# bayes_sram_loader

**bayes_sram_loader: gate-type map**

Scale: 6 px per µm.
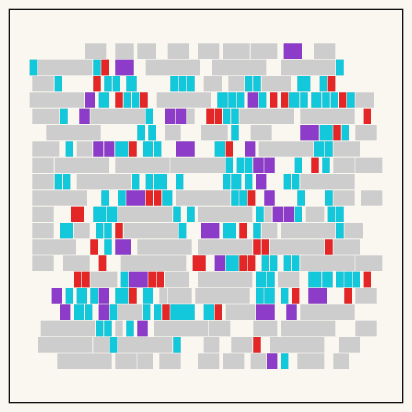

## src/rtl/bayes_sram_loader.sv

```systemverilog
// bayes_sram_loader
//   Programs the Bayesian probability SRAM from a valid/ready word stream. Words are written
//   to addresses 0..NUM_WORDS-1 in arrival order while a running XOR checksum is kept. With
//   VERIFY=1 the array is then read back, XOR-folded and compared against that checksum.
//
// Ports
//   clk, rst_n       clock; asynchronous active-low reset
//   start            one-cycle load request, honoured only when idle
//   in_valid/in_data word stream; in_ready is high while loading
//   mem_we/mem_re    SRAM write / read strobes (registered)
//   mem_addr         SRAM address for either strobe
//   mem_wdata        SRAM write data
//   mem_rdata        SRAM read data, valid the cycle after mem_re
//   busy             load or verify in progress
//   done             one-cycle pulse once the load has finished
//   error            sticky readback mismatch, cleared by the next accepted start
//   checksum         XOR of the words accepted in the current/last load
module bayes_sram_loader #(
  parameter int unsigned WORD_SIZE = 8,
  parameter int unsigned NUM_WORDS = 4,
  parameter int unsigned ADDR_W    = 2,
  parameter bit          VERIFY    = 1'b1
) (
  input  logic                 clk,
  input  logic                 rst_n,
  input  logic                 start,
  input  logic                 in_valid,
  input  logic [WORD_SIZE-1:0] in_data,
  output logic                 in_ready,
  output logic                 mem_we,
  output logic                 mem_re,
  output logic [ADDR_W-1:0]    mem_addr,
  output logic [WORD_SIZE-1:0] mem_wdata,
  input  logic [WORD_SIZE-1:0] mem_rdata,
  output logic                 busy,
  output logic                 done,
  output logic                 error,
  output logic [WORD_SIZE-1:0] checksum
);

  typedef enum logic [2:0] {
    StIdle,
    StLoad,
    StWait,
    StVerify,
    StCheck,
    StDone
  } state_e;

  localparam logic [ADDR_W-1:0] LastIdx = ADDR_W'(NUM_WORDS - 1);

  state_e state_q, state_d;

  // cnt is the write index while loading and the read index while verifying.
  logic [ADDR_W-1:0]    cnt_q, cnt_d;
  logic [WORD_SIZE-1:0] rb_q, rb_d;
  logic [WORD_SIZE-1:0] checksum_q, checksum_d;
  logic                 error_q, error_d;
  logic                 mem_we_q, mem_we_d;
  logic                 mem_re_q, mem_re_d;
  logic [ADDR_W-1:0]    mem_addr_q, mem_addr_d;
  logic [WORD_SIZE-1:0] mem_wdata_q, mem_wdata_d;
  logic                 busy_q, busy_d;
  logic                 done_q, done_d;

  logic xfer;

  assign in_ready = (state_q == StLoad);
  assign xfer     = in_valid && in_ready;

  // State and output registers.
  always_ff @(posedge clk or negedge rst_n) begin
    if (!rst_n) begin
      state_q     <= StIdle;
      cnt_q       <= '0;
      rb_q        <= '0;
      checksum_q  <= '0;
      error_q     <= 1'b0;
      mem_we_q    <= 1'b0;
      mem_re_q    <= 1'b0;
      mem_addr_q  <= '0;
      mem_wdata_q <= '0;
      busy_q      <= 1'b0;
      done_q      <= 1'b0;
    end else begin
      state_q     <= state_d;
      cnt_q       <= cnt_d;
      rb_q        <= rb_d;
      checksum_q  <= checksum_d;
      error_q     <= error_d;
      mem_we_q    <= mem_we_d;
      mem_re_q    <= mem_re_d;
      mem_addr_q  <= mem_addr_d;
      mem_wdata_q <= mem_wdata_d;
      busy_q      <= busy_d;
      done_q      <= done_d;
    end
  end

  // Next-state logic.
  always_comb begin
    state_d = state_q;
    unique case (state_q)
      StIdle:   if (start) state_d = StLoad;
      StLoad:   if (xfer && (cnt_q == LastIdx)) state_d = VERIFY ? StWait : StDone;
      StWait:   state_d = StVerify;
      StVerify: if (cnt_q == LastIdx) state_d = StCheck;
      StCheck:  state_d = StDone;
      StDone:   state_d = StIdle;
      default:  state_d = StIdle;
    endcase
  end

  // Output and datapath next values.
  always_comb begin
    cnt_d       = cnt_q;
    rb_d        = rb_q;
    checksum_d  = checksum_q;
    error_d     = error_q;
    mem_we_d    = 1'b0;
    mem_re_d    = 1'b0;
    mem_addr_d  = mem_addr_q;
    mem_wdata_d = mem_wdata_q;
    busy_d      = state_d inside {StLoad, StWait, StVerify, StCheck};
    // done trails the DONE state by one cycle so it is seen with all results settled.
    done_d      = (state_q == StDone);
    unique case (state_q)
      StIdle: begin
        if (start) begin
          cnt_d      = '0;
          checksum_d = '0;
          error_d    = 1'b0;
        end
      end
      StLoad: begin
        if (xfer) begin
          mem_we_d    = 1'b1;
          mem_addr_d  = cnt_q;
          mem_wdata_d = in_data;
          checksum_d  = checksum_q ^ in_data;
          cnt_d       = cnt_q + ADDR_W'(1);
        end
      end
      StWait: begin
        // The last write is on the bus now; first read goes out next cycle.
        mem_re_d   = 1'b1;
        mem_addr_d = '0;
        cnt_d      = '0;
        rb_d       = '0;
      end
      StVerify: begin
        // Data for the previous read arrives now; nothing to fold on the first read cycle.
        if (cnt_q != '0) rb_d = rb_q ^ mem_rdata;
        if (cnt_q != LastIdx) begin
          mem_re_d   = 1'b1;
          mem_addr_d = cnt_q + ADDR_W'(1);
          cnt_d      = cnt_q + ADDR_W'(1);
        end
      end
      StCheck: begin
        rb_d    = rb_q ^ mem_rdata;
        error_d = ((rb_q ^ mem_rdata) != checksum_q);
      end
      default: ;
    endcase
  end

  assign mem_we    = mem_we_q;
  assign mem_re    = mem_re_q;
  assign mem_addr  = mem_addr_q;
  assign mem_wdata = mem_wdata_q;
  assign busy      = busy_q;
  assign done      = done_q;
  assign error     = error_q;
  assign checksum  = checksum_q;

endmodule

```

## config.mk

```make
export PLATFORM = sky130hd
export DESIGN_NAME = bayes_sram_loader
export DESIGN_NICKNAME = d
export VERILOG_FILES = /design/src/rtl/bayes_sram_loader.sv
export SDC_FILE = /design/constraint.sdc
export NUM_CORES = 1
export LEC_CHECK = 0
export ABC_AREA = 1
export CORE_MARGIN = 3
export CORE_UTILIZATION = 53
export CTS_CLUSTER_DIAMETER = 80
export DETAILED_ROUTE_END_ITERATION = 12
export PLACE_DENSITY = 0.83
export SLEW_MARGIN = 5
export SYNTH_ARGS = -nofsm -noshare
export SYNTH_HDL_FRONTEND = slang
export SYNTH_SLANG_ARGS = --single-unit
```

## constraint.sdc

```tcl
create_clock -name clk -period 1.95 [get_ports clk]
set_input_delay 0.39 -clock clk [delete_from_list [all_inputs] [get_ports clk]]
set_output_delay 0.39 -clock clk [all_outputs]
set_load 0.05 [all_outputs]
```

# exec_regfile_alu

==> src/rtl/exec_pkg.sv <==
// Shared encodings for the execute-stage datapath: ALU control codes, ALUOp values
// and R-type funct fields.
package exec_pkg;

  typedef enum logic [2:0] {
    ALU_AND = 3'b000,
    ALU_OR  = 3'b001,
    ALU_ADD = 3'b010,
    ALU_SUB = 3'b110,
    ALU_SLT = 3'b111
  } alu_ctrl_e;

  // ALUOp 11 is not issued by the control FSM; it decodes the same as fetch/address ADD.
  typedef enum logic [1:0] {
    ALUOP_ADD   = 2'b00,
    ALUOP_SUB   = 2'b01,
    ALUOP_FUNCT = 2'b10,
    ALUOP_RSVD  = 2'b11
  } alu_op_e;

  localparam logic [5:0] FUNCT_ADD = 6'b100000;
  localparam logic [5:0] FUNCT_SUB = 6'b100010;
  localparam logic [5:0] FUNCT_AND = 6'b100100;
  localparam logic [5:0] FUNCT_OR  = 6'b100101;
  localparam logic [5:0] FUNCT_SLT = 6'b101010;

  function automatic alu_ctrl_e funct_to_ctrl(input logic [5:0] funct);
    alu_ctrl_e ctrl;
    case (funct)
      FUNCT_ADD: ctrl = ALU_ADD;
      FUNCT_SUB: ctrl = ALU_SUB;
      FUNCT_AND: ctrl = ALU_AND;
      FUNCT_OR:  ctrl = ALU_OR;
      FUNCT_SLT: ctrl = ALU_SLT;
      default:   ctrl = ALU_ADD;
    endcase
    return ctrl;
  endfunction

endpackage

==> src/rtl/alu_decoder.sv <==
// ALU-control decoder: maps the control FSM's ALUOp and the instruction funct
// field onto the 3-bit ALU operation code.
module alu_decoder
  import exec_pkg::*;
(
  input  logic [1:0] alu_op,
  input  logic [5:0] funct,
  output logic [2:0] alu_ctrl
);

  always_comb begin
    alu_ctrl = ALU_ADD;
    case (alu_op)
      ALUOP_ADD:   alu_ctrl = ALU_ADD;
      ALUOP_SUB:   alu_ctrl = ALU_SUB;
      ALUOP_FUNCT: alu_ctrl = funct_to_ctrl(funct);
      default:     alu_ctrl = ALU_ADD;
    endcase
  end

endmodule

==> src/rtl/exec_regfile_alu.sv <==
// Execute-stage core of the multicycle MIPS: 32x32 register file, ALU-control decode and ALU.
// Optional macro REGFILE_BYPASS_EN forwards same-cycle write data onto matching read ports.
module exec_regfile_alu
  import exec_pkg::*;
#(
  parameter int DATA_W = 32,
  parameter int ADDR_W = 5
) (
  input  logic              clk,
  input  logic              rst_n,
  input  logic              reg_write,
  input  logic [ADDR_W-1:0] read_reg_a,
  input  logic [ADDR_W-1:0] read_reg_b,
  input  logic [ADDR_W-1:0] write_reg,
  input  logic [DATA_W-1:0] write_data,
  output logic [DATA_W-1:0] reg_a,
  output logic [DATA_W-1:0] reg_b,
  input  logic [1:0]        alu_op,
  input  logic [5:0]        funct,
  input  logic [DATA_W-1:0] alu_a,
  input  logic [DATA_W-1:0] alu_b,
  output logic [2:0]        alu_ctrl,
  output logic [DATA_W-1:0] alu_result,
  output logic              zero
);

  localparam int NREG = 2 ** ADDR_W;

  logic [DATA_W-1:0] regs [NREG];
  logic              write_en;
  logic              slt_bit;

  assign write_en = reg_write && (write_reg != '0);

  // Entry 0 is never written, so the hardwired-zero register stays 0 even before the read gating.
  always_ff @(posedge clk or negedge rst_n) begin
    if (!rst_n) begin
      for (int i = 0; i < NREG; i++) begin
        regs[i] <= '0;
      end
    end else if (write_en) begin
      regs[write_reg] <= write_data;
    end
  end

  always_comb begin
    reg_a = (read_reg_a == '0) ? '0 : regs[read_reg_a];
    reg_b = (read_reg_b == '0) ? '0 : regs[read_reg_b];
`ifdef REGFILE_BYPASS_EN
    // Reset wins over forwarding so a write strobed during reset never leaks out.
    if (rst_n && write_en && (write_reg == read_reg_a)) begin
      reg_a = write_data;
    end
    if (rst_n && write_en && (write_reg == read_reg_b)) begin
      reg_b = write_data;
    end
`endif
  end

  alu_decoder u_alu_decoder (
    .alu_op   (alu_op),
    .funct    (funct),
    .alu_ctrl (alu_ctrl)
  );

  assign slt_bit = ($signed(alu_a) < $signed(alu_b));

  always_comb begin
    alu_result = '0;
    case (alu_ctrl)
      ALU_AND: alu_result = alu_a & alu_b;
      ALU_OR:  alu_result = alu_a | alu_b;
      ALU_ADD: alu_result = alu_a + alu_b;
      ALU_SUB: alu_result = alu_a - alu_b;
      ALU_SLT: alu_result = {{(DATA_W-1){1'b0}}, slt_bit};
      default: alu_result = '0;
    endcase
  end

  assign zero = (alu_result == '0);

endmodule

==> config.mk <==
export PLATFORM = sky130hd
export DESIGN_NAME = exec_regfile_alu
export DESIGN_NICKNAME = d
export VERILOG_FILES = /design/src/rtl/exec_pkg.sv /design/src/rtl/alu_decoder.sv /design/src/rtl/exec_regfile_alu.sv
export SDC_FILE = /design/constraint.sdc
export NUM_CORES = 2
export LEC_CHECK = 0
export CAP_MARGIN = 15
export CELL_PAD_IN_SITES_DETAIL_PLACEMENT = 0
export CELL_PAD_IN_SITES_GLOBAL_PLACEMENT = 1
export CORE_UTILIZATION = 36
export CTS_BUF_LIST = sky130_fd_sc_hd__clkbuf_4 sky130_fd_sc_hd__clkbuf_8 sky130_fd_sc_hd__clkbuf_16
export CTS_CLUSTER_SIZE = 28
export DETAILED_ROUTE_END_ITERATION = 7
export GPL_TIMING_DRIVEN = 0
export PLACE_DENSITY = 0.61
export SYNTH_ARGS = -nofsm -noshare
export SYNTH_HDL_FRONTEND = slang
export SYNTH_SLANG_ARGS = --single-unit
export TNS_END_PERCENT = 100
==> constraint.sdc <==
create_clock -name clk -period 4.1 [get_ports clk]
set_input_delay 0.41 -clock clk [delete_from_list [all_inputs] [get_ports clk]]
set_output_delay 0.41 -clock clk [all_outputs]
set_load 0.05 [all_outputs]
# nim_trigger_logic_flat

File: config.mk
export PLATFORM = sky130hd
export DESIGN_NAME = nim_trigger_logic_flat
export DESIGN_NICKNAME = d
export VERILOG_FILES = /design/src/rtl/nim_trig_pkg.sv /design/src/rtl/nim_trigger_logic_if.sv /design/src/rtl/nim_trig_channel.sv /design/src/rtl/nim_trigger_logic.sv /design/src/flat_wrapper.sv
export SDC_FILE = /design/constraint.sdc
export NUM_CORES = 1
export LEC_CHECK = 0
export ABC_AREA = 1
export ABC_CLOCK_PERIOD_IN_PS = 19450
export CORE_MARGIN = 5
export CORE_UTILIZATION = 50
export DETAILED_ROUTE_END_ITERATION = 12
export GPL_TIMING_DRIVEN = 0
export PLACE_DENSITY = 0.73
export SLEW_MARGIN = 0
export SYNTH_ARGS = -nofsm -noshare
export SYNTH_HDL_FRONTEND = slang
export SYNTH_SLANG_ARGS = --single-unit
export TNS_END_PERCENT = 50
File: constraint.sdc
create_clock -name clk -period 19.45 [get_ports clk]
set_input_delay 1.945 -clock clk [delete_from_list [all_inputs] [get_ports clk]]
set_output_delay 1.945 -clock clk [all_outputs]
set_load 0.02 [all_outputs]
File: src/rtl/nim_trig_pkg.sv
// Shared types for the NIM trigger stage: channel configuration, mode and FSM state encodings.
package nim_trig_pkg;

  localparam int NIM_N_IN       = 12;
  localparam int NIM_N_OUT      = 4;
  localparam int NIM_W_WIDTH    = 8;
  localparam int NIM_W_PRESCALE = 16;
  localparam int NIM_W_CNT      = 32;

  typedef enum logic [1:0] {
    MODE_OR  = 2'd0,
    MODE_AND = 2'd1,
    MODE_MAJ = 2'd2
  } trig_mode_t;

  typedef enum logic [1:0] {
    ST_IDLE  = 2'd0,
    ST_PULSE = 2'd1,
    ST_DEAD  = 2'd2
  } trig_state_t;

  typedef struct packed {
    logic                      enable;
    trig_mode_t                mode;
    logic [NIM_N_IN-1:0]       mask;
    logic [NIM_N_IN-1:0]       veto_mask;
    logic [3:0]                threshold;
    logic [NIM_W_PRESCALE-1:0] prescale;
    logic [NIM_W_WIDTH-1:0]    width;
    logic [NIM_W_WIDTH-1:0]    deadtime;
  } chan_cfg_t;

  function automatic logic [3:0] popcount(input logic [NIM_N_IN-1:0] v);
    logic [3:0] n;
    n = '0;
    for (int i = 0; i < NIM_N_IN; i++) n = n + {3'b000, v[i]};
    return n;
  endfunction

endpackage

File: src/rtl/nim_trigger_logic_if.sv
// Trigger-stage bus: conditioned inputs, per-channel config/clear, output pulses and counters.
interface nim_trigger_logic_if
  import nim_trig_pkg::*;
#(
  parameter int N_IN  = NIM_N_IN,
  parameter int N_OUT = NIM_N_OUT,
  parameter int W_CNT = NIM_W_CNT
) ();

  logic [N_IN-1:0]              trig_in;
  chan_cfg_t [N_OUT-1:0]        cfg;
  logic [N_OUT-1:0]             count_clear;
  logic [N_OUT-1:0]             trig_out;
  logic [N_OUT-1:0][W_CNT-1:0]  raw_count;
  logic [N_OUT-1:0][W_CNT-1:0]  acc_count;

  modport master (
    output trig_in, cfg, count_clear,
    input  trig_out, raw_count, acc_count
  );

  modport slave (
    input  trig_in, cfg, count_clear,
    output trig_out, raw_count, acc_count
  );

endinterface

File: src/rtl/nim_trig_channel.sv
// One output channel: coincidence, veto, edge detect, prescale, pulse/deadtime FSM, counters.
// Fire is registered one cycle after the registered inputs; trig_o is a flop output.
module nim_trig_channel
  import nim_trig_pkg::*;
#(
  parameter int N_IN       = NIM_N_IN,
  parameter int W_WIDTH    = NIM_W_WIDTH,
  parameter int W_PRESCALE = NIM_W_PRESCALE,
  parameter int W_CNT      = NIM_W_CNT
) (
  input  logic             clk,
  input  logic             reset,
  input  logic [N_IN-1:0]  in_i,
  input  chan_cfg_t        cfg_i,
  input  logic             clear_i,
  output logic             trig_o,
  output logic [W_CNT-1:0] raw_count_o,
  output logic [W_CNT-1:0] acc_count_o
);

  trig_state_t           state_q, state_d;
  logic [W_WIDTH-1:0]    tmr_q, tmr_d;
  logic [W_WIDTH-1:0]    dead_q, dead_d;
  logic [W_PRESCALE-1:0] pc_q, pc_d;
  logic                  trig_q, trig_d;
  logic                  qual_prev_q, qual_prev_d;
  logic                  hold_q, hold_d;
  logic [W_CNT-1:0]      raw_q, raw_d;
  logic [W_CNT-1:0]      acc_q, acc_d;

  logic [N_IN-1:0]       sel;
  logic [3:0]            n_hit;
  logic                  cond, veto, qual, edge_det;
  logic [W_PRESCALE:0]   pc_inc, ps_eff;
  logic                  raw_inc, acc_inc;

  always_comb begin
    sel    = in_i & cfg_i.mask;
    n_hit  = popcount(sel);
    cond   = 1'b0;
    case (cfg_i.mode)
      MODE_OR:  cond = (n_hit != 4'd0);
      MODE_AND: cond = (cfg_i.mask != '0) && (sel == cfg_i.mask);
      MODE_MAJ: cond = (cfg_i.threshold != 4'd0) && (n_hit >= cfg_i.threshold);
      default:  cond = 1'b0;
    endcase
    veto     = |(in_i & cfg_i.veto_mask);
    qual     = cond & ~veto;
    // hold_q blocks a level that was already high when the channel was (re-)enabled
    edge_det = cfg_i.enable & qual & ~qual_prev_q & ~hold_q;
    pc_inc   = {1'b0, pc_q} + 1'b1;
    ps_eff   = (cfg_i.prescale == '0) ? {{W_PRESCALE{1'b0}}, 1'b1} : {1'b0, cfg_i.prescale};
  end

  always_comb begin
    state_d     = state_q;
    tmr_d       = tmr_q;
    dead_d      = dead_q;
    pc_d        = pc_q;
    trig_d      = trig_q;
    raw_inc     = 1'b0;
    acc_inc     = 1'b0;
    qual_prev_d = cfg_i.enable & qual;
    hold_d      = cfg_i.enable ? (hold_q & qual) : 1'b1;

    case (state_q)
      ST_IDLE: begin
        if (edge_det) begin
          raw_inc = 1'b1;
          if (pc_inc >= ps_eff) begin
            acc_inc = 1'b1;
            pc_d    = '0;
            tmr_d   = cfg_i.width;
            dead_d  = cfg_i.deadtime;
            trig_d  = 1'b1;
            state_d = ST_PULSE;
          end else begin
            pc_d = pc_inc[W_PRESCALE-1:0];
          end
        end
      end
      ST_PULSE: begin
        if (tmr_q == '0) begin
          trig_d = 1'b0;
          if (dead_q != '0) begin
            tmr_d   = dead_q;
            state_d = ST_DEAD;
          end else begin
            state_d = ST_IDLE;
          end
        end else begin
          tmr_d = tmr_q - 1'b1;
        end
      end
      ST_DEAD: begin
        if (tmr_q <= {{(W_WIDTH-1){1'b0}}, 1'b1}) state_d = ST_IDLE;
        else                                      tmr_d   = tmr_q - 1'b1;
      end
      default: begin
        state_d = ST_IDLE;
        trig_d  = 1'b0;
      end
    endcase

    if (!cfg_i.enable) begin
      state_d = ST_IDLE;
      trig_d  = 1'b0;
      pc_d    = '0;
    end

    raw_d = raw_q;
    acc_d = acc_q;
    if (clear_i) begin
      raw_d = '0;
      acc_d = '0;
    end else begin
      if (raw_inc && (raw_q != '1)) raw_d = raw_q + 1'b1;
      if (acc_inc && (acc_q != '1)) acc_d = acc_q + 1'b1;
    end
  end

  always_ff @(posedge clk or posedge reset) begin
    if (reset) begin
      state_q     <= ST_IDLE;
      tmr_q       <= '0;
      dead_q      <= '0;
      pc_q        <= '0;
      trig_q      <= 1'b0;
      qual_prev_q <= 1'b0;
      hold_q      <= 1'b1;
      raw_q       <= '0;
      acc_q       <= '0;
    end else begin
      state_q     <= state_d;
      tmr_q       <= tmr_d;
      dead_q      <= dead_d;
      pc_q        <= pc_d;
      trig_q      <= trig_d;
      qual_prev_q <= qual_prev_d;
      hold_q      <= hold_d;
      raw_q       <= raw_d;
      acc_q       <= acc_d;
    end
  end

  assign trig_o      = trig_q;
  assign raw_count_o = raw_q;
  assign acc_count_o = acc_q;

endmodule

File: src/rtl/nim_trigger_logic.sv
// NIM trigger stage: shared input register feeding N_OUT independent trigger channels.
// trig_out rises two cycles after a qualifying input change; no backpressure.
module nim_trigger_logic
  import nim_trig_pkg::*;
#(
  parameter int N_IN       = NIM_N_IN,
  parameter int N_OUT      = NIM_N_OUT,
  parameter int W_WIDTH    = NIM_W_WIDTH,
  parameter int W_PRESCALE = NIM_W_PRESCALE,
  parameter int W_CNT      = NIM_W_CNT
) (
  input  logic               clk,
  input  logic               reset,
  nim_trigger_logic_if.slave bus
);

  logic [N_IN-1:0] in_q;

  always_ff @(posedge clk or posedge reset) begin
    if (reset) in_q <= '0;
    else       in_q <= bus.trig_in;
  end

  for (genvar c = 0; c < N_OUT; c++) begin : g_chan
    nim_trig_channel #(
      .N_IN       (N_IN),
      .W_WIDTH    (W_WIDTH),
      .W_PRESCALE (W_PRESCALE),
      .W_CNT      (W_CNT)
    ) u_chan (
      .clk         (clk),
      .reset       (reset),
      .in_i        (in_q),
      .cfg_i       (bus.cfg[c]),
      .clear_i     (bus.count_clear[c]),
      .trig_o      (bus.trig_out[c]),
      .raw_count_o (bus.raw_count[c]),
      .acc_count_o (bus.acc_count[c])
    );
  end

endmodule

File: src/flat_wrapper.sv
// flat-port wrapper written by rule: the top's interface ports become plain ports
module nim_trigger_logic_flat import nim_trig_pkg::*;
#(
  parameter int N_IN       = NIM_N_IN,
  parameter int N_OUT      = NIM_N_OUT,
  parameter int W_WIDTH    = NIM_W_WIDTH,
  parameter int W_PRESCALE = NIM_W_PRESCALE,
  parameter int W_CNT      = NIM_W_CNT
)
  (clk, reset, bus_trig_in, bus_cfg, bus_count_clear, bus_trig_out, bus_raw_count, bus_acc_count);
  nim_trigger_logic_if #(.N_IN(N_IN), .N_OUT(N_OUT), .W_CNT(W_CNT)) bus_i ();
  input  logic clk;
  input  logic reset;
  input wire logic [$bits(bus_i.trig_in)-1:0] bus_trig_in;
  input wire logic [$bits(bus_i.cfg)-1:0] bus_cfg;
  input wire logic [$bits(bus_i.count_clear)-1:0] bus_count_clear;
  output wire logic [$bits(bus_i.trig_out)-1:0] bus_trig_out;
  output wire logic [$bits(bus_i.raw_count)-1:0] bus_raw_count;
  output wire logic [$bits(bus_i.acc_count)-1:0] bus_acc_count;
  assign bus_i.trig_in = bus_trig_in;
  assign bus_i.cfg = bus_cfg;
  assign bus_i.count_clear = bus_count_clear;
  assign bus_trig_out = bus_i.trig_out;
  assign bus_raw_count = bus_i.raw_count;
  assign bus_acc_count = bus_i.acc_count;
  nim_trigger_logic #(.N_IN(N_IN), .N_OUT(N_OUT), .W_WIDTH(W_WIDTH), .W_PRESCALE(W_PRESCALE), .W_CNT(W_CNT)) u_core (.clk(clk), .reset(reset), .bus(bus_i));
endmodule
**bayes_sram_loader: wire density map**

Scale: 6 px per µm. 13 x 13 tiles, from white (low) to dark blue (high), scaled to the fullest tile. Values are wire area over tile area, all layers added.
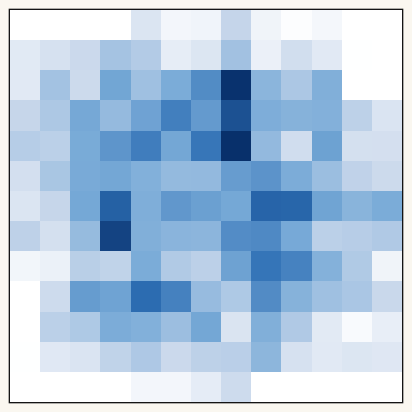
- densest ninth of the die: center
- nearly empty tiles: 14%
- mean over tiles: 0.16
- tiles over half the peak: 23%
- fullest tile: 0.48

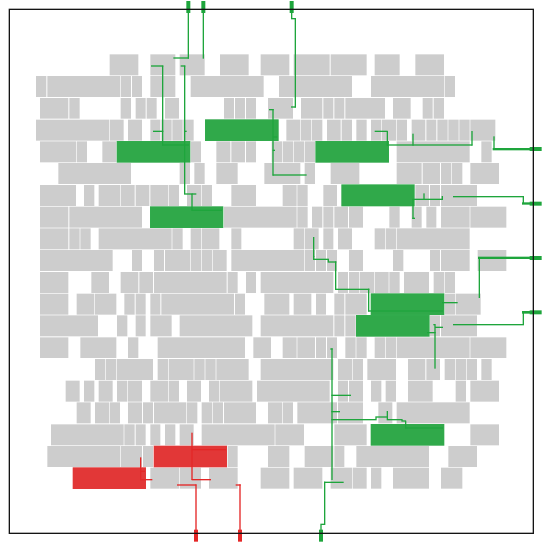
**Above:** bayes_sram_loader (port wiring).
Scale: 8 px per µm.
- green: `checksum` (bits 8; direction output; end cells 8; buffers 8; wire 220 µm)
- red: `mem_addr` (bits 2; direction output; end cells 2; buffers 2; wire 30.8 µm)
io pins: 44
port bufs: 43

## Picture notes: 'gate-type map' of bayes_sram_loader
- red: inverters (cells 40; most used inv_1)
- purple: inverting AOI/OAI gates (cells 32; most used o21ai_0)
- cyan: NAND gates (cells 116; most used nand2_1)

==> changes_impl.md, bayes_sram_loader <==
## Flow update

* OpenROAD warning count at 27
* Yosys cell count at 238
* Achievable frequency at 0.530 GHz
* Worst R2R Start: state_q[1]$_DFF_PN0_
* Met1 Wirelength at 1870 µm
* Initial antenna violation count at 0
* Die height at 65.3 µm
* Ys flop type: dfrtp_1
* Post-Layout Cell Count at 333
* Vias per cell at 4.99
* Synth area leader: dfrtp_1
* Non-clk bufs at 45
* P_int at 2.19 mW
* Met2 usage at 0.345
* Inserted Diodes at 0
* Max_cap viols at 0
* Buf/Inv on CP at 1
* Yosys Chip Area at 1870 µm²
* Routed wire per std cell at 12.4 µm
* Flop share of the area at 0.366
* Global-route wire length before repair at 7040 µm
* Critical setup path kind: reg -> out
* Xor/xnor share at 0
* Crit path capture type: output port
* Crit start category: flop
* Pwr dens at 1750 nW/µm²
* Met2 wire len at 1890 µm
* Synth top cells by count: 87 x nand2_1, 36 x dfrtp_1, 35 x inv_1
* Synthesized cell area at 1870 µm²
* Clock network power share at 0.136
* Max clock buf depth at 2
* Outcome: finished clean
* H-tree levels at 2
* Number of global-route vias before repair at 1,673
* Top logic family: simple AND/OR/NAND/NOR gates
* Net Sw Frac at 0.493
* Top cell category: registers
* First-pass iteration count of the detailed router at 4
* M3 GR Usage at 0.0632
* FF-to-FF End: state_q[0]$_DFF_PN0_
* Post-route ant nets at 0
* Buffering overhead at 0.191
* Mux area share at 0
* Top Layer Used: met4
* Clock slew at reported path FFs at 110 ps
* Top-count cell post-synth: nand2_1
* CP endpoint: mem_we
* Placement row count at 20
* WP data required at 1560 ps
* Largest net degree at the start of global routing at 37
* Area of the core at 3200 µm²
* Min Clock Period, post-route at 1890 ps
* Post-Synth Adder-Cell Area at 0.0134
bayes_sram_loader: how the worst min path moves through the flow:
stage | start | end | slack (ps) | cells after the start
after floorplan | rst_n | busy$_DFF_PN0_ | 90 | 0
after global placement | mem_wdata[6]$_DFFE_PN0P_ | mem_wdata[6]$_DFFE_PN0P_ | 470 | 2
after detailed placement | mem_wdata[3]$_DFFE_PN0P_ | mem_wdata[3]$_DFFE_PN0P_ | 470 | 2
after CTS | rst_n | mem_wdata[6]$_DFFE_PN0P_ | 460 | 2
after global routing | rst_n | mem_wdata[6]$_DFFE_PN0P_ | 480 | 2
final | rst_n | mem_wdata[6]$_DFFE_PN0P_ | 450 | 2
bayes_sram_loader: repair_timing:
item	4_1_cts	5_1_grt
buffers inserted	0	0
cloned	0	0
endpoints found under the setup margin	6	10
gates resized	6	10
endpoints found under the hold margin	0	0
bayes_sram_loader: power groups by stage:
stage                     combinational [mW]  clock [mW]  sequential (mW)
after floorplan                         1.04           0             2.00
after global placement                  2.47           0             1.28
after detailed placement                2.50           0             1.29
after CTS                               2.48       0.603             1.28
after global routing                    2.68       0.645             1.32
final                                   2.46       0.589             1.27
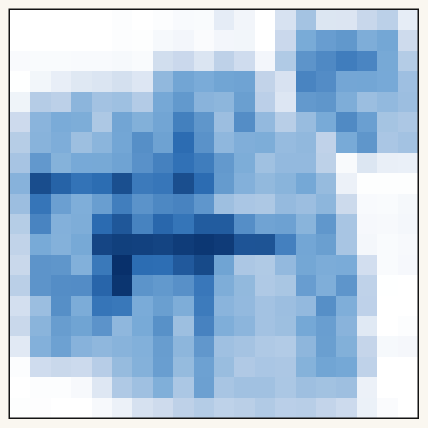
**Above:** exec_regfile_alu (wire density map).
Scale: 1 px per µm. 20 x 20 tiles, from white (low) to dark blue (high), scaled to the fullest tile. Values are wire area over tile area, all layers added.
- mean over tiles: 0.22
- nearly empty tiles: 10%
- tiles over half the peak: 33%

==> changes_impl.md, exec_regfile_alu <==
## Flow update

* Outcome: finished, violations left
* Failing checks: negative setup slack
* Post-Route WL at 220,000 µm
* CTS resizes at 535
* Relative slew margins at 0.143
* Routed wire per std cell at 32.5 µm
* Power Combinational at 9.02 mW
* Synth top cells by count: 1,024 x dfrtp_1, 993 x mux2_2, 640 x mux4_2
* Flops after synth at 1,024
* Chip Area at 166,000 µm²
* Area share of the largest cell type after synthesis at 0.433
* Post-Layout Cell Count at 6,768
* Placement Setup Slack at -2130 ps
* Number of global-route vias before repair at 41,900
* Area Growth Syn to Fin at 20.5%
* Crit path arrival time at 4100 ps
* Top-count cell post-synth: dfrtp_1
* Yosys warning count at 0
* Post-synthesis cell type count at 89
* Worst Skew at 0 ps
* Top Layout Cells: 1,024 x dfrtp_1, 993 x mux2_2, 640 x mux4_2, 198 x clkbuf_1, 155 x nor2_1
* RSZ-0062 raised after global routing: true
* Crit path capture type: output port
* Max clock buf depth at 3
* Worst Max-Slew Pin Slew at 1290 ps
* Largest net degree at the start of global routing at 163
* Slowest stage delay, CP at 380 ps
* Crit start category: input port
* Max_cap viols at 0
* Clock Sinks at 1,024
* Layout clock area frac at 0.0574
* Crit path max fanout at 3
* Port bufs at 213
* Post-synth net total at 4,266
* Final setup violation count at 4
* Max power group: registers
* First-pass iteration count of the detailed router at 7
* FFs & Latches at 1,024
* NumNets Final at 4,718
* Worst setup margin at -415 ps
* Top cells, area: dfrtp_1 43%, mux4_2 24%, mux2_2 19%
* OpenROAD warning count at 124
* HP Class: in -> async
* Post-synthesis async set-or-reset flop share at 1.00
* Global route total overflow at 0
exec_regfile_alu: layer usage:
metal / vias to the layer above / share of wire / track usage
met1: 22000 / 0.43 / 0.366
met2: 1477 / 0.46 / 0.408
met4: 10 / 0.043 / 0.105
met3: 398 / 0.067 / 0.0564
met5: - / 0.00029 / 0
li1: 16600 / - / -
exec_regfile_alu: kinds of logic after synthesis:
logic type                 Yosys count  share of synthesized area
AOI/OAI and AO/OA                  314                     0.0378
DFF                               1024                      0.433
buffers and inverters              530                     0.0339
xor gates and xnor gates             3                   0.000444
muxes                             1702                      0.444
adders and majority gates          107                     0.0229
and+or+nand+nor                    357                     0.0286
exec_regfile_alu: final timing paths:
check | startpoint | to | slack [ps] | cells past startpoint
setup / recovery | alu_b[0] | zero | -410 | 17
hold / removal | rst_n | regs[956]$_DFFE_PN0P_ | 200 | 2
setup reg to reg | regs[916]$_DFFE_PN0P_ | regs[916]$_DFFE_PN0P_ | 3300 | 1
hold reg to reg | regs[992]$_DFFE_PN0P_ | regs[992]$_DFFE_PN0P_ | 480 | 1
max in group asynchronous | rst_n | regs[80]$_DFFE_PN0P_ | 1620 | 5
min in group clk | write_data[29] | regs[29]$_DFFE_PN0P_ | 370 | 2
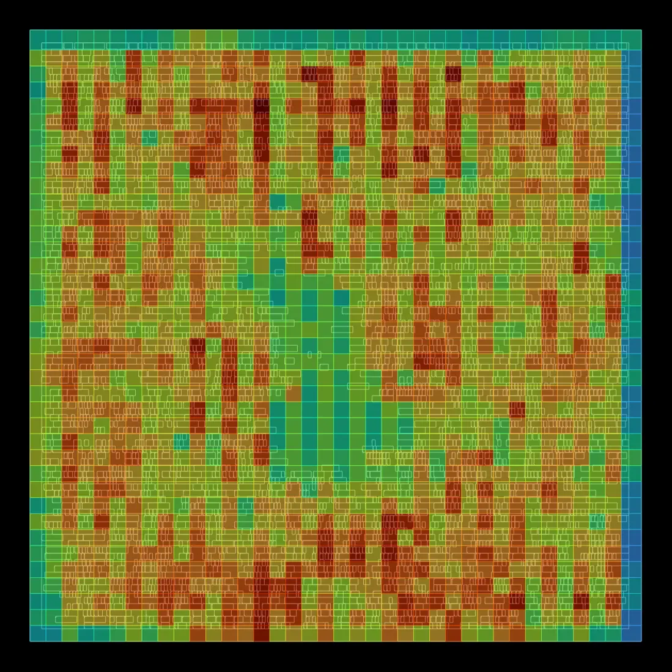
**Above:** nim_trigger_logic_flat (routing congestion).
Routed wire per std cell: 16.9 µm
post-route core utilization: 0.632
M3 GR Usage: 0.0529
busiest grt layer: met2

==> changes_impl.md, nim_trigger_logic_flat <==
## Flow update

* Outcome: finished clean
* Mux area share at 0
* Vias per cell at 5.36
* Yosys Chip Area at 32,200 µm²
* Number of global-route vias before repair at 31,400
* Comb gates at 3,537
* Avg Inst Size Synth at 6.89 µm²
* Post-Synth Adder-Cell Area at 0.0717
* Max_cap viols at 0
* Power Combinational at 785 µW
* Final setup violation count at 0
* Placement row count at 93
* Synthesized cell area at 32,200 µm²
* Post-synthesis async set-or-reset flop share at 1.00
* Seq pwr share at 0.346
* Logic area at 18,800 µm²
* Worst Max-Slew Pin Slew at 832 ps
* Hold_sp: u_core.g_chan[2].u_chan.trig_o$_DFFE_PP0P_
* Worst R2R Start: u_core.in_q[0]$_DFF_PP0_
* Global routing usage on met1 at 0.395
* Relative slew margins at 0.440
* Min Clock Period, post-route at 7230 ps
* Number of enable flip-flop cells at 0
* Crit start category: input port
* Final Hold Viols at 0
==> nim_trigger_logic_flat: path summary, 6_finish.rpt <==
path | to | slack [ps] | depth (start not counted)
worst max-delay path | u_core.g_chan[0].u_chan.raw_count_o[4]$_DFFE_PP0P_ | 12220 | 30
worst min-delay path | u_core.g_chan[2].u_chan.trig_o$_DFFE_PP0P_ | 470 | 2
worst max register to register | u_core.g_chan[0].u_chan.raw_count_o[4]$_DFFE_PP0P_ | 13500 | 30
worst min register to register | u_core.g_chan[2].u_chan.trig_o$_DFFE_PP0P_ | 470 | 2
max in group asynchronous | u_core.g_chan[3].u_chan.tmr_q[1]$_DFFE_PP0P_ | 16100 | 4
min in group asynchronous | u_core.in_q[2]$_DFF_PP0_ | 1910 | 2
==> nim_trigger_logic_flat: worst min-delay path, delay by kind of cell, from the launching register on <==
kind,cells,cell delay [ps]
flops,1,340
simple gates,2,90
==> nim_trigger_logic_flat: through the flow <==
stage	cell area (µm²)	setup slack (ps)	instances	util	hold slack, ps
after floorplan	32200	5930	4681	-	443
after global placement	38600	531	6059	0.601	461
after detailed placement	38600	11630	6062	0.603	461
after CTS	40500	12220	6151	0.631	475
after global routing	40500	11820	6160	0.631	522
final	40500	12220	6162	0.632	473

# instr_fetch_unit

**instr_fetch_unit: gate-type map**

Scale: 2 px per µm.
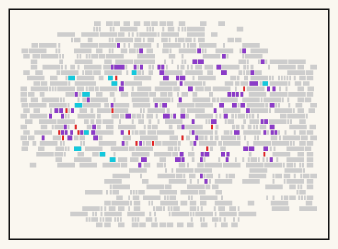

[config.mk]
export PLATFORM = sky130hd
export DESIGN_NAME = instr_fetch_unit
export DESIGN_NICKNAME = d
export VERILOG_FILES = /design/src/rtl/risc_pkg.sv /design/src/rtl/fetch_watchdog.sv /design/src/rtl/instr_fetch_unit.sv
export SDC_FILE = /design/constraint.sdc
export NUM_CORES = 1
export LEC_CHECK = 0
export ABC_CLOCK_PERIOD_IN_PS = 3000
export CORE_ASPECT_RATIO = 0.7
export CORE_MARGIN = 5
export CORE_UTILIZATION = 40
export DETAILED_ROUTE_END_ITERATION = 16
export PLACE_DENSITY = 0.79
export SYNTH_ARGS = -nofsm -noshare
export SYNTH_HDL_FRONTEND = slang
export SYNTH_SLANG_ARGS = --single-unit
[constraint.sdc]
create_clock -name clk -period 3 [get_ports clk]
set_clock_uncertainty 0.15 [all_clocks]
set_input_delay 0.6 -clock clk [delete_from_list [all_inputs] [get_ports clk]]
set_output_delay 0.6 -clock clk [all_outputs]
set_load 0.005 [all_outputs]
[src/rtl/risc_pkg.sv]
// Shared fetch-stage types and constants for the 32-bit RISC core.
package risc_pkg;

  typedef enum logic [1:0] {
    IDLE  = 2'd0,
    FETCH = 2'd1,
    ISSUE = 2'd2,
    FAULT = 2'd3
  } fetch_state_t;

  localparam int unsigned INSTR_BYTES      = 4;
  localparam logic [31:0] DEFAULT_RESET_PC = 32'h0000_0000;

endpackage

[src/rtl/fetch_watchdog.sv]
// Counts consecutive request cycles without an acknowledge.
// expired fires in the cycle that would bring the count to TIMEOUT.
module fetch_watchdog #(
  parameter int unsigned TIMEOUT = 16
) (
  input  logic clk,
  input  logic reset,
  input  logic clear,
  input  logic enable,
  output logic expired
);

  localparam int unsigned    CNT_W = $clog2(TIMEOUT + 1);
  localparam logic [CNT_W-1:0] LAST = CNT_W'(TIMEOUT - 1);
  localparam logic [CNT_W-1:0] TOP  = CNT_W'(TIMEOUT);

  logic [CNT_W-1:0] count_q, count_d;

  // next count: clear wins, otherwise count up and saturate at TIMEOUT
  always_comb begin
    count_d = count_q;
    if (clear) begin
      count_d = '0;
    end else if (enable && (count_q != TOP)) begin
      count_d = count_q + CNT_W'(1);
    end
  end

  // counter register
  always_ff @(posedge clk or negedge reset) begin
    if (!reset) begin
      count_q <= '0;
    end else begin
      count_q <= count_d;
    end
  end

  assign expired = enable && !clear && (count_q == LAST);

endmodule

[src/rtl/instr_fetch_unit.sv]
// Multicycle instruction fetch stage feeding the instruction holding register.
//
// state | meaning
// IDLE  | waiting for run; a request is launched directly on run=1
// FETCH | request outstanding (mem_req=1) or one-cycle gap before the next request
// ISSUE | fetched word held on instr; ir_write pulses once when not stalled
// FAULT | memory never answered; sticky until reset
//
// mem_addr is a separate register loaded when a request launches so that a
// redirect can retarget fetch_pc without disturbing the outstanding address.
module instr_fetch_unit
  import risc_pkg::*;
#(
  parameter int unsigned        ADDR_W   = 32,
  parameter int unsigned        DATA_W   = 32,
  parameter logic [ADDR_W-1:0]  RESET_PC = ADDR_W'(DEFAULT_RESET_PC),
  parameter int unsigned        TIMEOUT  = 16
) (
  input  logic              clk,
  input  logic              reset,
  input  logic              run,
  input  logic              stall,
  input  logic              redirect,
  input  logic [ADDR_W-1:0] redirect_pc,
  output logic              mem_req,
  output logic [ADDR_W-1:0] mem_addr,
  input  logic              mem_ack,
  input  logic [DATA_W-1:0] mem_rdata,
  output logic [DATA_W-1:0] instr,
  output logic              ir_write,
  output logic [ADDR_W-1:0] pc,
  output logic              busy,
  output logic              fault
);

  localparam logic [ADDR_W-1:0] INSTR_STEP = ADDR_W'(INSTR_BYTES);

  fetch_state_t      state_q, state_d;
  logic [ADDR_W-1:0] fetch_pc_q, fetch_pc_d;
  logic [ADDR_W-1:0] mem_addr_q, mem_addr_d;
  logic              mem_req_q, mem_req_d;
  logic              ir_write_q, ir_write_d;
  logic [DATA_W-1:0] instr_q, instr_d;
  logic [ADDR_W-1:0] pc_q, pc_d;
  logic              fault_q, fault_d;
  logic              discard_q, discard_d;

  logic              timeout;
  logic [ADDR_W-1:0] redirect_target;
  logic              unused_redirect_lsbs;

  assign redirect_target      = {redirect_pc[ADDR_W-1:2], 2'b00};
  assign unused_redirect_lsbs = ^redirect_pc[1:0];

  fetch_watchdog #(
    .TIMEOUT (TIMEOUT)
  ) u_watchdog (
    .clk     (clk),
    .reset   (reset),
    .clear   (!mem_req_q || mem_ack),
    .enable  (mem_req_q),
    .expired (timeout)
  );

  // next-state, handshake and capture logic
  always_comb begin
    state_d    = state_q;
    fetch_pc_d = fetch_pc_q;
    mem_addr_d = mem_addr_q;
    mem_req_d  = 1'b0;
    ir_write_d = 1'b0;
    instr_d    = instr_q;
    pc_d       = pc_q;
    fault_d    = fault_q;
    discard_d  = discard_q;

    if (redirect && (state_q != FAULT)) begin
      fetch_pc_d = redirect_target;
    end

    case (state_q)
      IDLE: begin
        if (run) begin
          state_d   = FETCH;
          mem_req_d = 1'b1;
        end
      end

      FETCH: begin
        if (!mem_req_q) begin
          mem_req_d = 1'b1;
        end else if (mem_ack) begin
          discard_d = 1'b0;
          if (!discard_q && !redirect) begin
            instr_d    = mem_rdata;
            pc_d       = fetch_pc_q;
            fetch_pc_d = fetch_pc_q + INSTR_STEP;
            ir_write_d = !stall;
            state_d    = ISSUE;
          end
        end else if (timeout) begin
          state_d   = FAULT;
          fault_d   = 1'b1;
          discard_d = 1'b0;
        end else begin
          mem_req_d = 1'b1;
          if (redirect) begin
            discard_d = 1'b1;
          end
        end
      end

      ISSUE: begin
        // leave once the write has gone out, or squash a still-pending word
        if (ir_write_q || redirect) begin
          if (run) begin
            state_d = FETCH;
          end else begin
            state_d = IDLE;
          end
        end else if (!stall) begin
          ir_write_d = 1'b1;
        end
      end

      default: begin
        state_d = FAULT;
      end
    endcase

    if (mem_req_d && !mem_req_q) begin
      mem_addr_d = fetch_pc_d;
    end
  end

  // state and output registers, cleared asynchronously
  always_ff @(posedge clk or negedge reset) begin
    if (!reset) begin
      state_q    <= IDLE;
      fetch_pc_q <= RESET_PC;
      mem_addr_q <= RESET_PC;
      mem_req_q  <= 1'b0;
      ir_write_q <= 1'b0;
      instr_q    <= '0;
      pc_q       <= RESET_PC;
      fault_q    <= 1'b0;
      discard_q  <= 1'b0;
    end else begin
      state_q    <= state_d;
      fetch_pc_q <= fetch_pc_d;
      mem_addr_q <= mem_addr_d;
      mem_req_q  <= mem_req_d;
      ir_write_q <= ir_write_d;
      instr_q    <= instr_d;
      pc_q       <= pc_d;
      fault_q    <= fault_d;
      discard_q  <= discard_d;
    end
  end

  assign mem_req  = mem_req_q;
  assign mem_addr = mem_addr_q;
  assign ir_write = ir_write_q;
  assign instr    = instr_q;
  assign pc       = pc_q;
  assign fault    = fault_q;
  assign busy     = (state_q == FETCH) || (state_q == ISSUE);

endmodule

# upc_scanner

[config.mk]
export PLATFORM = sky130hd
export DESIGN_NAME = upc_scanner
export DESIGN_NICKNAME = d
export VERILOG_FILES = /design/src/rtl/upc_scanner.sv
export SDC_FILE = /design/constraint.sdc
export NUM_CORES = 1
export LEC_CHECK = 0
export CORE_MARGIN = 1.5
export CORE_UTILIZATION = 46
export CTS_CLUSTER_SIZE = 40
export DETAILED_ROUTE_END_ITERATION = 10
export HOLD_SLACK_MARGIN = 0.15
export PLACE_DENSITY = 0.74
export SETUP_SLACK_MARGIN = 0.5
export SLEW_MARGIN = 30
export SYNTH_ARGS = -nofsm -noshare
export SYNTH_HDL_FRONTEND = slang
export SYNTH_SLANG_ARGS = --single-unit
[constraint.sdc]
create_clock -name clk -period 1.8 [get_ports clk]
set_input_delay 0.36 -clock clk [delete_from_list [all_inputs] [get_ports clk]]
set_output_delay 0.36 -clock clk [all_outputs]
set_load 0.1 [all_outputs]
[src/rtl/upc_scanner.sv]
// upc_scanner: debounced scan-button capture of legal UPC codes onto a registered
// bus, with single-cycle valid/error pulses and a saturating accepted-scan count.
module upc_scanner #(
    parameter int DEBOUNCE_CYCLES = 4,
    parameter int COUNT_W = 4
) (
    input  logic               clk,
    input  logic               reset,
    input  logic [2:0]         upc_in,
    input  logic               scan,
    output logic [2:0]         UPC,
    output logic               upc_valid,
    output logic               upc_err,
    output logic [COUNT_W-1:0] scan_count,
    output logic               busy
);
    localparam int CW = $clog2(DEBOUNCE_CYCLES + 1);
    localparam logic [CW-1:0] DEB = CW'(DEBOUNCE_CYCLES);
    typedef enum logic [1:0] {IDLE, PRESS, CAPTURE, RELEASE} state_t;
    state_t r_state, w_next;
    logic [1:0] r_sync;
    logic [CW-1:0] r_cnt, w_cnt_next, w_cnt_inc;
    logic w_scan_s, w_legal, w_take;
    assign w_scan_s = r_sync[1];
    assign w_cnt_inc = r_cnt + CW'(1);
    assign w_legal = upc_in != 3'b010 && upc_in != 3'b111;
    assign w_take = r_state == CAPTURE && w_legal;
    assign busy = r_state != IDLE;
    // The counter only ever runs while the synchronized level matches the state's goal.
    always_comb begin
        w_next = r_state;
        w_cnt_next = '0;
        case (r_state)
            IDLE: w_next = w_scan_s ? PRESS : IDLE;
            PRESS: begin
                w_next = !w_scan_s ? IDLE : (w_cnt_inc == DEB ? CAPTURE : PRESS);
                w_cnt_next = (w_scan_s && w_cnt_inc != DEB) ? w_cnt_inc : '0;
            end
            CAPTURE: w_next = RELEASE;
            RELEASE: begin
                w_next = (!w_scan_s && w_cnt_inc == DEB) ? IDLE : RELEASE;
                w_cnt_next = (!w_scan_s && w_cnt_inc != DEB) ? w_cnt_inc : '0;
            end
            default: w_next = IDLE;
        endcase
    end
    always_ff @(posedge clk or posedge reset) begin
        if (reset) begin
            r_sync <= '0;
            r_state <= IDLE;
            r_cnt <= '0;
            UPC <= '0;
            upc_valid <= 1'b0;
            upc_err <= 1'b0;
            scan_count <= '0;
        end else begin
            r_sync <= {r_sync[0], scan};
            r_state <= w_next;
            r_cnt <= w_cnt_next;
            upc_valid <= w_take;
            upc_err <= r_state == CAPTURE && !w_legal;
            if (w_take) UPC <= upc_in;
            if (w_take && scan_count != '1) scan_count <= scan_count + COUNT_W'(1);
        end
    end
endmodule

**upc_scanner: wire density map**

Scale: 10 px per µm. 8 x 8 tiles, from white (low) to dark blue (high), scaled to the fullest tile. Values are wire area over tile area, all layers added.
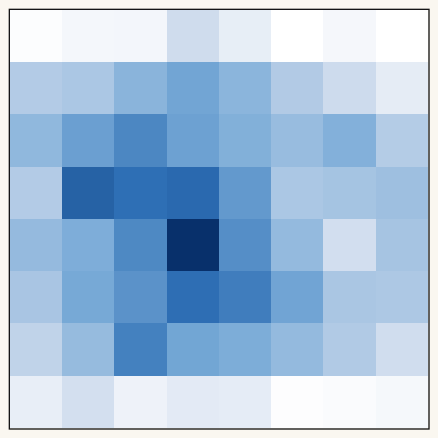
- densest ninth of the die: center
- nearly empty tiles: 6.2%
- mean over tiles: 0.20

==> changes_impl.md, upc_scanner <==
## Flow update

* CP Cell Sequence: ha_4, and3_4, a211oi_4, mux2_4
* Global routing usage on met1 at 0.246
* Top Layer Used: met4
* Worst Max-Slew Pin Slew at 417 ps
* Crit path arrival time at 1710 ps
* Relative slew margins at 0.722
* Metal3 WL at 96 µm
* Placed cells at 84
* Via count at 578
* Sequential area share after synthesis at 0.578
* Top logic family: simple AND/OR/NAND/NOR gates
* CP endpoint: scan_count[1]$_DFFE_PP0P_
* Biggest register: scan_count
* Post-synthesis async set-or-reset flop share at 1.00
* Critical setup path kind: reg -> reg
* Area share of the largest cell type after synthesis at 0.578
* DRC violations left at 0
* Initial antenna violation count at 0
* Outcome: finished clean
* Setup Buffers After CTS at 11
* Area Growth Syn to Fin at 83.8%
* Synthesized cell area at 693 µm²
* Global-route wire length before repair at 2460 µm
* Largest net degree at the start of global routing at 12
* Final setup violation count at 0
* Crit path max fanout at 3
* Top flop regs: scan_count x4, UPC x3, r_cnt x3
* OpenROAD warning count at 31
* Inserted Diodes at 0
* NumNets Final at 101
* CP startpoint: scan_count[0]$_DFFE_PP0P_
* H-tree levels at 1
==> upc_scanner: cell usage after synthesis (2+ instances only) <==
cell / n
dfrtp_1: 16
ha_1: 3
a211oi_1: 3
xor2_1: 3
mux2_1: 2
nand2_1: 4
nand3_1: 2
inv_1: 3
mux2_4: 2
nor2_1: 3
==> upc_scanner: stage by stage <==
stage,power (mW),hold WS [ps]
after CTS,0.843,279
final,0.874,328
after global placement,0.579,337
after global routing,0.893,353
after detailed placement,0.582,346
after floorplan,0.506,274
==> upc_scanner: layout make-up <==
class / instances / area [µm²]
Multi-Input combinational cell: 33 / 387
Fill cell: 36 / 76.3
Sequential cell: 16 / 413
Tap cell: 15 / 18.8
Timing Repair Buffer: 35 / 408
Inverter: 3 / 11.3
Clock buffer: 4 / 36.3
==> upc_scanner: kinds of logic (layout without fill, tap and decap cells) <==
logic type,after synthesis,count (layout)
muxes,5,5
xor gates and xnor gates,4,4
adders and majority gates,4,4
and+or+nand+nor,13,13
DFF,16,16
AOI/OAI and AO/OA,7,7
buffers and inverters,3,42
==> upc_scanner: report_power, final <==
part	switching (mW)	internal [mW]	total (mW)
combinational	0.132	0.0940	0.226
clock	0.129	0.123	0.252
sequential	0.0185	0.377	0.395
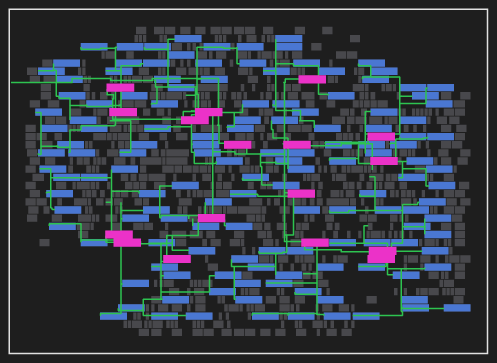
**Above:** instr_fetch_unit (clock network drawn from the DEF).
Scale: 3 px per µm.
- magenta: cells driving clock nets (count 17)
- blue: flip-flops (count 139)
- green: clock wires (length 1,780 µm)
- routed clock nets: 18
- flops lie: all over the die
Latency at later pin: 410 ps
clock network power share: 0.491
clock-net power: 2.06 mW

## Picture notes: 'gate-type map' of instr_fetch_unit
- cyan: AND-OR and OR-AND gates (cells 11)
- red: inverters (cells 15; most used inv_1)
- purple: inverting AOI/OAI gates (cells 97; most used o21ai_0)
Commonest Layout Cell: nand2_1
logic share of the area: 0.290

==> changes_impl.md, instr_fetch_unit <==
## Flow update

* Outcome: finished clean
* Global routing usage on met1 at 0.273
* Via count at 5,352
* Fillcell total at 1,338
* Cycle use final at 0.810
* Setup tns final at 0 ps
* M3 GR Usage at 0.0594
* Relative slew margins at 0.569
* Cell count after synthesis at 654
* Worst Max-Slew Pin Slew at 646 ps
* Logic area at 2530 µm²
* Crit path max fanout at 3
* Area Growth Syn to Fin at 40.7%
* Crit start category: flop
* Synth top cells by count: 225 x nand2_1, 139 x dfrtp_1, 34 x nor2_1
* Buf/Inv on CP at 2
* Post-route core utilization at 0.569
* Flops after synth at 139
* H-tree levels at 4
* Final Hold Viols at 0
* Post-Route WL at 17,300 µm
* Xor/xnor share at 0.00846
* Global-route wire length before repair at 28,500 µm
* Die Width at 159 µm
* Global route total overflow at 0
* Initial DRC Count at 385
* Final Power at 4.20 mW
* Sequential cell area at 3480 µm²
* Final setup violation count at 0
* Ys flop type: dfrtp_1
* CTS tree: done
* Crit path capture type: output port
* Top Layout Cells: 225 x nand2_1, 166 x clkdlybuf4s50_1, 139 x dfrtp_1, 33 x nor2_1, 29 x o21ai_0
* Placed cells at 1,005
* Met2 wire len at 7850 µm
* Metal3 WL at 1210 µm
instr_fetch_unit: cells by family (layout without fill, tap and decap cells):
logic type               after synthesis  after routing
flip-flops                           139            139
AND/OR/NAND/NOR                      329            329
multiplexers                          15             15
XOR/XNOR                               6              6
buffers and inverters                 49            231
AND-OR/OR-AND                        108            108
adder cells (fa/ha/maj)                8              8
instr_fetch_unit: path summary, 6_finish.rpt:
path / start / to / cells past startpoint
setup / recovery: state_q[0]$_DFFE_PN0P_ / busy / 3
hold / removal: reset / pc[17]$_DFFE_PN0P_ / 1
setup reg to reg: state_q[1]$_DFFE_PN0P_ / mem_addr[10]$_DFFE_PN0P_ / 8
hold reg to reg: fetch_pc_q[1]$_DFF_PN0_ / pc[1]$_DFFE_PN0P_ / 2
max in group asynchronous: reset / mem_addr[23]$_DFFE_PN0P_ / 2
min in group clk: fetch_pc_q[1]$_DFF_PN0_ / pc[1]$_DFFE_PN0P_ / 2
instr_fetch_unit: power by group:
| part | total (mW) | internal, mW | switching, mW |
|---|---|---|---|
| Combinational | 0.201 | 0.112 | 0.0889 |
| Sequential | 1.94 | 1.90 | 0.0379 |
| Clock | 2.06 | 1.26 | 0.799 |

# load_store_unit_flat

**src/rtl/load_store_unit_pkg.sv**
```systemverilog
// Shared constants for the data-memory stage: memory-op codes and LSU state codes.
// Imported by the lane aligner and the load/store unit.
package load_store_unit_pkg;

  localparam logic [2:0] MEM_OP_LB  = 3'd0;
  localparam logic [2:0] MEM_OP_LBU = 3'd1;
  localparam logic [2:0] MEM_OP_LH  = 3'd2;
  localparam logic [2:0] MEM_OP_LHU = 3'd3;
  localparam logic [2:0] MEM_OP_LW  = 3'd4;
  localparam logic [2:0] MEM_OP_SB  = 3'd5;
  localparam logic [2:0] MEM_OP_SH  = 3'd6;
  localparam logic [2:0] MEM_OP_SW  = 3'd7;

  localparam logic [1:0] LSU_ST_IDLE = 2'd0;
  localparam logic [1:0] LSU_ST_BUSY = 2'd1;
  localparam logic [1:0] LSU_ST_RESP = 2'd2;

  function automatic logic mem_op_is_store(input logic [2:0] op);
    return (op == MEM_OP_SB) || (op == MEM_OP_SH) || (op == MEM_OP_SW);
  endfunction

endpackage

```
**src/rtl/load_store_unit_if.sv**
```systemverilog
// Core-side request/response and data-bus signals of the load/store unit.
// slave: seen by the LSU; master: seen by the core/bus side.
interface load_store_unit_if;
  logic        op_valid;
  logic [2:0]  mem_op;
  logic [31:0] addr;
  logic [31:0] wdata;
  logic        stall;
  logic        done;
  logic [31:0] rdata;
  logic        addr_err;
  logic        bus_req;
  logic        bus_we;
  logic [31:0] bus_addr;
  logic [3:0]  bus_be;
  logic [31:0] bus_wdata;
  logic        bus_ack;
  logic [31:0] bus_rdata;
  logic        bus_err;

  modport slave (
    input  op_valid, mem_op, addr, wdata, bus_ack, bus_rdata,
    output stall, done, rdata, addr_err, bus_req, bus_we, bus_addr, bus_be,
           bus_wdata, bus_err
  );

  modport master (
    output op_valid, mem_op, addr, wdata, bus_ack, bus_rdata,
    input  stall, done, rdata, addr_err, bus_req, bus_we, bus_addr, bus_be,
           bus_wdata, bus_err
  );
endinterface

```
**src/rtl/load_store_unit_lane_align.sv**
```systemverilog
// lsu_lane_align: byte-lane steering for stores and extraction/extension for loads.
// Purely combinational; also flags misaligned or unknown memory ops.
module lsu_lane_align
  import load_store_unit_pkg::*;
(
  input  logic [2:0]  i_mem_op,
  input  logic [1:0]  i_addr_lo,
  input  logic [31:0] i_wdata,
  input  logic [31:0] i_bus_rdata,
  output logic        o_we,
  output logic [3:0]  o_be,
  output logic [31:0] o_wdata,
  output logic [31:0] o_load_data,
  output logic        o_misalign
);

  logic [7:0]  w_byte;
  logic [15:0] w_half;

  always_comb begin
    case (i_addr_lo)
      2'd0:    w_byte = i_bus_rdata[7:0];
      2'd1:    w_byte = i_bus_rdata[15:8];
      2'd2:    w_byte = i_bus_rdata[23:16];
      default: w_byte = i_bus_rdata[31:24];
    endcase
    w_half = i_addr_lo[1] ? i_bus_rdata[31:16] : i_bus_rdata[15:0];
  end

  always_comb begin
    o_we        = 1'b0;
    o_be        = 4'b1111;
    o_wdata     = 32'h0;
    o_load_data = 32'h0;
    o_misalign  = 1'b0;
    case (i_mem_op)
      MEM_OP_LB:  o_load_data = {{24{w_byte[7]}}, w_byte};
      MEM_OP_LBU: o_load_data = {24'h0, w_byte};
      MEM_OP_LH: begin
        o_misalign  = i_addr_lo[0];
        o_load_data = {{16{w_half[15]}}, w_half};
      end
      MEM_OP_LHU: begin
        o_misalign  = i_addr_lo[0];
        o_load_data = {16'h0, w_half};
      end
      MEM_OP_LW: begin
        o_misalign  = |i_addr_lo;
        o_load_data = i_bus_rdata;
      end
      MEM_OP_SB: begin
        o_we    = 1'b1;
        o_be    = 4'b0001 << i_addr_lo;
        o_wdata = {4{i_wdata[7:0]}};
      end
      MEM_OP_SH: begin
        o_we       = 1'b1;
        o_misalign = i_addr_lo[0];
        o_be       = i_addr_lo[1] ? 4'b1100 : 4'b0011;
        o_wdata    = {2{i_wdata[15:0]}};
      end
      MEM_OP_SW: begin
        o_we       = 1'b1;
        o_misalign = |i_addr_lo;
        o_wdata    = i_wdata;
      end
      default: o_misalign = 1'b1;
    endcase
  end

endmodule

```
**src/rtl/load_store_unit.sv**
```systemverilog
// load_store_unit: one req/ack bus transaction per memory op, stalling the core until done.
// Optional bus timeout abort built only with LSU_BUS_TIMEOUT_EN defined.
module load_store_unit
  import load_store_unit_pkg::*;
#(
  parameter int unsigned TIMEOUT_CYCLES = 256
) (
  input  logic             clk,
  input  logic             rst,
  load_store_unit_if.slave lsu
);

  logic [1:0]  r_state;
  logic        r_bus_req;
  logic        r_bus_we;
  logic [31:0] r_bus_addr;
  logic [3:0]  r_bus_be;
  logic [31:0] r_bus_wdata;
  logic        r_done;
  logic [31:0] r_rdata;
  logic        r_addr_err;
  logic [2:0]  r_mem_op;
  logic [1:0]  r_addr_lo;

  logic [2:0]  w_op;
  logic [1:0]  w_addr_lo;
  logic        w_we;
  logic [3:0]  w_be;
  logic [31:0] w_wdata;
  logic [31:0] w_load_data;
  logic        w_misalign;

  // Issue uses the live request; load extraction uses the op captured at issue.
  assign w_op      = (r_state == LSU_ST_IDLE) ? lsu.mem_op    : r_mem_op;
  assign w_addr_lo = (r_state == LSU_ST_IDLE) ? lsu.addr[1:0] : r_addr_lo;

  lsu_lane_align u_align (
    .i_mem_op    (w_op),
    .i_addr_lo   (w_addr_lo),
    .i_wdata     (lsu.wdata),
    .i_bus_rdata (lsu.bus_rdata),
    .o_we        (w_we),
    .o_be        (w_be),
    .o_wdata     (w_wdata),
    .o_load_data (w_load_data),
    .o_misalign  (w_misalign)
  );

`ifdef LSU_BUS_TIMEOUT_EN
  localparam int unsigned CNT_W = $clog2(TIMEOUT_CYCLES + 1);
  localparam logic [CNT_W-1:0] CNT_LAST = CNT_W'(TIMEOUT_CYCLES - 1);
  logic [CNT_W-1:0] r_cnt;
  logic             r_bus_err;
  assign lsu.bus_err = r_bus_err;
`else
  logic w_unused_timeout_cfg;
  assign w_unused_timeout_cfg = (TIMEOUT_CYCLES == 0);
  assign lsu.bus_err = 1'b0;
`endif

  always_ff @(posedge clk or posedge rst) begin
    if (rst) begin
      r_state     <= LSU_ST_IDLE;
      r_bus_req   <= 1'b0;
      r_bus_we    <= 1'b0;
      r_bus_addr  <= 32'h0;
      r_bus_be    <= 4'h0;
      r_bus_wdata <= 32'h0;
      r_done      <= 1'b0;
      r_rdata     <= 32'h0;
      r_addr_err  <= 1'b0;
      r_mem_op    <= 3'h0;
      r_addr_lo   <= 2'h0;
`ifdef LSU_BUS_TIMEOUT_EN
      r_cnt       <= '0;
      r_bus_err   <= 1'b0;
`endif
    end else begin
      r_done     <= 1'b0;
      r_addr_err <= 1'b0;
`ifdef LSU_BUS_TIMEOUT_EN
      r_bus_err  <= 1'b0;
`endif
      case (r_state)
        LSU_ST_IDLE: begin
          if (lsu.op_valid) begin
            r_mem_op  <= lsu.mem_op;
            r_addr_lo <= lsu.addr[1:0];
            if (w_misalign) begin
              r_state    <= LSU_ST_RESP;
              r_done     <= 1'b1;
              r_addr_err <= 1'b1;
              r_rdata    <= 32'h0;
            end else begin
              r_state     <= LSU_ST_BUSY;
              r_bus_req   <= 1'b1;
              r_bus_we    <= w_we;
              r_bus_addr  <= {lsu.addr[31:2], 2'b00};
              r_bus_be    <= w_be;
              r_bus_wdata <= w_wdata;
`ifdef LSU_BUS_TIMEOUT_EN
              r_cnt       <= '0;
`endif
            end
          end
        end
        LSU_ST_BUSY: begin
          if (lsu.bus_ack) begin
            r_bus_req <= 1'b0;
            r_rdata   <= w_load_data;
            r_done    <= 1'b1;
            r_state   <= LSU_ST_RESP;
          end
`ifdef LSU_BUS_TIMEOUT_EN
          else if (r_cnt == CNT_LAST) begin
            r_cnt     <= r_cnt + 1'b1;
            r_bus_req <= 1'b0;
            r_rdata   <= 32'h0;
            r_bus_err <= 1'b1;
            r_done    <= 1'b1;
            r_state   <= LSU_ST_RESP;
          end else begin
            r_cnt <= r_cnt + 1'b1;
          end
`endif
        end
        LSU_ST_RESP: r_state <= LSU_ST_IDLE;
        default:     r_state <= LSU_ST_IDLE;
      endcase
    end
  end

  assign lsu.stall     = ((r_state == LSU_ST_IDLE) && lsu.op_valid) || (r_state == LSU_ST_BUSY);
  assign lsu.done      = r_done;
  assign lsu.rdata     = r_rdata;
  assign lsu.addr_err  = r_addr_err;
  assign lsu.bus_req   = r_bus_req;
  assign lsu.bus_we    = r_bus_we;
  assign lsu.bus_addr  = r_bus_addr;
  assign lsu.bus_be    = r_bus_be;
  assign lsu.bus_wdata = r_bus_wdata;

endmodule

```
**src/flat_wrapper.sv**
```systemverilog
// flat-port wrapper written by rule: the top's interface ports become plain ports
module load_store_unit_flat import load_store_unit_pkg::*;
#(
  parameter int unsigned TIMEOUT_CYCLES = 256
)
  (clk, rst, lsu_op_valid, lsu_mem_op, lsu_addr, lsu_wdata, lsu_bus_ack, lsu_bus_rdata, lsu_stall, lsu_done, lsu_rdata, lsu_addr_err, lsu_bus_req, lsu_bus_we, lsu_bus_addr, lsu_bus_be, lsu_bus_wdata, lsu_bus_err);
  load_store_unit_if lsu_i ();
  input  logic clk;
  input  logic rst;
  input wire logic [$bits(lsu_i.op_valid)-1:0] lsu_op_valid;
  input wire logic [$bits(lsu_i.mem_op)-1:0] lsu_mem_op;
  input wire logic [$bits(lsu_i.addr)-1:0] lsu_addr;
  input wire logic [$bits(lsu_i.wdata)-1:0] lsu_wdata;
  input wire logic [$bits(lsu_i.bus_ack)-1:0] lsu_bus_ack;
  input wire logic [$bits(lsu_i.bus_rdata)-1:0] lsu_bus_rdata;
  output wire logic [$bits(lsu_i.stall)-1:0] lsu_stall;
  output wire logic [$bits(lsu_i.done)-1:0] lsu_done;
  output wire logic [$bits(lsu_i.rdata)-1:0] lsu_rdata;
  output wire logic [$bits(lsu_i.addr_err)-1:0] lsu_addr_err;
  output wire logic [$bits(lsu_i.bus_req)-1:0] lsu_bus_req;
  output wire logic [$bits(lsu_i.bus_we)-1:0] lsu_bus_we;
  output wire logic [$bits(lsu_i.bus_addr)-1:0] lsu_bus_addr;
  output wire logic [$bits(lsu_i.bus_be)-1:0] lsu_bus_be;
  output wire logic [$bits(lsu_i.bus_wdata)-1:0] lsu_bus_wdata;
  output wire logic [$bits(lsu_i.bus_err)-1:0] lsu_bus_err;
  assign lsu_i.op_valid = lsu_op_valid;
  assign lsu_i.mem_op = lsu_mem_op;
  assign lsu_i.addr = lsu_addr;
  assign lsu_i.wdata = lsu_wdata;
  assign lsu_i.bus_ack = lsu_bus_ack;
  assign lsu_i.bus_rdata = lsu_bus_rdata;
  assign lsu_stall = lsu_i.stall;
  assign lsu_done = lsu_i.done;
  assign lsu_rdata = lsu_i.rdata;
  assign lsu_addr_err = lsu_i.addr_err;
  assign lsu_bus_req = lsu_i.bus_req;
  assign lsu_bus_we = lsu_i.bus_we;
  assign lsu_bus_addr = lsu_i.bus_addr;
  assign lsu_bus_be = lsu_i.bus_be;
  assign lsu_bus_wdata = lsu_i.bus_wdata;
  assign lsu_bus_err = lsu_i.bus_err;
  load_store_unit #(.TIMEOUT_CYCLES(TIMEOUT_CYCLES)) u_core (.clk(clk), .rst(rst), .lsu(lsu_i));
endmodule
```
**config.mk**
```make
export PLATFORM = sky130hd
export DESIGN_NAME = load_store_unit_flat
export DESIGN_NICKNAME = d
export VERILOG_FILES = /design/src/rtl/load_store_unit_pkg.sv /design/src/rtl/load_store_unit_if.sv /design/src/rtl/load_store_unit_lane_align.sv /design/src/rtl/load_store_unit.sv /design/src/flat_wrapper.sv
export SDC_FILE = /design/constraint.sdc
export NUM_CORES = 1
export LEC_CHECK = 0
export CAP_MARGIN = 20
export CORE_UTILIZATION = 30
export CTS_CLUSTER_SIZE = 12
export DETAILED_ROUTE_END_ITERATION = 6
export GPL_TIMING_DRIVEN = 1
export HOLD_SLACK_MARGIN = 0.08
export PLACE_DENSITY = 0.63
export SLEW_MARGIN = 15
export SYNTH_ARGS = -nofsm -noshare
export SYNTH_HDL_FRONTEND = slang
export SYNTH_HIERARCHICAL = 1
export SYNTH_SLANG_ARGS = --single-unit
```
**constraint.sdc**
```tcl
create_clock -name clk -period 4.48 [get_ports clk]
set_input_delay 1.12 -clock clk [delete_from_list [all_inputs] [get_ports clk]]
set_output_delay 1.12 -clock clk [all_outputs]
set_load 0.05 [all_outputs]
```
# uart_word_bridge

[src/rtl/uart_word_bridge.sv]
// Word-wide bridge onto an AXI-Lite UART: queued TX words go out MSB first, one byte per register write.
// RX polls the status register, then reads and accumulates WORD_BYTES data bytes into one word.

module uart_word_bridge #(
  parameter int          WORD_BYTES = 4,
  parameter int          TXQ_DEPTH  = 4,
  parameter logic [31:0] RX_ADDR    = 32'h0,
  parameter logic [31:0] TX_ADDR    = 32'h4,
  parameter logic [31:0] STAT_ADDR  = 32'h8
) (
  input  logic        clk,
  input  logic        rstn,
  input  logic        wenable,
  input  logic [31:0] wdata,
  output logic        wfull,
  output logic        wdone,
  input  logic        renable,
  output logic        rbusy,
  output logic        rdone,
  output logic [31:0] rdata,
  output logic [31:0] uart_awaddr,
  output logic        uart_awvalid,
  input  logic        uart_awready,
  output logic [31:0] uart_wdata,
  output logic [3:0]  uart_wstrb,
  output logic        uart_wvalid,
  input  logic        uart_wready,
  input  logic [1:0]  uart_bresp,
  input  logic        uart_bvalid,
  output logic        uart_bready,
  output logic [31:0] uart_araddr,
  output logic        uart_arvalid,
  input  logic        uart_arready,
  input  logic [31:0] uart_rdata,
  input  logic [1:0]  uart_rresp,
  input  logic        uart_rvalid,
  output logic        uart_rready
);

  localparam int         QW    = (TXQ_DEPTH > 1) ? $clog2(TXQ_DEPTH) : 1;
  localparam int         QCW   = QW + 1;
  localparam int         MSB   = 8 * WORD_BYTES - 1;
  localparam logic [1:0] LAST  = 2'(WORD_BYTES - 1);
  localparam logic [QW:0] QFULL = QCW'(TXQ_DEPTH);

  typedef enum logic [1:0] {T_IDLE, T_SEND, T_RESP} tx_state_t;
  typedef enum logic [1:0] {R_IDLE, R_STAT, R_DATA, R_DONE} rx_state_t;

  logic [31:0]   r_q [TXQ_DEPTH];
  logic [QW-1:0] r_wptr, r_rptr;
  logic [QW:0]   r_count;
  logic          w_empty, w_full, w_push, w_pop;
  logic [31:0]   w_q_head;

  tx_state_t   r_tx_state, w_tx_next;
  logic [31:0] r_tx_shift, w_tx_shl;
  logic [1:0]  r_tx_cnt;
  logic [7:0]  r_wbyte;
  logic        r_awvalid, r_wvalid, r_bready, r_wdone;
  logic        w_aw_done, w_w_done;

  rx_state_t   r_rx_state, w_rx_next;
  logic [1:0]  r_rx_cnt;
  logic [31:0] r_acc, r_rdata, r_araddr;
  logic        r_arvalid, r_rready, r_rdone, r_rbusy;
  logic        w_r_hs;
  logic        w_unused;

  assign w_empty  = (r_count == '0);
  assign w_full   = (r_count == QFULL);
  assign w_pop    = (r_tx_state == T_IDLE) && !w_empty;
  // A pop in the same cycle frees the slot, so a push while full still lands.
  assign w_push   = wenable && (!w_full || w_pop);
  assign w_q_head = r_q[r_rptr];

  always_ff @(posedge clk) begin
    if (w_push) r_q[r_wptr] <= wdata;
  end

  always_ff @(posedge clk) begin
    if (!rstn) begin
      r_wptr  <= '0;
      r_rptr  <= '0;
      r_count <= '0;
    end else begin
      if (w_push) r_wptr <= r_wptr + 1'b1;
      if (w_pop)  r_rptr <= r_rptr + 1'b1;
      if (w_push && !w_pop)      r_count <= r_count + 1'b1;
      else if (!w_push && w_pop) r_count <= r_count - 1'b1;
    end
  end

  assign w_tx_shl  = r_tx_shift << 8;
  assign w_aw_done = !r_awvalid || uart_awready;
  assign w_w_done  = !r_wvalid || uart_wready;

  always_ff @(posedge clk) begin
    if (!rstn) r_tx_state <= T_IDLE;
    else       r_tx_state <= w_tx_next;
  end

  always_comb begin
    w_tx_next = r_tx_state;
    case (r_tx_state)
      T_IDLE: if (!w_empty) w_tx_next = T_SEND;
      T_SEND: if (w_aw_done && w_w_done) w_tx_next = T_RESP;
      T_RESP: if (uart_bvalid)
                w_tx_next = (!uart_bresp[1] && r_tx_cnt == 2'd0) ? T_IDLE : T_SEND;
      default: w_tx_next = T_IDLE;
    endcase
  end

  always_ff @(posedge clk) begin
    if (!rstn) begin
      r_tx_shift <= '0;
      r_tx_cnt   <= '0;
      r_wbyte    <= '0;
      r_awvalid  <= 1'b0;
      r_wvalid   <= 1'b0;
      r_bready   <= 1'b0;
      r_wdone    <= 1'b0;
    end else begin
      r_wdone <= 1'b0;
      case (r_tx_state)
        T_IDLE: if (!w_empty) begin
          r_tx_shift <= w_q_head;
          r_tx_cnt   <= LAST;
          r_wbyte    <= w_q_head[MSB -: 8];
          r_awvalid  <= 1'b1;
          r_wvalid   <= 1'b1;
          r_bready   <= 1'b1;
        end
        T_SEND: begin
          if (uart_awready) r_awvalid <= 1'b0;
          if (uart_wready)  r_wvalid  <= 1'b0;
        end
        T_RESP: if (uart_bvalid) begin
          if (uart_bresp[1]) begin
            r_awvalid <= 1'b1;
            r_wvalid  <= 1'b1;
          end else if (r_tx_cnt == 2'd0) begin
            r_bready <= 1'b0;
            r_wdone  <= 1'b1;
          end else begin
            r_tx_shift <= w_tx_shl;
            r_tx_cnt   <= r_tx_cnt - 1'b1;
            r_wbyte    <= w_tx_shl[MSB -: 8];
            r_awvalid  <= 1'b1;
            r_wvalid   <= 1'b1;
          end
        end
        default: ;
      endcase
    end
  end

  assign w_r_hs = uart_rvalid && r_rready;

  always_ff @(posedge clk) begin
    if (!rstn) r_rx_state <= R_IDLE;
    else       r_rx_state <= w_rx_next;
  end

  always_comb begin
    w_rx_next = r_rx_state;
    case (r_rx_state)
      R_IDLE: if (renable) w_rx_next = R_STAT;
      R_STAT: if (w_r_hs && !uart_rresp[1] && uart_rdata[0]) w_rx_next = R_DATA;
      R_DATA: if (w_r_hs && !uart_rresp[1])
                w_rx_next = (r_rx_cnt == LAST) ? R_DONE : R_STAT;
      R_DONE: w_rx_next = R_IDLE;
      default: w_rx_next = R_IDLE;
    endcase
  end

  always_ff @(posedge clk) begin
    if (!rstn) begin
      r_rx_cnt  <= '0;
      r_acc     <= '0;
      r_rdata   <= '0;
      r_araddr  <= STAT_ADDR;
      r_arvalid <= 1'b0;
      r_rready  <= 1'b0;
      r_rdone   <= 1'b0;
      r_rbusy   <= 1'b0;
    end else begin
      r_rdone <= 1'b0;
      if (r_arvalid && uart_arready) r_arvalid <= 1'b0;
      if (w_r_hs)                    r_rready  <= 1'b0;
      // Every non-final response below re-arms AR and R together, keeping one read outstanding.
      case (r_rx_state)
        R_IDLE: if (renable) begin
          r_rx_cnt  <= '0;
          r_acc     <= '0;
          r_rbusy   <= 1'b1;
          r_araddr  <= STAT_ADDR;
          r_arvalid <= 1'b1;
          r_rready  <= 1'b1;
        end
        R_STAT: if (w_r_hs) begin
          r_arvalid <= 1'b1;
          r_rready  <= 1'b1;
          if (!uart_rresp[1] && uart_rdata[0]) r_araddr <= RX_ADDR;
        end
        R_DATA: if (w_r_hs) begin
          if (uart_rresp[1]) begin
            r_arvalid <= 1'b1;
            r_rready  <= 1'b1;
          end else begin
            r_acc    <= {r_acc[23:0], uart_rdata[7:0]};
            r_rx_cnt <= r_rx_cnt + 1'b1;
            if (r_rx_cnt != LAST) begin
              r_araddr  <= STAT_ADDR;
              r_arvalid <= 1'b1;
              r_rready  <= 1'b1;
            end
          end
        end
        R_DONE: begin
          r_rdata <= r_acc;
          r_rdone <= 1'b1;
          r_rbusy <= 1'b0;
        end
        default: ;
      endcase
    end
  end

  assign w_unused     = ^{uart_bresp[0], uart_rresp[0], uart_rdata[31:8]};

  assign wfull        = w_full;
  assign wdone        = r_wdone;
  assign rbusy        = r_rbusy;
  assign rdone        = r_rdone;
  assign rdata        = r_rdata;
  assign uart_awaddr  = TX_ADDR;
  assign uart_awvalid = r_awvalid;
  assign uart_wdata   = {24'h0, r_wbyte};
  assign uart_wstrb   = 4'b0001;
  assign uart_wvalid  = r_wvalid;
  assign uart_bready  = r_bready;
  assign uart_araddr  = r_araddr;
  assign uart_arvalid = r_arvalid;
  assign uart_rready  = r_rready;

endmodule

[config.mk]
export PLATFORM = sky130hd
export DESIGN_NAME = uart_word_bridge
export DESIGN_NICKNAME = d
export VERILOG_FILES = /design/src/rtl/uart_word_bridge.sv
export SDC_FILE = /design/constraint.sdc
export NUM_CORES = 1
export LEC_CHECK = 0
export CORE_ASPECT_RATIO = 1.25
export CORE_MARGIN = 1
export CORE_UTILIZATION = 38
export CTS_CLUSTER_SIZE = 20
export DETAILED_ROUTE_END_ITERATION = 6
export PLACE_DENSITY = 0.72
export SYNTH_ARGS = -nofsm -noshare
export SYNTH_HDL_FRONTEND = slang
export SYNTH_SLANG_ARGS = --single-unit
[constraint.sdc]
create_clock -name clk -period 2.7 [get_ports clk]
set_clock_uncertainty 0.2 [all_clocks]
set_input_delay 0.54 -clock clk [delete_from_list [all_inputs] [get_ports clk]]
set_output_delay 0.54 -clock clk [all_outputs]
set_load 0.1 [all_outputs]
**uart_word_bridge: gate-type map**

Scale: 2 px per µm.
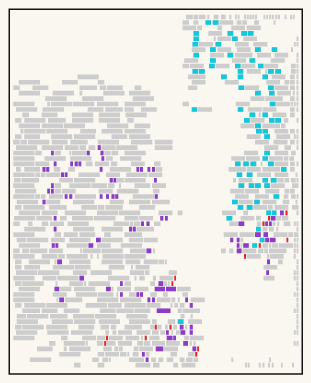
- purple: inverting AOI/OAI gates (cells 90; most used a21oi_1)
- red: inverters (cells 15; most used inv_1)
- cyan: AND-OR and OR-AND gates (cells 71; most used a22o_1)

==> changes_impl.md, uart_word_bridge <==
## Flow update

* Clock slew at reported path FFs at 60 ps
* Hold WS at 268 ps
* Vias per cell at 4.80
* Global route total overflow at 0
* Slowest stage delay, CP at 370 ps
* Commonest Layout Cell: edfxtp_1
* Setup tns final at 0 ps
* Die Width at 146 µm
* Top-count cell post-synth: edfxtp_1
* Crit path arrival time at 2690 ps
* Worst Max-Slew Pin Slew at 505 ps
* DRC violations left at 0
* Mux area share at 0.100
* Outcome: finished clean
* Area after DPL at 10,900 µm²
* Avg Inst Size Synth at 14.4 µm²
* Post-Synth Adder-Cell Area at 0.0110
* Area Growth Syn to Fin at 19.3%
* Yosys Chip Area at 9810 µm²
* Post-Route WL at 17,800 µm
* Cell count after synthesis at 683
* Synth area leader: edfxtp_1
* Max rail drop VDD at 0.000837 V
* Number of enable flip-flop cells at 128
* HP Class: reg -> reg
* Initial DRC Count at 256
* Min Clock Period, post-route at 2440 ps
* Initial antenna violation count at 1
* Area share of the largest cell type after synthesis at 0.392
* WHS Endpoint: rdata[29]$_SDFFE_PN0P_
* Setup slack, reg-to-reg at 260 ps
* Dpl hpwl at 11,100 µm
* Placed cells at 1,100
* Placement row count at 65
* Xor/xnor share at 0.00446
* Final Hold Viols at 0
==> uart_word_bridge: final cells by class <==
cell class | count | area, µm²
repair buffers | 121 | 1150
fillers | 2227 | 13600
flip-flops and latches | 250 | 6290
well taps | 335 | 419
inverters | 15 | 56.3
clock inverters | 10 | 70.1
clock buffers | 38 | 759
multi-input cells | 379 | 2970
==> uart_word_bridge: where the power goes <==
group	internal, mW	switching [mW]	total (mW)
sequential	4.43	0.255	4.69
combinational	1.14	2.23	3.37
clock	1.96	1.42	3.38
total	7.54	3.90	11.4
==> uart_word_bridge: metal layers <==
| metal | share of wire | routed length, µm | track usage |
|---|---|---|---|
| met4 | 0.021 | 369 | 0.0392 |
| met1 | 0.41 | 7350 | 0.163 |
| met3 | 0.059 | 1050 | 0.0312 |
| met5 | 0.00073 | 13 | 0 |
| met2 | 0.51 | 9040 | 0.244 |
==> uart_word_bridge: registers in the layout (all words and copies together) (netlist names), 2 cells and up, named ones only <==
signal and count:
rdata 32, r_count 3, r_wptr 2, r_rptr 2
r_tx_cnt 2, r_q 128, r_rx_state 2, r_wbyte 8
r_rx_cnt 2, r_acc 32, r_tx_state 2, r_tx_shift 24
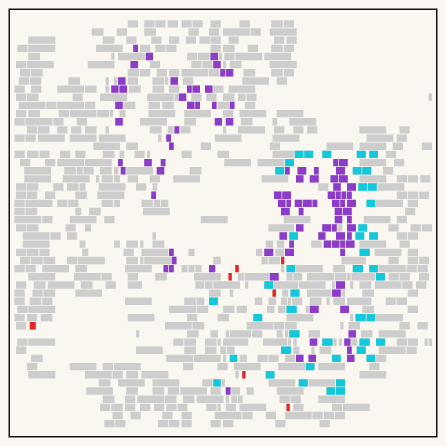
**Above:** load_store_unit_flat (gate-type map).
Scale: 3 px per µm.
- red: inverters (cells 7; most used inv_1)
- purple: inverting AOI/OAI gates (cells 98; most used a21oi_1)
- cyan: AND-OR and OR-AND gates (cells 44; most used a22o_1)

==> changes_impl.md, load_store_unit_flat <==
## Flow update

* CLK BUF at 13
* Synthesized cell area at 5880 µm²
* Initial Utilization at 0.310
* Post-synthesis cell type count at 41
* Share of cells above drive strength 1 at 0.166
* RSZ-0062 raised after global routing: false
* Nonclk inv count at 7
* Global route total overflow at 0
* Outcome: finished clean
* Number of global-route vias before repair at 5,105
* Flop share of the area at 0.326
* # hold bufs at CTS at 0
* CTS resizes at 0
* Routed wire per std cell at 19.4 µm
* CTS tree: done
* Top-count cell post-synth: dfrtp_1
* Buf/Inv on CP at 2
* Worst R2R Start: u_core/r_state[0]$_DFFE_PP0P_
* Post-Synth Adder-Cell Area at 0
* Synth top cells by count: 109 x dfrtp_1, 76 x mux2_2, 34 x a22o_1
* Top logic family: multiplexers
* Tap Count at 260
* Sequential cell area at 2730 µm²
* Die height at 142 µm
* Xor/xnor share at 0.00149
* Area after DPL at 8100 µm²
* HP Class: reg -> reg
* Worst R2R Path Depth at 9
* Final Hold Viols at 0
* Area of the core at 19,000 µm²
* Clock slew at reported path FFs at 70 ps
* Commonest Layout Cell: clkdlybuf4s50_1
* Fillcell total at 1,775
* Post-synthesis async set-or-reset flop share at 1.00
* Latency at later pin at 350 ps
* Final setup violation count at 0
* Max clock buf depth at 2
* Critical setup path kind: in -> out
* Achievable frequency at 0.264 GHz
* Global-route wire length before repair at 28,600 µm
* Via count at 5,010
* First-pass iteration count of the detailed router at 5
* Chip Area at 20,200 µm²
* Avg Inst Size Synth at 11.7 µm²
* Mux area share at 0.226
* Area Growth Syn to Fin at 42.4%
* Critical path depth at 4
[load_store_unit_flat: sequential cells by signal, summed over array words and instances (netlist names)]
register,flops
u_core/lsu.bus_we,1
u_core/lsu.bus_wdata,32
u_core/r_state,2
u_core/lsu.addr_err,1
u_core/lsu.done,1
u_core/r_mem_op,3
u_core/r_addr_lo,2
u_core/lsu.bus_addr,30
u_core/lsu.rdata,32
u_core/lsu.bus_be,4
u_core/lsu.bus_req,1
[load_store_unit_flat: power by group]
group	switching, mW	total [mW]	internal, mW
Sequential	0.258	1.69	1.43
Clock	0.365	0.759	0.394
Combinational	2.93	4.73	1.80
[load_store_unit_flat: metal layers]
layer  share of wire  GRT usage
met5               0          0
met4           0.014     0.0521
met3           0.086     0.0565
met2            0.49      0.310
met1            0.41      0.228
[load_store_unit_flat: through the flow]
| stage | util | worst slack [ps] | hold slack (ps) | instances |
|---|---|---|---|---|
| after floorplan | - | 486 | 475 | 506 |
| after global placement | 0.427 | 701 | 469 | 931 |
| after detailed placement | 0.427 | 651 | 483 | 931 |
| after CTS | 0.442 | 700 | 499 | 947 |
| after global routing | 0.442 | 642 | 508 | 947 |
| final | 0.442 | 691 | 492 | 947 |

# smoke_run_ctrl

**smoke_run_ctrl: wire density map**

Scale: 3 px per µm. 24 x 26 tiles, from white (low) to dark blue (high), scaled to the fullest tile. Values are wire area over tile area, all layers added.
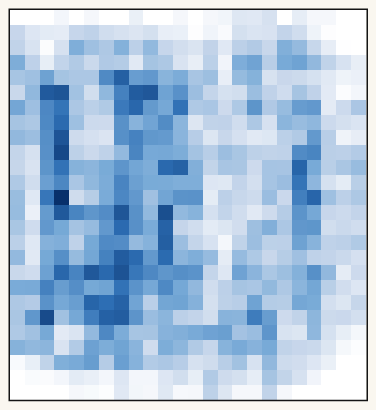

[src/rtl/smoke_run_ctrl_pkg.sv]
// Shared types and default widths for the smoke co-simulation run scheduler.
package smoke_run_ctrl_pkg;

  typedef enum logic [1:0] {
    IDLE = 2'd0,
    RUN  = 2'd1,
    DONE = 2'd2
  } run_state_e;

  localparam int CNT_W_DEF = 32;
  localparam int N_REQ_DEF = 2;
  localparam int TOT_W_DEF = 64;

  // Id width for n requesters; a single requester still gets a 1-bit id.
  function automatic int id_width(input int n);
    return (n > 1) ? $clog2(n) : 1;
  endfunction

endpackage

[src/rtl/smoke_rr_arb.sv]
// Round-robin arbiter: searches from the requester after the last grant,
// and moves its pointer only when the owner reports an accepted grant.
module smoke_rr_arb #(
  parameter int N_REQ = 2,
  parameter int ID_W  = (N_REQ > 1) ? $clog2(N_REQ) : 1
) (
  input  logic             clock,
  input  logic             reset,
  input  logic [N_REQ-1:0] req,
  input  logic             advance,
  output logic [N_REQ-1:0] grant_onehot,
  output logic [ID_W-1:0]  grant_id,
  output logic             grant_any
);

  logic [ID_W-1:0] ptr;
  logic [ID_W-1:0] idx;

  // First asserted request in rotation order starting at ptr wins.
  always_comb begin
    grant_onehot = '0;
    grant_id     = '0;
    grant_any    = 1'b0;
    idx          = '0;
    for (int off = 0; off < N_REQ; off++) begin
      idx = ID_W'((int'(ptr) + off) % N_REQ);
      if (!grant_any && req[idx]) begin
        grant_any         = 1'b1;
        grant_id          = idx;
        grant_onehot[idx] = 1'b1;
      end
    end
  end

  always_ff @(posedge clock or posedge reset) begin
    if (reset) begin
      ptr <= '0;
    end else if (advance && grant_any) begin
      ptr <= (grant_id == ID_W'(N_REQ - 1)) ? '0 : grant_id + ID_W'(1);
    end
  end

endmodule

[src/rtl/smoke_run_ctrl.sv]
// Cycle-run scheduler: grants one requester at a time, enables the DUT clock
// for the requested number of cycles, then hands back a completion token.
module smoke_run_ctrl
  import smoke_run_ctrl_pkg::*;
#(
  parameter int CNT_W = CNT_W_DEF,
  parameter int N_REQ = N_REQ_DEF,
  parameter int ID_W  = id_width(N_REQ),
  parameter int TOT_W = TOT_W_DEF
) (
  input  logic                   clock,
  input  logic                   reset,
  input  logic [N_REQ-1:0]       req_valid,
  input  logic [N_REQ*CNT_W-1:0] req_cycles,
  output logic [N_REQ-1:0]       req_ready,
  input  logic                   halt,
  output logic                   run_en,
  output logic                   busy,
  output logic                   done_valid,
  output logic [ID_W-1:0]        done_id,
  output logic [CNT_W-1:0]       done_remain,
  input  logic                   done_ready,
  output logic [TOT_W-1:0]       cycles_total
);

  run_state_e       state;
  logic [CNT_W-1:0] remain;
  logic [CNT_W-1:0] granted_count;
  logic [N_REQ-1:0] grant_onehot;
  logic [ID_W-1:0]  grant_id;
  logic             grant_any;
  logic             advance;

  assign advance = (state == IDLE) && !reset;

  smoke_rr_arb #(
    .N_REQ (N_REQ),
    .ID_W  (ID_W)
  ) u_arb (
    .clock        (clock),
    .reset        (reset),
    .req          (req_valid),
    .advance      (advance),
    .grant_onehot (grant_onehot),
    .grant_id     (grant_id),
    .grant_any    (grant_any)
  );

  always_comb begin
    granted_count = '0;
    for (int i = 0; i < N_REQ; i++) begin
      if (grant_onehot[i]) granted_count = req_cycles[i*CNT_W +: CNT_W];
    end
  end

  // A halted cycle never reaches the DUT, so halt gates run_en directly.
  assign req_ready  = advance ? grant_onehot : '0;
  assign run_en     = (state == RUN) && !halt;
  assign busy       = (state != IDLE);
  assign done_valid = (state == DONE);

  always_ff @(posedge clock or posedge reset) begin
    if (reset) begin
      state        <= IDLE;
      remain       <= '0;
      done_id      <= '0;
      done_remain  <= '0;
      cycles_total <= '0;
    end else begin
      if (run_en) cycles_total <= cycles_total + TOT_W'(1);
      case (state)
        IDLE: begin
          if (grant_any) begin
            done_id <= grant_id;
            if (granted_count == '0) begin
              done_remain <= '0;
              state       <= DONE;
            end else begin
              remain <= granted_count;
              state  <= RUN;
            end
          end
        end
        RUN: begin
          if (halt) begin
            done_remain <= remain;
            remain      <= '0;
            state       <= DONE;
          end else if (remain == CNT_W'(1)) begin
            done_remain <= '0;
            remain      <= '0;
            state       <= DONE;
          end else begin
            remain <= remain - CNT_W'(1);
          end
        end
        DONE: begin
          if (done_ready) state <= IDLE;
        end
        default: state <= IDLE;
      endcase
    end
  end

endmodule

[config.mk]
export PLATFORM = sky130hd
export DESIGN_NAME = smoke_run_ctrl
export DESIGN_NICKNAME = d
export VERILOG_FILES = /design/src/rtl/smoke_run_ctrl_pkg.sv /design/src/rtl/smoke_rr_arb.sv /design/src/rtl/smoke_run_ctrl.sv
export SDC_FILE = /design/constraint.sdc
export NUM_CORES = 1
export LEC_CHECK = 0
export ABC_CLOCK_PERIOD_IN_PS = 8700
export CORE_ASPECT_RATIO = 1.1
export CORE_MARGIN = 4
export CORE_UTILIZATION = 49
export DETAILED_ROUTE_END_ITERATION = 8
export PLACE_DENSITY_LB_ADDON = 0.12
export RECOVER_POWER = 50
export SLEW_MARGIN = 20
export SYNTH_ARGS = -nofsm -noshare
export SYNTH_HDL_FRONTEND = slang
export SYNTH_SLANG_ARGS = --single-unit
[constraint.sdc]
create_clock -name clock -period 8.7 [get_ports clock]
set_input_delay 2.61 -clock clock [delete_from_list [all_inputs] [get_ports clock]]
set_output_delay 2.61 -clock clock [all_outputs]
set_load 0.01 [all_outputs]
# pc_ras_flat

===== src/rtl/pc_ras_pkg.sv =====
// pc_ras_pkg: shared defaults and next-PC select encodings for the pc_ras fetch block.
package pc_ras_pkg;
    localparam int DEF_DATAWIDTH = 16;
    localparam int DEF_IMMWIDTH  = 8;

    typedef enum logic [2:0] {
        NPC_SEQ,
        NPC_BR,
        NPC_JMP,
        NPC_CALL,
        NPC_RET,
        NPC_SWAP
    } npc_sel_e;

    // A ret against an empty stack falls back to sequential, unless call is also set
    function automatic npc_sel_e npc_select(input logic branch, input logic jump, input logic call,
                                            input logic ret, input logic empty);
        return (ret && !empty) ? (call ? NPC_SWAP : NPC_RET) :
               call            ? NPC_CALL :
               ret             ? NPC_SEQ  :
               jump            ? NPC_JMP  :
               branch          ? NPC_BR   : NPC_SEQ;
    endfunction
endpackage


===== src/rtl/pc_ras_if.sv =====
// pc_ras_if: decode-side strobes and fetch-side PC/stack status of the pc_ras block.
interface pc_ras_if
    import pc_ras_pkg::*;
#(
    parameter int DATAWIDTH = DEF_DATAWIDTH,
    parameter int IMMWIDTH  = DEF_IMMWIDTH
);
    logic                 pcEn, branch, jump, call, ret;
    logic [IMMWIDTH-1:0]  disp;
    logic [DATAWIDTH-1:0] dSrc, pc, pc_ra;
    logic                 ras_empty, ras_full, ras_ovf, ras_unf;

    modport master (
        output pcEn, branch, jump, call, ret, disp, dSrc,
        input  pc, pc_ra, ras_empty, ras_full, ras_ovf, ras_unf
    );
    modport slave (
        input  pcEn, branch, jump, call, ret, disp, dSrc,
        output pc, pc_ra, ras_empty, ras_full, ras_ovf, ras_unf
    );
endinterface


===== src/rtl/pc_ras_ras_stack.sv =====
// ras_stack: circular return-address stack; ptr_q indexes the current top, a full push overwrites the oldest entry.
module ras_stack #(
    parameter int DATAWIDTH = 16,
    parameter int RAS_DEPTH = 4
) (
    input  logic                 clk,
    input  logic                 rst,
    input  logic                 push,
    input  logic                 pop,
    input  logic [DATAWIDTH-1:0] wdata,
    output logic [DATAWIDTH-1:0] top,
    output logic                 empty,
    output logic                 full,
    output logic                 ovf_evt,
    output logic                 unf_evt
);
    localparam int PW = $clog2(RAS_DEPTH);
    localparam int CW = $clog2(RAS_DEPTH + 1);

    logic [DATAWIDTH-1:0] mem_q [RAS_DEPTH];
    logic [PW-1:0]        ptr_q, ptr_d, widx;
    logic [CW-1:0]        cnt_q, cnt_d;
    logic                 swap;

    assign empty   = cnt_q == '0;
    assign full    = cnt_q == CW'(RAS_DEPTH);
    assign swap    = push && pop && !empty;
    assign top     = mem_q[ptr_q];
    assign ovf_evt = push && !swap && full;
    assign unf_evt = pop && !push && empty;

    always_comb begin
        widx  = swap ? ptr_q : ptr_q + PW'(1);
        ptr_d = swap ? ptr_q : push ? ptr_q + PW'(1) : (pop && !empty) ? ptr_q - PW'(1) : ptr_q;
        cnt_d = swap ? cnt_q : push ? (full ? cnt_q : cnt_q + CW'(1)) :
                (pop && !empty) ? cnt_q - CW'(1) : cnt_q;
    end

    always_ff @(posedge clk or negedge rst) begin
        if (!rst) begin
            ptr_q <= '0;
            cnt_q <= '0;
        end else begin
            ptr_q <= ptr_d;
            cnt_q <= cnt_d;
        end
    end

    always_ff @(posedge clk) begin
        if (push) mem_q[widx] <= wdata;
    end
endmodule


===== src/rtl/pc_ras.sv =====
// pc_ras: fetch-stage PC with seq/branch/jump select and a return-address stack for call/ret.
// PC_RAS_ERR_EN: when defined, ras_ovf/ras_unf are sticky flops; otherwise they are tied low.
module pc_ras
    import pc_ras_pkg::*;
#(
    parameter int                   DATAWIDTH    = DEF_DATAWIDTH,
    parameter int                   IMMWIDTH     = DEF_IMMWIDTH,
    parameter int                   RAS_DEPTH    = 4,
    parameter logic [DATAWIDTH-1:0] RESET_VECTOR = '0
) (
    input logic     clk,
    input logic     rst,
    pc_ras_if.slave bus
);
    logic [DATAWIDTH-1:0] pc_q, pc_d, seq, br, top;
    logic                 empty, full;
    npc_sel_e             sel;

    assign seq = pc_q + DATAWIDTH'(1);
    assign br  = pc_q + DATAWIDTH'($signed(bus.disp));
    assign sel = npc_select(bus.branch, bus.jump, bus.call, bus.ret, empty);

    always_comb begin
        pc_d = !bus.pcEn                           ? pc_q     :
               (sel == NPC_RET || sel == NPC_SWAP) ? top      :
               (sel == NPC_JMP || sel == NPC_CALL) ? bus.dSrc :
               (sel == NPC_BR)                     ? br       : seq;
    end

    always_ff @(posedge clk or negedge rst) begin
        if (!rst) pc_q <= RESET_VECTOR;
        else      pc_q <= pc_d;
    end

`ifdef PC_RAS_ERR_EN
    logic ovf_evt, unf_evt, ovf_q, unf_q;
`endif

    ras_stack #(.DATAWIDTH(DATAWIDTH), .RAS_DEPTH(RAS_DEPTH)) u_stack (
        .clk     (clk),
        .rst     (rst),
        .push    (bus.pcEn && bus.call),
        .pop     (bus.pcEn && bus.ret),
        .wdata   (seq),
        .top     (top),
        .empty   (empty),
        .full    (full),
`ifdef PC_RAS_ERR_EN
        .ovf_evt (ovf_evt),
        .unf_evt (unf_evt)
`else
        .ovf_evt (),
        .unf_evt ()
`endif
    );

`ifdef PC_RAS_ERR_EN
    always_ff @(posedge clk or negedge rst) begin
        if (!rst) begin
            ovf_q <= 1'b0;
            unf_q <= 1'b0;
        end else begin
            ovf_q <= ovf_q || ovf_evt;
            unf_q <= unf_q || unf_evt;
        end
    end
    assign bus.ras_ovf = ovf_q;
    assign bus.ras_unf = unf_q;
`else
    assign bus.ras_ovf = 1'b0;
    assign bus.ras_unf = 1'b0;
`endif

    assign bus.pc        = pc_q;
    assign bus.pc_ra     = bus.branch ? br : seq;
    assign bus.ras_empty = empty;
    assign bus.ras_full  = full;
endmodule


===== src/flat_wrapper.sv =====
// flat-port wrapper written by rule: the top's interface ports become plain ports
module pc_ras_flat import pc_ras_pkg::*;
#(
    parameter int                   DATAWIDTH    = DEF_DATAWIDTH,
    parameter int                   IMMWIDTH     = DEF_IMMWIDTH,
    parameter int                   RAS_DEPTH    = 4,
    parameter logic [DATAWIDTH-1:0] RESET_VECTOR = '0
)
  (clk, rst, bus_pcEn, bus_branch, bus_jump, bus_call, bus_ret, bus_disp, bus_dSrc, bus_pc, bus_pc_ra, bus_ras_empty, bus_ras_full, bus_ras_ovf, bus_ras_unf);
  pc_ras_if #(.DATAWIDTH(DATAWIDTH), .IMMWIDTH(IMMWIDTH)) bus_i ();
  input logic clk;
  input logic rst;
  input wire logic [$bits(bus_i.pcEn)-1:0] bus_pcEn;
  input wire logic [$bits(bus_i.branch)-1:0] bus_branch;
  input wire logic [$bits(bus_i.jump)-1:0] bus_jump;
  input wire logic [$bits(bus_i.call)-1:0] bus_call;
  input wire logic [$bits(bus_i.ret)-1:0] bus_ret;
  input wire logic [$bits(bus_i.disp)-1:0] bus_disp;
  input wire logic [$bits(bus_i.dSrc)-1:0] bus_dSrc;
  output wire logic [$bits(bus_i.pc)-1:0] bus_pc;
  output wire logic [$bits(bus_i.pc_ra)-1:0] bus_pc_ra;
  output wire logic [$bits(bus_i.ras_empty)-1:0] bus_ras_empty;
  output wire logic [$bits(bus_i.ras_full)-1:0] bus_ras_full;
  output wire logic [$bits(bus_i.ras_ovf)-1:0] bus_ras_ovf;
  output wire logic [$bits(bus_i.ras_unf)-1:0] bus_ras_unf;
  assign bus_i.pcEn = bus_pcEn;
  assign bus_i.branch = bus_branch;
  assign bus_i.jump = bus_jump;
  assign bus_i.call = bus_call;
  assign bus_i.ret = bus_ret;
  assign bus_i.disp = bus_disp;
  assign bus_i.dSrc = bus_dSrc;
  assign bus_pc = bus_i.pc;
  assign bus_pc_ra = bus_i.pc_ra;
  assign bus_ras_empty = bus_i.ras_empty;
  assign bus_ras_full = bus_i.ras_full;
  assign bus_ras_ovf = bus_i.ras_ovf;
  assign bus_ras_unf = bus_i.ras_unf;
  pc_ras #(.DATAWIDTH(DATAWIDTH), .IMMWIDTH(IMMWIDTH), .RAS_DEPTH(RAS_DEPTH), .RESET_VECTOR(RESET_VECTOR)) u_core (.clk(clk), .rst(rst), .bus(bus_i));
endmodule

===== config.mk =====
export PLATFORM = sky130hd
export DESIGN_NAME = pc_ras_flat
export DESIGN_NICKNAME = d
export VERILOG_FILES = /design/src/rtl/pc_ras_pkg.sv /design/src/rtl/pc_ras_if.sv /design/src/rtl/pc_ras_ras_stack.sv /design/src/rtl/pc_ras.sv /design/src/flat_wrapper.sv
export SDC_FILE = /design/constraint.sdc
export NUM_CORES = 1
export LEC_CHECK = 0
export CAP_MARGIN = 20
export CELL_PAD_IN_SITES_DETAIL_PLACEMENT = 1
export CELL_PAD_IN_SITES_GLOBAL_PLACEMENT = 2
export CORE_MARGIN = 3
export CORE_UTILIZATION = 37
export CTS_CLUSTER_SIZE = 40
export DETAILED_ROUTE_END_ITERATION = 10
export PLACE_DENSITY = 0.83
export SLEW_MARGIN = 20
export SYNTH_ARGS = -nofsm -noshare
export SYNTH_HDL_FRONTEND = slang
export SYNTH_SLANG_ARGS = --single-unit

===== constraint.sdc =====
create_clock -name clk -period 3.69 [get_ports clk]
set_input_delay 0.369 -clock clk [delete_from_list [all_inputs] [get_ports clk]]
set_output_delay 0.369 -clock clk [all_outputs]
set_load 0.05 [all_outputs]

# pipe_skid_reg

<file path="src/rtl/pipe_skid_reg_pkg.sv">
// Shared pipeline definitions: skid-register state encoding, count width and
// the default NOP payload used as the bubble value.
package pipe_skid_reg_pkg;

   localparam int unsigned MAX_DATA_W = 256;
   localparam int unsigned CNT_W      = 2;

   // Encoding equals the number of held entries, so count is the state itself
   typedef enum logic [1:0] {
      ST_EMPTY = 2'd0,
      ST_ONE   = 2'd1,
      ST_TWO   = 2'd2
   } skid_state_e;

   // NOP payload; instances slice it down to their own width
   localparam logic [MAX_DATA_W-1:0] NOP_PAYLOAD = '0;

endpackage : pipe_skid_reg_pkg

</file>
<file path="src/rtl/pipe_skid_reg.sv">
// pipe_skid_reg: pipeline stage register with optional skid entry.
//
// Macro PIPE_SKID_BUF_EN: when defined, the stage holds up to two entries and
// in_ready depends only on registered state and hold. When undefined, the stage
// holds a single entry and in_ready also looks at out_ready.
//
// Ports
//   cpu_clk_50M  in   clock, all state on rising edge
//   cpu_rst_n    in   asynchronous active-low reset
//   in_valid     in   upstream offers in_data
//   in_ready     out  stage accepts in_data this cycle
//   in_data      in   upstream payload [DATA_W]
//   out_valid    out  out_data holds a valid entry
//   out_ready    in   downstream consumes out_data this cycle
//   out_data     out  head entry, BUBBLE_VAL when out_valid=0 [DATA_W]
//   flush        in   discard all entries, highest priority
//   hold         in   global freeze, no accept or release
//   count        out  number of held entries (0..2)
module pipe_skid_reg
   import pipe_skid_reg_pkg::*;
#(
   parameter int unsigned            DATA_W     = 64,
   parameter logic [DATA_W-1:0]      BUBBLE_VAL = NOP_PAYLOAD[DATA_W-1:0]
) (
   input  logic              cpu_clk_50M,
   input  logic              cpu_rst_n,
   input  logic              in_valid,
   output logic              in_ready,
   input  logic [DATA_W-1:0] in_data,
   output logic              out_valid,
   input  logic              out_ready,
   output logic [DATA_W-1:0] out_data,
   input  logic              flush,
   input  logic              hold,
   output logic [CNT_W-1:0]  count
);

   skid_state_e       state_q, state_d;
   logic [DATA_W-1:0] head_q,  head_d;
`ifdef PIPE_SKID_BUF_EN
   logic [DATA_W-1:0] skid_q,  skid_d;
`endif

   logic accept_c;
   logic release_c;

   // Handshake outputs; hold forces both low so a frozen stage cannot move
`ifdef PIPE_SKID_BUF_EN
   assign in_ready  = (state_q != ST_TWO) & ~hold;
`else
   assign in_ready  = ((state_q == ST_EMPTY) | out_ready) & ~hold;
`endif
   assign out_valid = (state_q != ST_EMPTY) & ~hold;
   assign out_data  = out_valid ? head_q : BUBBLE_VAL;
   assign count     = CNT_W'(state_q);

   assign accept_c  = in_valid & in_ready;
   assign release_c = out_valid & out_ready;

   // Next-state and entry update; payload is only captured on an accept
   always_comb begin
      state_d = state_q;
      head_d  = head_q;
`ifdef PIPE_SKID_BUF_EN
      skid_d  = skid_q;
`endif
      if (flush) begin
         state_d = ST_EMPTY;
         head_d  = BUBBLE_VAL;
`ifdef PIPE_SKID_BUF_EN
         skid_d  = BUBBLE_VAL;
`endif
      end else begin
         unique case (state_q)
            ST_EMPTY: begin
               if (accept_c) begin
                  head_d  = in_data;
                  state_d = ST_ONE;
               end
            end
            ST_ONE: begin
               if (accept_c && release_c) begin
                  head_d = in_data;
`ifdef PIPE_SKID_BUF_EN
               end else if (accept_c) begin
                  // Head is blocked downstream; park the new entry behind it
                  skid_d  = in_data;
                  state_d = ST_TWO;
`endif
               end else if (release_c) begin
                  head_d  = BUBBLE_VAL;
                  state_d = ST_EMPTY;
               end
            end
`ifdef PIPE_SKID_BUF_EN
            ST_TWO: begin
               if (release_c) begin
                  head_d  = skid_q;
                  skid_d  = BUBBLE_VAL;
                  state_d = ST_ONE;
               end
            end
`endif
            default: begin
               state_d = ST_EMPTY;
               head_d  = BUBBLE_VAL;
            end
         endcase
      end
   end

   // State and entry registers
   always_ff @(posedge cpu_clk_50M or negedge cpu_rst_n) begin
      if (!cpu_rst_n) begin
         state_q <= ST_EMPTY;
         head_q  <= BUBBLE_VAL;
`ifdef PIPE_SKID_BUF_EN
         skid_q  <= BUBBLE_VAL;
`endif
      end else begin
         state_q <= state_d;
         head_q  <= head_d;
`ifdef PIPE_SKID_BUF_EN
         skid_q  <= skid_d;
`endif
      end
   end

endmodule : pipe_skid_reg

</file>
<file path="config.mk">
export PLATFORM = sky130hd
export DESIGN_NAME = pipe_skid_reg
export DESIGN_NICKNAME = d
export VERILOG_FILES = /design/src/rtl/pipe_skid_reg_pkg.sv /design/src/rtl/pipe_skid_reg.sv
export SDC_FILE = /design/constraint.sdc
export NUM_CORES = 1
export LEC_CHECK = 0
export CAP_MARGIN = 10
export CORE_AREA = 2 2 67 117
export CTS_CLUSTER_DIAMETER = 120
export DETAILED_ROUTE_END_ITERATION = 7
export DIE_AREA = 0 0 69 119
export GPL_ROUTABILITY_DRIVEN = 0
export PLACE_DENSITY = 0.78
export SYNTH_ARGS = -nofsm -noshare
export SYNTH_HDL_FRONTEND = slang
export SYNTH_SLANG_ARGS = --single-unit
</file>
<file path="constraint.sdc">
create_clock -name cpu_clk_50M -period 1.95 [get_ports cpu_clk_50M]
set_clock_uncertainty 0.05 [all_clocks]
set_input_delay 0.2925 -clock cpu_clk_50M [delete_from_list [all_inputs] [get_ports cpu_clk_50M]]
set_output_delay 0.2925 -clock cpu_clk_50M [all_outputs]
set_load 0.005 [all_outputs]
</file>
# alu_arbiter

### src/rtl/alu_arbiter.sv
// alu_arbiter: two-requester arbiter in front of a shared external combinational ALU
module alu_arbiter #(
    parameter bit RR_EN = 1'b1
) (
    input  logic       clk,
    input  logic       reset_n,
    input  logic       req0_valid,
    output logic       req0_ready,
    input  logic [3:0] req0_a,
    input  logic [3:0] req0_b,
    input  logic [1:0] req0_op,
    input  logic       req1_valid,
    output logic       req1_ready,
    input  logic [3:0] req1_a,
    input  logic [3:0] req1_b,
    input  logic [1:0] req1_op,
    output logic       rsp_valid,
    input  logic       rsp_ready,
    output logic       rsp_id,
    output logic [3:0] rsp_result,
    output logic [3:0] rsp_flags,
    output logic [3:0] alu_a,
    output logic [3:0] alu_b,
    output logic [1:0] alu_ctrl,
    input  logic [3:0] alu_result,
    input  logic [3:0] alu_flags,
    output logic       busy
);
    typedef enum logic [1:0] {IDLE, EXEC, RESP} state_t;

    state_t state;
    logic   last_id;
    logic   op_id;
    logic   pick1;

    // Requester 1 wins when alone, or on a tie when round-robin says it is its turn
    always_comb begin
        pick1      = req1_valid && (!req0_valid || (RR_EN && !last_id));
        req1_ready = (state == IDLE) && pick1;
        req0_ready = (state == IDLE) && req0_valid && !pick1;
    end

    // Operation sequencing: latch the winner, let the ALU settle for one cycle, hold the response
    always_ff @(posedge clk or negedge reset_n) begin
        if (!reset_n) begin
            state      <= IDLE;
            last_id    <= 1'b1;
            op_id      <= 1'b0;
            alu_a      <= '0;
            alu_b      <= '0;
            alu_ctrl   <= '0;
            rsp_result <= '0;
            rsp_flags  <= '0;
            rsp_id     <= 1'b0;
            rsp_valid  <= 1'b0;
            busy       <= 1'b0;
        end else begin
            case (state)
                IDLE: if (req0_ready || req1_ready) begin
                    alu_a    <= pick1 ? req1_a : req0_a;
                    alu_b    <= pick1 ? req1_b : req0_b;
                    alu_ctrl <= pick1 ? req1_op : req0_op;
                    op_id    <= pick1;
                    last_id  <= pick1;
                    busy     <= 1'b1;
                    state    <= EXEC;
                end
                EXEC: begin
                    rsp_result <= alu_result;
                    rsp_flags  <= alu_flags;
                    rsp_id     <= op_id;
                    rsp_valid  <= 1'b1;
                    state      <= RESP;
                end
                RESP: if (rsp_ready) begin
                    rsp_valid <= 1'b0;
                    busy      <= 1'b0;
                    state     <= IDLE;
                end
                default: begin
                    rsp_valid <= 1'b0;
                    busy      <= 1'b0;
                    state     <= IDLE;
                end
            endcase
        end
    end
endmodule
### config.mk
export PLATFORM = sky130hd
export DESIGN_NAME = alu_arbiter
export DESIGN_NICKNAME = d
export VERILOG_FILES = /design/src/rtl/alu_arbiter.sv
export SDC_FILE = /design/constraint.sdc
export NUM_CORES = 1
export LEC_CHECK = 0
export ABC_AREA = 1
export CELL_PAD_IN_SITES_DETAIL_PLACEMENT = 0
export CELL_PAD_IN_SITES_GLOBAL_PLACEMENT = 2
export CORE_MARGIN = 2
export CORE_UTILIZATION = 24
export DETAILED_ROUTE_END_ITERATION = 7
export PLACE_DENSITY_LB_ADDON = 0.1
export SKIP_CTS_REPAIR_TIMING = 1
export SYNTH_ARGS = -nofsm -noshare
export SYNTH_HDL_FRONTEND = slang
export SYNTH_SLANG_ARGS = --single-unit
### constraint.sdc
create_clock -name clk -period 2.7 [get_ports clk]
set_input_delay 0.54 -clock clk [delete_from_list [all_inputs] [get_ports clk]]
set_output_delay 0.54 -clock clk [all_outputs]
set_load 0.05 [all_outputs]

==> notes/layouts.md <==
Pictures saved along the way, in no particular order.

Port wiring.
(a)
Scale: 4 px per µm.
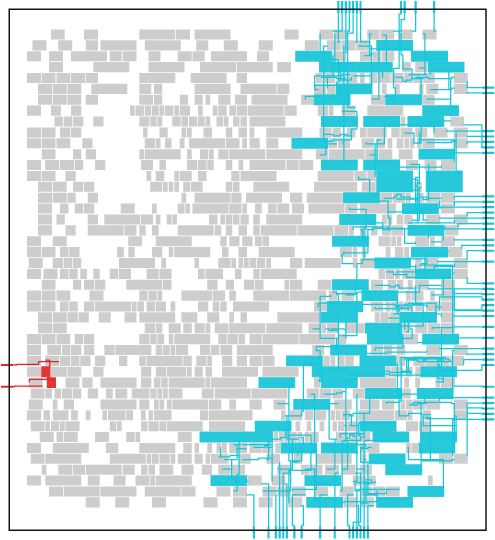
(b)
Scale: 4 px per µm.
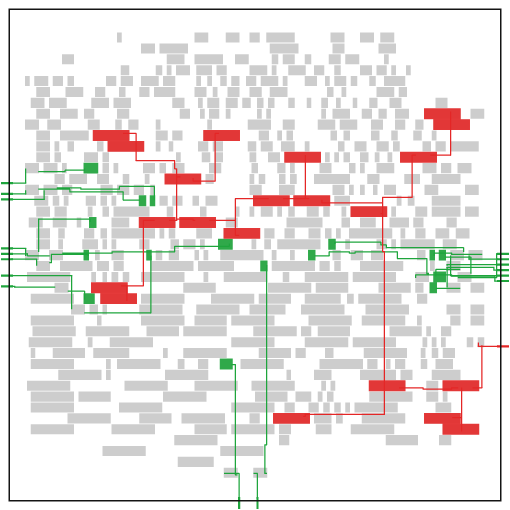
(c)
Scale: 4 px per µm.
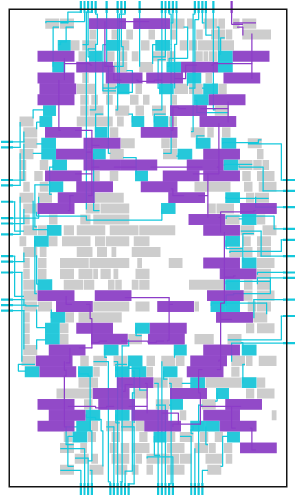
(d)
Scale: 6 px per µm.
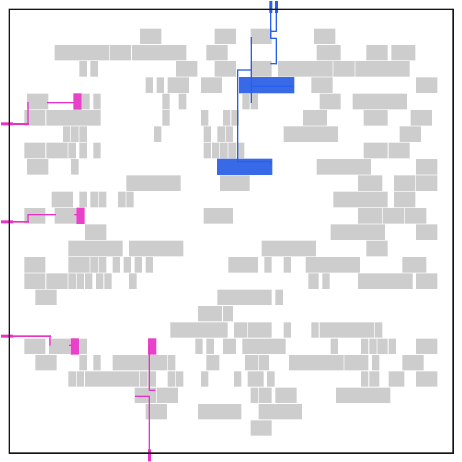
(c): pipe_skid_reg
(a): smoke_run_ctrl
(b): pc_ras_flat
(d): alu_arbiter
Of these, most cells: (a)
Of these, fewest cells: (d)

Key to (b):
- green: `bus_dSrc` (bits 16; direction input; end cells 16; buffers 16; wire 564 µm)
- red: `rst` (bits 1; direction input; end cells 21; buffers 1; wire 306 µm)

**pipe_skid_reg: clock network drawn from the DEF**

Scale: 4 px per µm.
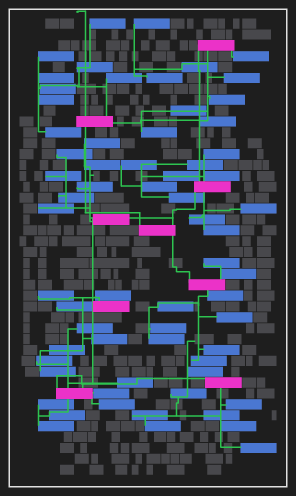
- blue: flip-flops (count 65)
- green: clock wires (length 859 µm)
- magenta: cells driving clock nets (count 9)
- flops lie: all over the die
- routed clock nets: 10

==> changes_impl.md, pipe_skid_reg <==
## Flow update

* Top Layout Cells: 73 x clkdlybuf4s50_1, 65 x dfrtp_1, 64 x and2_1, 49 x a22o_2, 45 x clkbuf_2
* Metal3 WL at 352 µm
* Pwr dens at 761 nW/µm²
* Non-clk bufs at 153
* Biggest register: head_q
* Slowest stage delay, CP at 380 ps
* Worst setup margin at -62.0 ps
* Number of global-route vias before repair at 2,413
* Sequential area share after synthesis at 0.562
* Outcome: finished, violations left
* Final Hold Viols at 0
* Sequential power at 1.45 mW
* Yosys warning count at 0
* Failing checks: negative setup slack
* HP Class: in -> async
* DRC violations left at 0
* Vias per cell at 5.05
* Global-route wire length before repair at 12,200 µm
* Setup tns final at -189 ps
* Commonest Layout Cell: clkdlybuf4s50_1
* Yosys Chip Area at 2890 µm²
* Flop share of the area at 0.356
* Post-synthesis cell type count at 19
* Placed cells at 442
* Die height at 119 µm
* Final setup violation count at 6
* Max rail drop VDD at 0.000593 V
-- pipe_skid_reg: final timing paths --
path,from,end,slack (ps),cells past startpoint
max,count[0]$_DFFE_PN0P_,out_data[9],-60,6
min in group cpu_clk_50M,head_q[54]$_DFFE_PN0P_,head_q[54]$_DFFE_PN0P_,440,1
max in group asynchronous,cpu_rst_n,count[0]$_DFFE_PN0P_,1100,3
min,cpu_rst_n,head_q[32]$_DFFE_PN0P_,430,3
max reg2reg,count[0]$_DFFE_PN0P_,head_q[21]$_DFFE_PN0P_,350,5
min reg2reg,head_q[54]$_DFFE_PN0P_,head_q[54]$_DFFE_PN0P_,440,1
-- pipe_skid_reg: synth_stat cells --
master	count	area share
buf_4	1	0.0026
inv_1	2	0.0026
nand2_1	1	0.0013
buf_2	4	0.0069
a21oi_1	2	0.0035
mux2_2	1	0.0039
inv_2	1	0.0013
conb_1	1	0.0013
a2111oi_4	1	0.0095
o21ai_0	1	0.0017
a21oi_4	1	0.0056
nor2b_1	1	0.0022
clkbuf_1	7	0.0091
a22o_1	15	0.045
buf_6	6	0.023
dfrtp_1	65	0.56
and2_1	64	0.14
a22o_2	49	0.17
clkbuf_8	2	0.0095
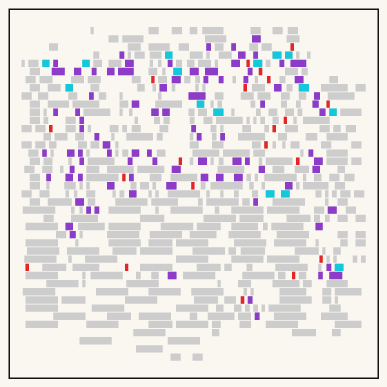
**Above:** pc_ras_flat (gate-type map).
Scale: 3 px per µm.
- purple: inverting AOI/OAI gates (cells 88; most used a21oi_1)
- red: inverters (cells 20; most used inv_1)
- cyan: AND-OR and OR-AND gates (cells 15; most used a21o_1)
logic share of the area: 0.384
Post-Layout Cell Count: 688
Commonest Layout Cell: edfxtp_1

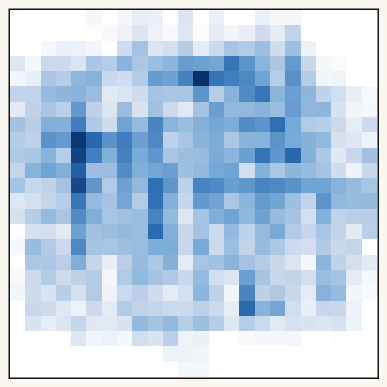
**Above:** pc_ras_flat (wire density map).
Scale: 3 px per µm. 24 x 24 tiles, from white (low) to dark blue (high), scaled to the fullest tile. Values are wire area over tile area, all layers added.
- nearly empty tiles: 17%
- fullest tile: 0.54
- tiles over half the peak: 15%
Routed wire per std cell: 21.2 µm
Post-Route WL: 14,600 µm
via count: 3,872
gr usage total: 0.205

==> changes_impl.md, pc_ras_flat <==
## Flow update

* P_int at 3.07 mW
* Metal3 WL at 586 µm
* Placed cells at 672
* Post-route ant nets at 0
* Power Combinational at 3.18 mW
* Global routing usage on met1 at 0.279
* Sequential cell area at 2450 µm²
* Met1 Wirelength at 6630 µm
* Yosys Chip Area at 5020 µm²
* Die height at 122 µm
* Critical setup path kind: in -> out
* Outcome: finished clean
* Net Sw Frac at 0.458
* CTS resizes at 0
* Crit path arrival time at 3160 ps
* Io pins at 67
* Total CTS buffers at 9
* Final Max Tran Viols at 0
* Crit start category: input port
* Cell count after synthesis at 439
* Max rail drop VDD at 0.000582 V
* Post-synthesis async set-or-reset flop share at 0.247
* Top Layout Cells: 64 x edfxtp_1, 52 x clkdlybuf4s50_1, 40 x nand2_1, 36 x nor2_1, 24 x xnor2_1
* Initial Utilization at 0.388
* Final setup violation count at 0
* Worst R2R Start: u_core.bus.pc[0]$_DFFE_PN0P_
* GPL Wtd Cong at 0.888
* Number of global-route vias before repair at 4,072
-- pc_ras_flat: state kept, by name (all words and copies together), names as in the netlist --
name / count
u_core.bus.pc: 16
u_core.u_stack.cnt_q: 3
u_core.u_stack.mem_q: 64
u_core.u_stack.ptr_q: 2
-- pc_ras_flat: through the flow --
stage	setup WS, ps	util	power (mW)	hold slack (ps)	area [µm²]
floorplan	168	-	3.66	73.4	5020
global placement	257	0.462	4.73	540	5970
detailed placement	174	0.462	4.81	403	5970
CTS	165	0.484	5.72	33.6	6260
global route	3.54	0.484	6.00	47.6	6260
finish	161	0.484	5.65	17.2	6260
-- pc_ras_flat: kinds of logic after synthesis --
logic type | share of synthesized area
flip-flops | 0.487
AND/OR/NAND/NOR | 0.130
multiplexers | 0.0954
buffers and inverters | 0.0381
AND-OR/OR-AND | 0.145
XOR/XNOR | 0.0558
adder cells (fa/ha/maj) | 0.0478
other | 0.000747
-- pc_ras_flat: area by class of cell --
cell class | count | area share
timing repair buffer | 80 | 0.132
multi-input combinational | 315 | 0.384
sequential | 85 | 0.391
clock buffer | 9 | 0.0360
clock inverter | 7 | 0.0102
inverter | 20 | 0.0120
tap | 172 | 0.0344
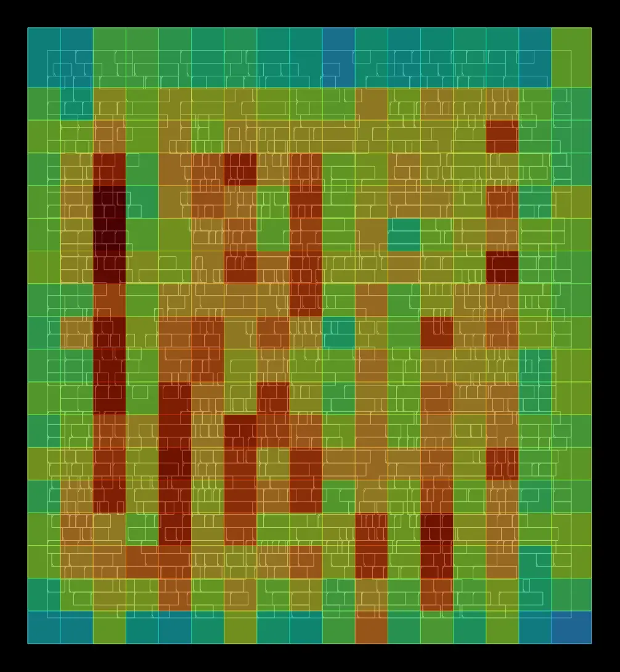
**Above:** smoke_run_ctrl (routing congestion).
met2 usage: 0.414
global routing usage on met1: 0.309

Notes on 'wire density map' of smoke_run_ctrl above:
- tiles over half the peak: 24%
- fullest tile: 0.57
- nearly empty tiles: 5.9%
Routed wire per std cell: 18.5 µm
Post-Route WL: 18,700 µm
via count: 6,077
gr usage total: 0.247

==> changes_impl.md, smoke_run_ctrl <==
## Flow update

* Outcome: finished, violations left
* Failing checks: max-capacitance violations, max-slew violations
* Largest net degree at the start of global routing at 77
* Final Max Tran Viols at 114
* Top logic family: simple AND/OR/NAND/NOR gates
* Root Driver: clkbuf_16
* Pwr dens at 279 nW/µm²
* Flops after synth at 132
* Max_cap viols at 2
* Buf/Inv on CP at 4
* LEAKAGE at 3.91 nW
* Number of global-route vias before repair at 6,252
* Final Power at 2.54 mW
* Comb pwr share at 0.341
* Simple Share, Synth at 0.200
* Ys flop type: dfrtp_1
* WHS Endpoint: cycles_total[63]$_DFFE_PP0P_
* Post-synth net total at 742
* Post-synthesis cell type count at 54
* First-pass iteration count of the detailed router at 5
* NetSw at 907 µW
* Dpl hpwl at 13,800 µm
* Synth area leader: dfrtp_1
* Initial antenna violation count at 0
* Achievable frequency at 0.136 GHz
* M3 GR Usage at 0.0598
* Final setup violation count at 0
* DRC violations left at 0
* Fillcell total at 1,015
* GPL Wtd Cong at 0.908
* Worst R2R Start: remain[1]$_DFFE_PP0P_
* H-tree levels at 4
* Number of enable flip-flop cells at 0
* NumNets Final at 910
* WP data required at 6090 ps
* Top flop regs: cycles_total x64, done_remain x32, remain x32
* Top Layout Cells: 132 x dfrtp_1, 125 x clkdlybuf4s50_1, 58 x nor2_1, 46 x dlygate4sd3_1
* Yosys warning count at 0
* Flop share of the area at 0.363
smoke_run_ctrl: worst max path at each step:
| stage | slack (ps) | endpoint | depth (start not counted) | from |
|---|---|---|---|---|
| after floorplan | 200 | req_ready[0] | 2 | reset |
| after global placement | 1720 | req_ready[1] | 5 | req_valid[1] |
| after detailed placement | 1700 | req_ready[0] | 5 | req_valid[0] |
| after CTS | 1690 | req_ready[1] | 5 | req_valid[1] |
| after global routing | 1250 | remain[21]$_DFFE_PP0P_ | 4 | reset |
| final | 1360 | run_en | 5 | halt |
smoke_run_ctrl: power groups by stage:
stage	combinational [mW]	sequential, mW	clock [mW]
floorplan	0.513	0.914	0
global placement	0.873	0.926	0
detailed placement	0.888	0.931	0
CTS	0.893	0.923	0.758
global route	0.953	0.943	0.787
finish	0.866	0.923	0.748
smoke_run_ctrl: through the flow:
| stage | instance area [µm²] | util | worst slack [ps] |
|---|---|---|---|
| 6_report | 9100 | 0.689 | 1360 |
| 5_1_grt | 9100 | 0.689 | 1250 |
| 4_1_cts | 9110 | 0.689 | 1690 |
| 3_5_place_dp | 8480 | 0.642 | 1700 |
| 3_3_place_gp | 8480 | 0.642 | 1720 |
| 2_1_floorplan | 6620 | - | 202 |
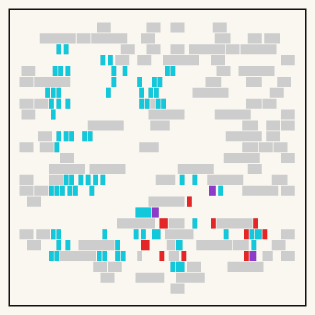
**Above:** alu_arbiter (gate-type map).
Scale: 4 px per µm.
- red: inverters (cells 10; most used inv_1)
- cyan: NAND gates (cells 75; most used nand2_1)
- purple: inverting AOI/OAI gates (cells 3; most used o21ai_0)

==> changes_impl.md, alu_arbiter <==
## Flow update

* Top cell category: registers
* Achievable frequency at 0.441 GHz
* Io pins at 56
* Clock-net power at 221 µW
* Sequential cell area at 627 µm²
* Final Hold Viols at 0
* Top Layer Used: met4
* Max rail drop VDD at 0.000372 V
* Post-Layout Cell Count at 241
* Crit start category: input port
* Global routing usage on met1 at 0.150
* Pwr dens at 1290 nW/µm²
* Compound-gate portion of the synthesized area at 0.0129
* Top logic family: simple AND/OR/NAND/NOR gates
* Slowest stage delay, CP at 480 ps
* Simple Share, Synth at 0.299
* Busiest grt layer: met2
* CP delay by family, top: buffers and inverters
* Crit path max fanout at 12
* Number of enable flip-flop cells at 0
* Outcome: finished clean
* Synth area leader: dfrtp_1
* Post-Route WL at 2660 µm
* Initial Utilization at 0.249
* Clock network power share at 0.094
* Sequential area share after synthesis at 0.537
* Worst Skew at 1.03 ps
* Relative slew margins at 0.644
* Initial DRC Count at 47
* CTS tree: done
* Max_cap viols at 0
* Metal3 WL at 174 µm
* Via count at 986
* NetSw at 1.16 mW
* Nonclk inv count at 10
* Number of global-route vias before repair at 956
* Hold WS at 468 ps
* WP data required at 2160 ps
* Met2 wire len at 1190 µm
* Post-synth net total at 164
* Critical setup path kind: in -> out
* Dpl hpwl at 1960 µm
[alu_arbiter: stage by stage]
step                total power, mW  setup slack, ps
finish                         2.34              434
floorplan                      1.69              578
detailed placement             2.16              416
CTS                            2.39              408
global placement               2.15              426
global route                   2.50              333
[alu_arbiter: path summary, 6_finish.rpt]
path | from | endpoint | slack (ps) | cells past startpoint
max | req0_valid | req0_ready | 430 | 6
min | last_id$_DFFE_PN1P_ | last_id$_DFFE_PN1P_ | 470 | 2
max reg2reg | last_id$_DFFE_PN1P_ | alu_b[0]$_DFFE_PN0P_ | 1110 | 7
min reg2reg | last_id$_DFFE_PN1P_ | last_id$_DFFE_PN1P_ | 470 | 2
max in group asynchronous | reset_n | last_id$_DFFE_PN1P_ | 1760 | 2
min in group asynchronous | reset_n | rsp_valid$_DFFE_PN0P_ | 640 | 2
[alu_arbiter: layout by cell type (no fill, tap or decap), drive strengths merged]
cell type      netlist  final
nand3                2      2
dfstp                1      1
mux2                 8      8
clkdlybuf4s50        0     53
nand2               73     73
inv                 10     10
buf                  5      4
nor2                 5      5
o21ai                3      3
clkbuf               0      4
dfrtp               24     24


==> screenshots <==
Port wiring.
Plate I
Scale: 1 px per µm.
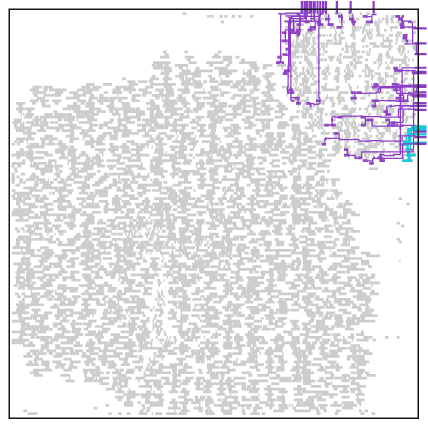
Plate II
Scale: 3 px per µm.
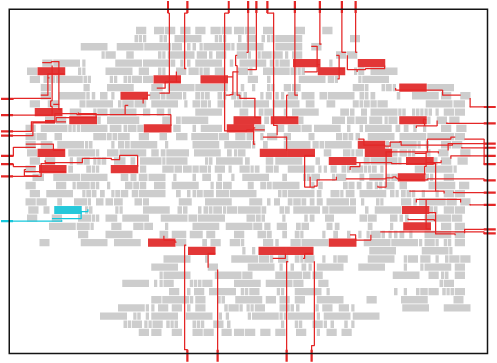
Plate III
Scale: 12 px per µm.
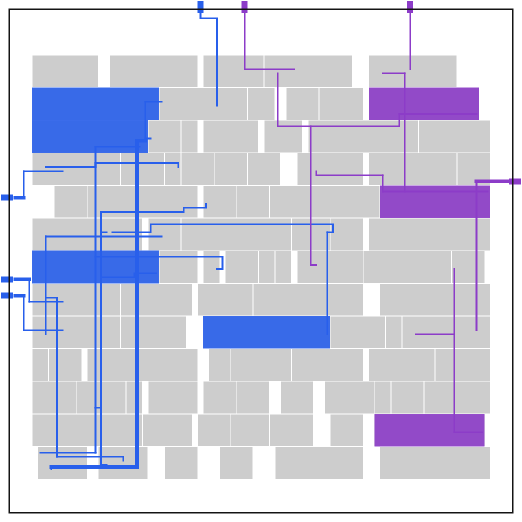
Plate IV
Scale: 2 px per µm.
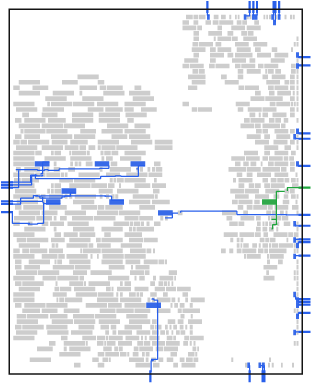
Plate V
Scale: 3 px per µm.
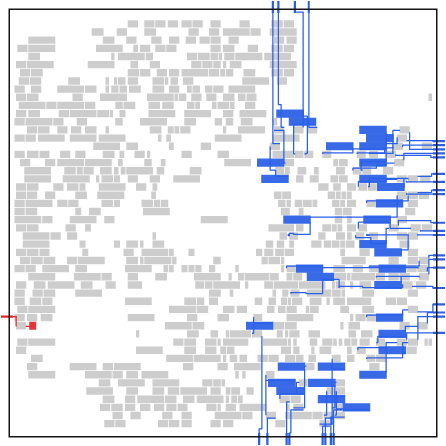
Plate VI
Scale: 2 px per µm.
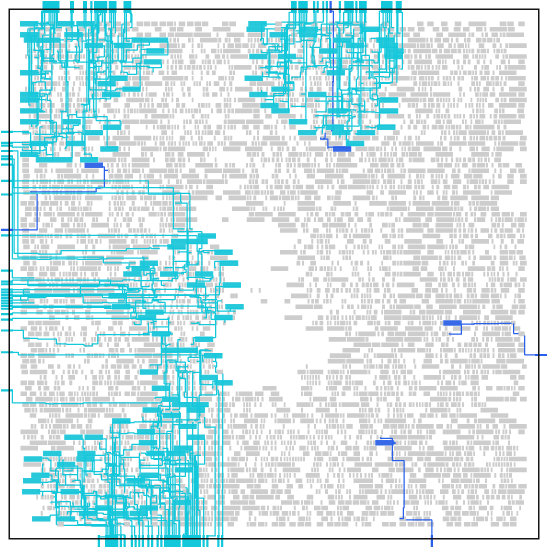
| from | picture |
|---|---|
| uart_word_bridge | Plate IV |
| upc_scanner | Plate III |
| instr_fetch_unit | Plate II |
| exec_regfile_alu | Plate I |
| load_store_unit_flat | Plate V |
| nim_trigger_logic_flat | Plate VI |
Of these, smallest die: Plate III

Key to Plate II:
- cyan: `ir_write` (bits 1; direction output; end cells 1; buffers 1; wire 32.0 µm)
- red: `mem_addr` (bits 32; direction output; end cells 32; buffers 32; wire 1,320 µm)


## Gallery

Routing congestion.
image #1
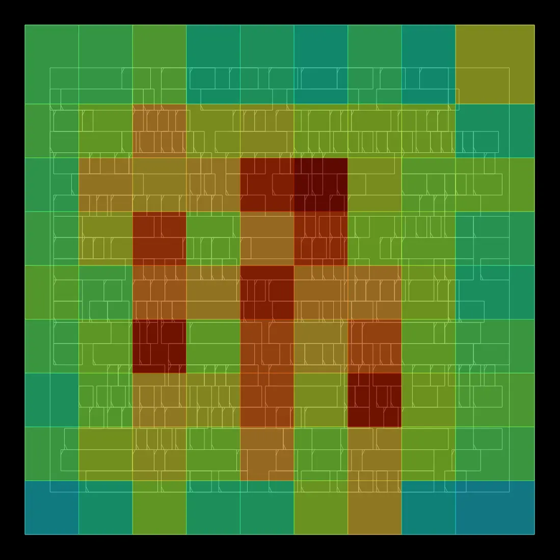
image #2
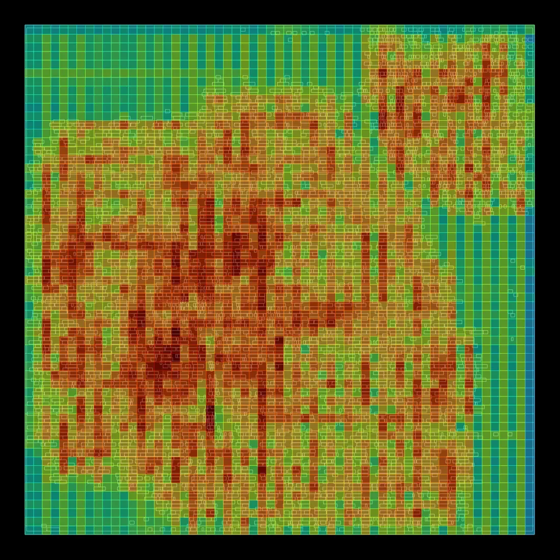
image #3
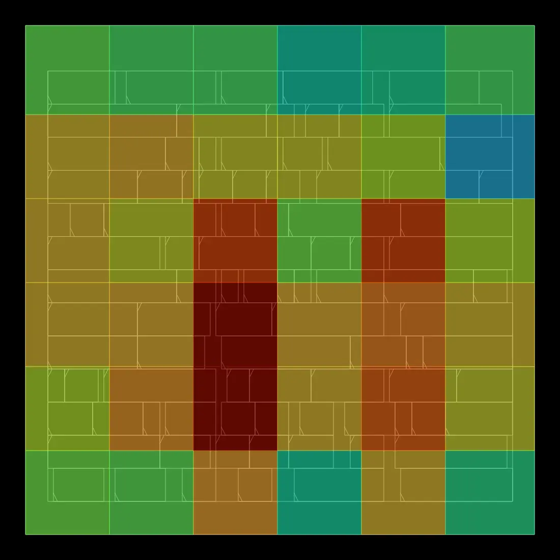
image #4
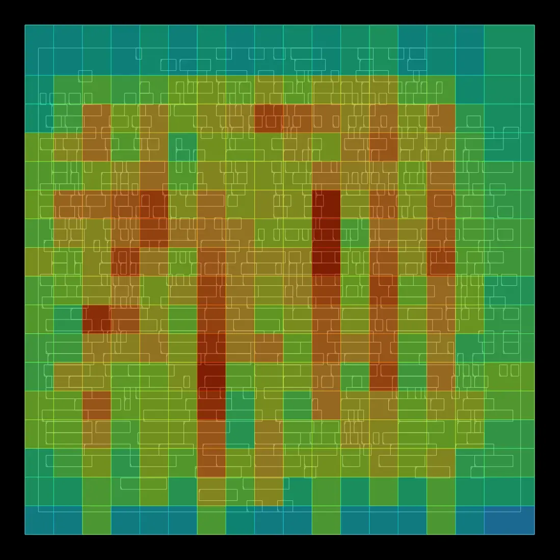
image #5
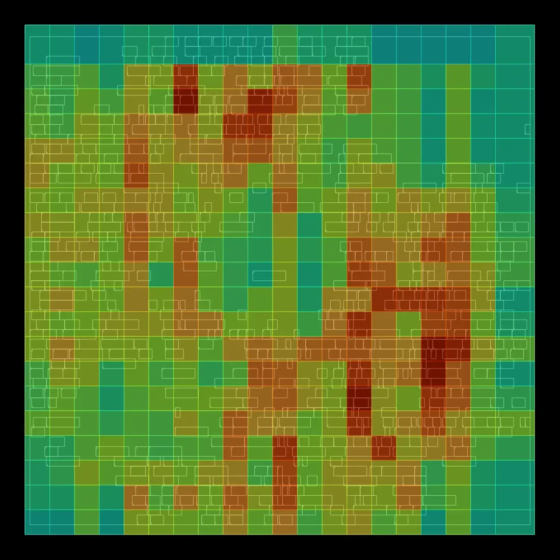
image #6
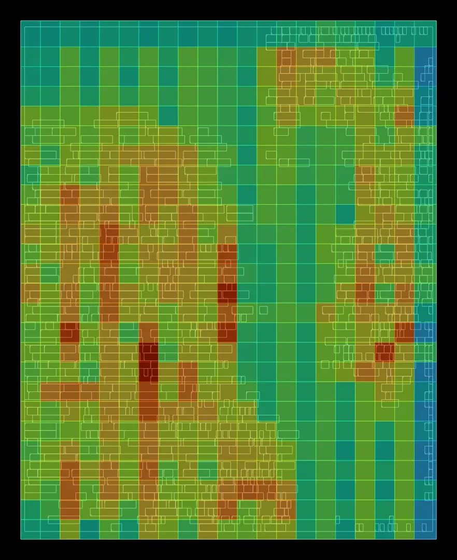
- uart_word_bridge = image #6
- exec_regfile_alu = image #2
- bayes_sram_loader = image #1
- load_store_unit_flat = image #5
- upc_scanner = image #3
- pc_ras_flat = image #4
The one with the lowest track usage is image #6.
The one with the least wire per cell is image #1.

Power and IR drop assume default switching activity.
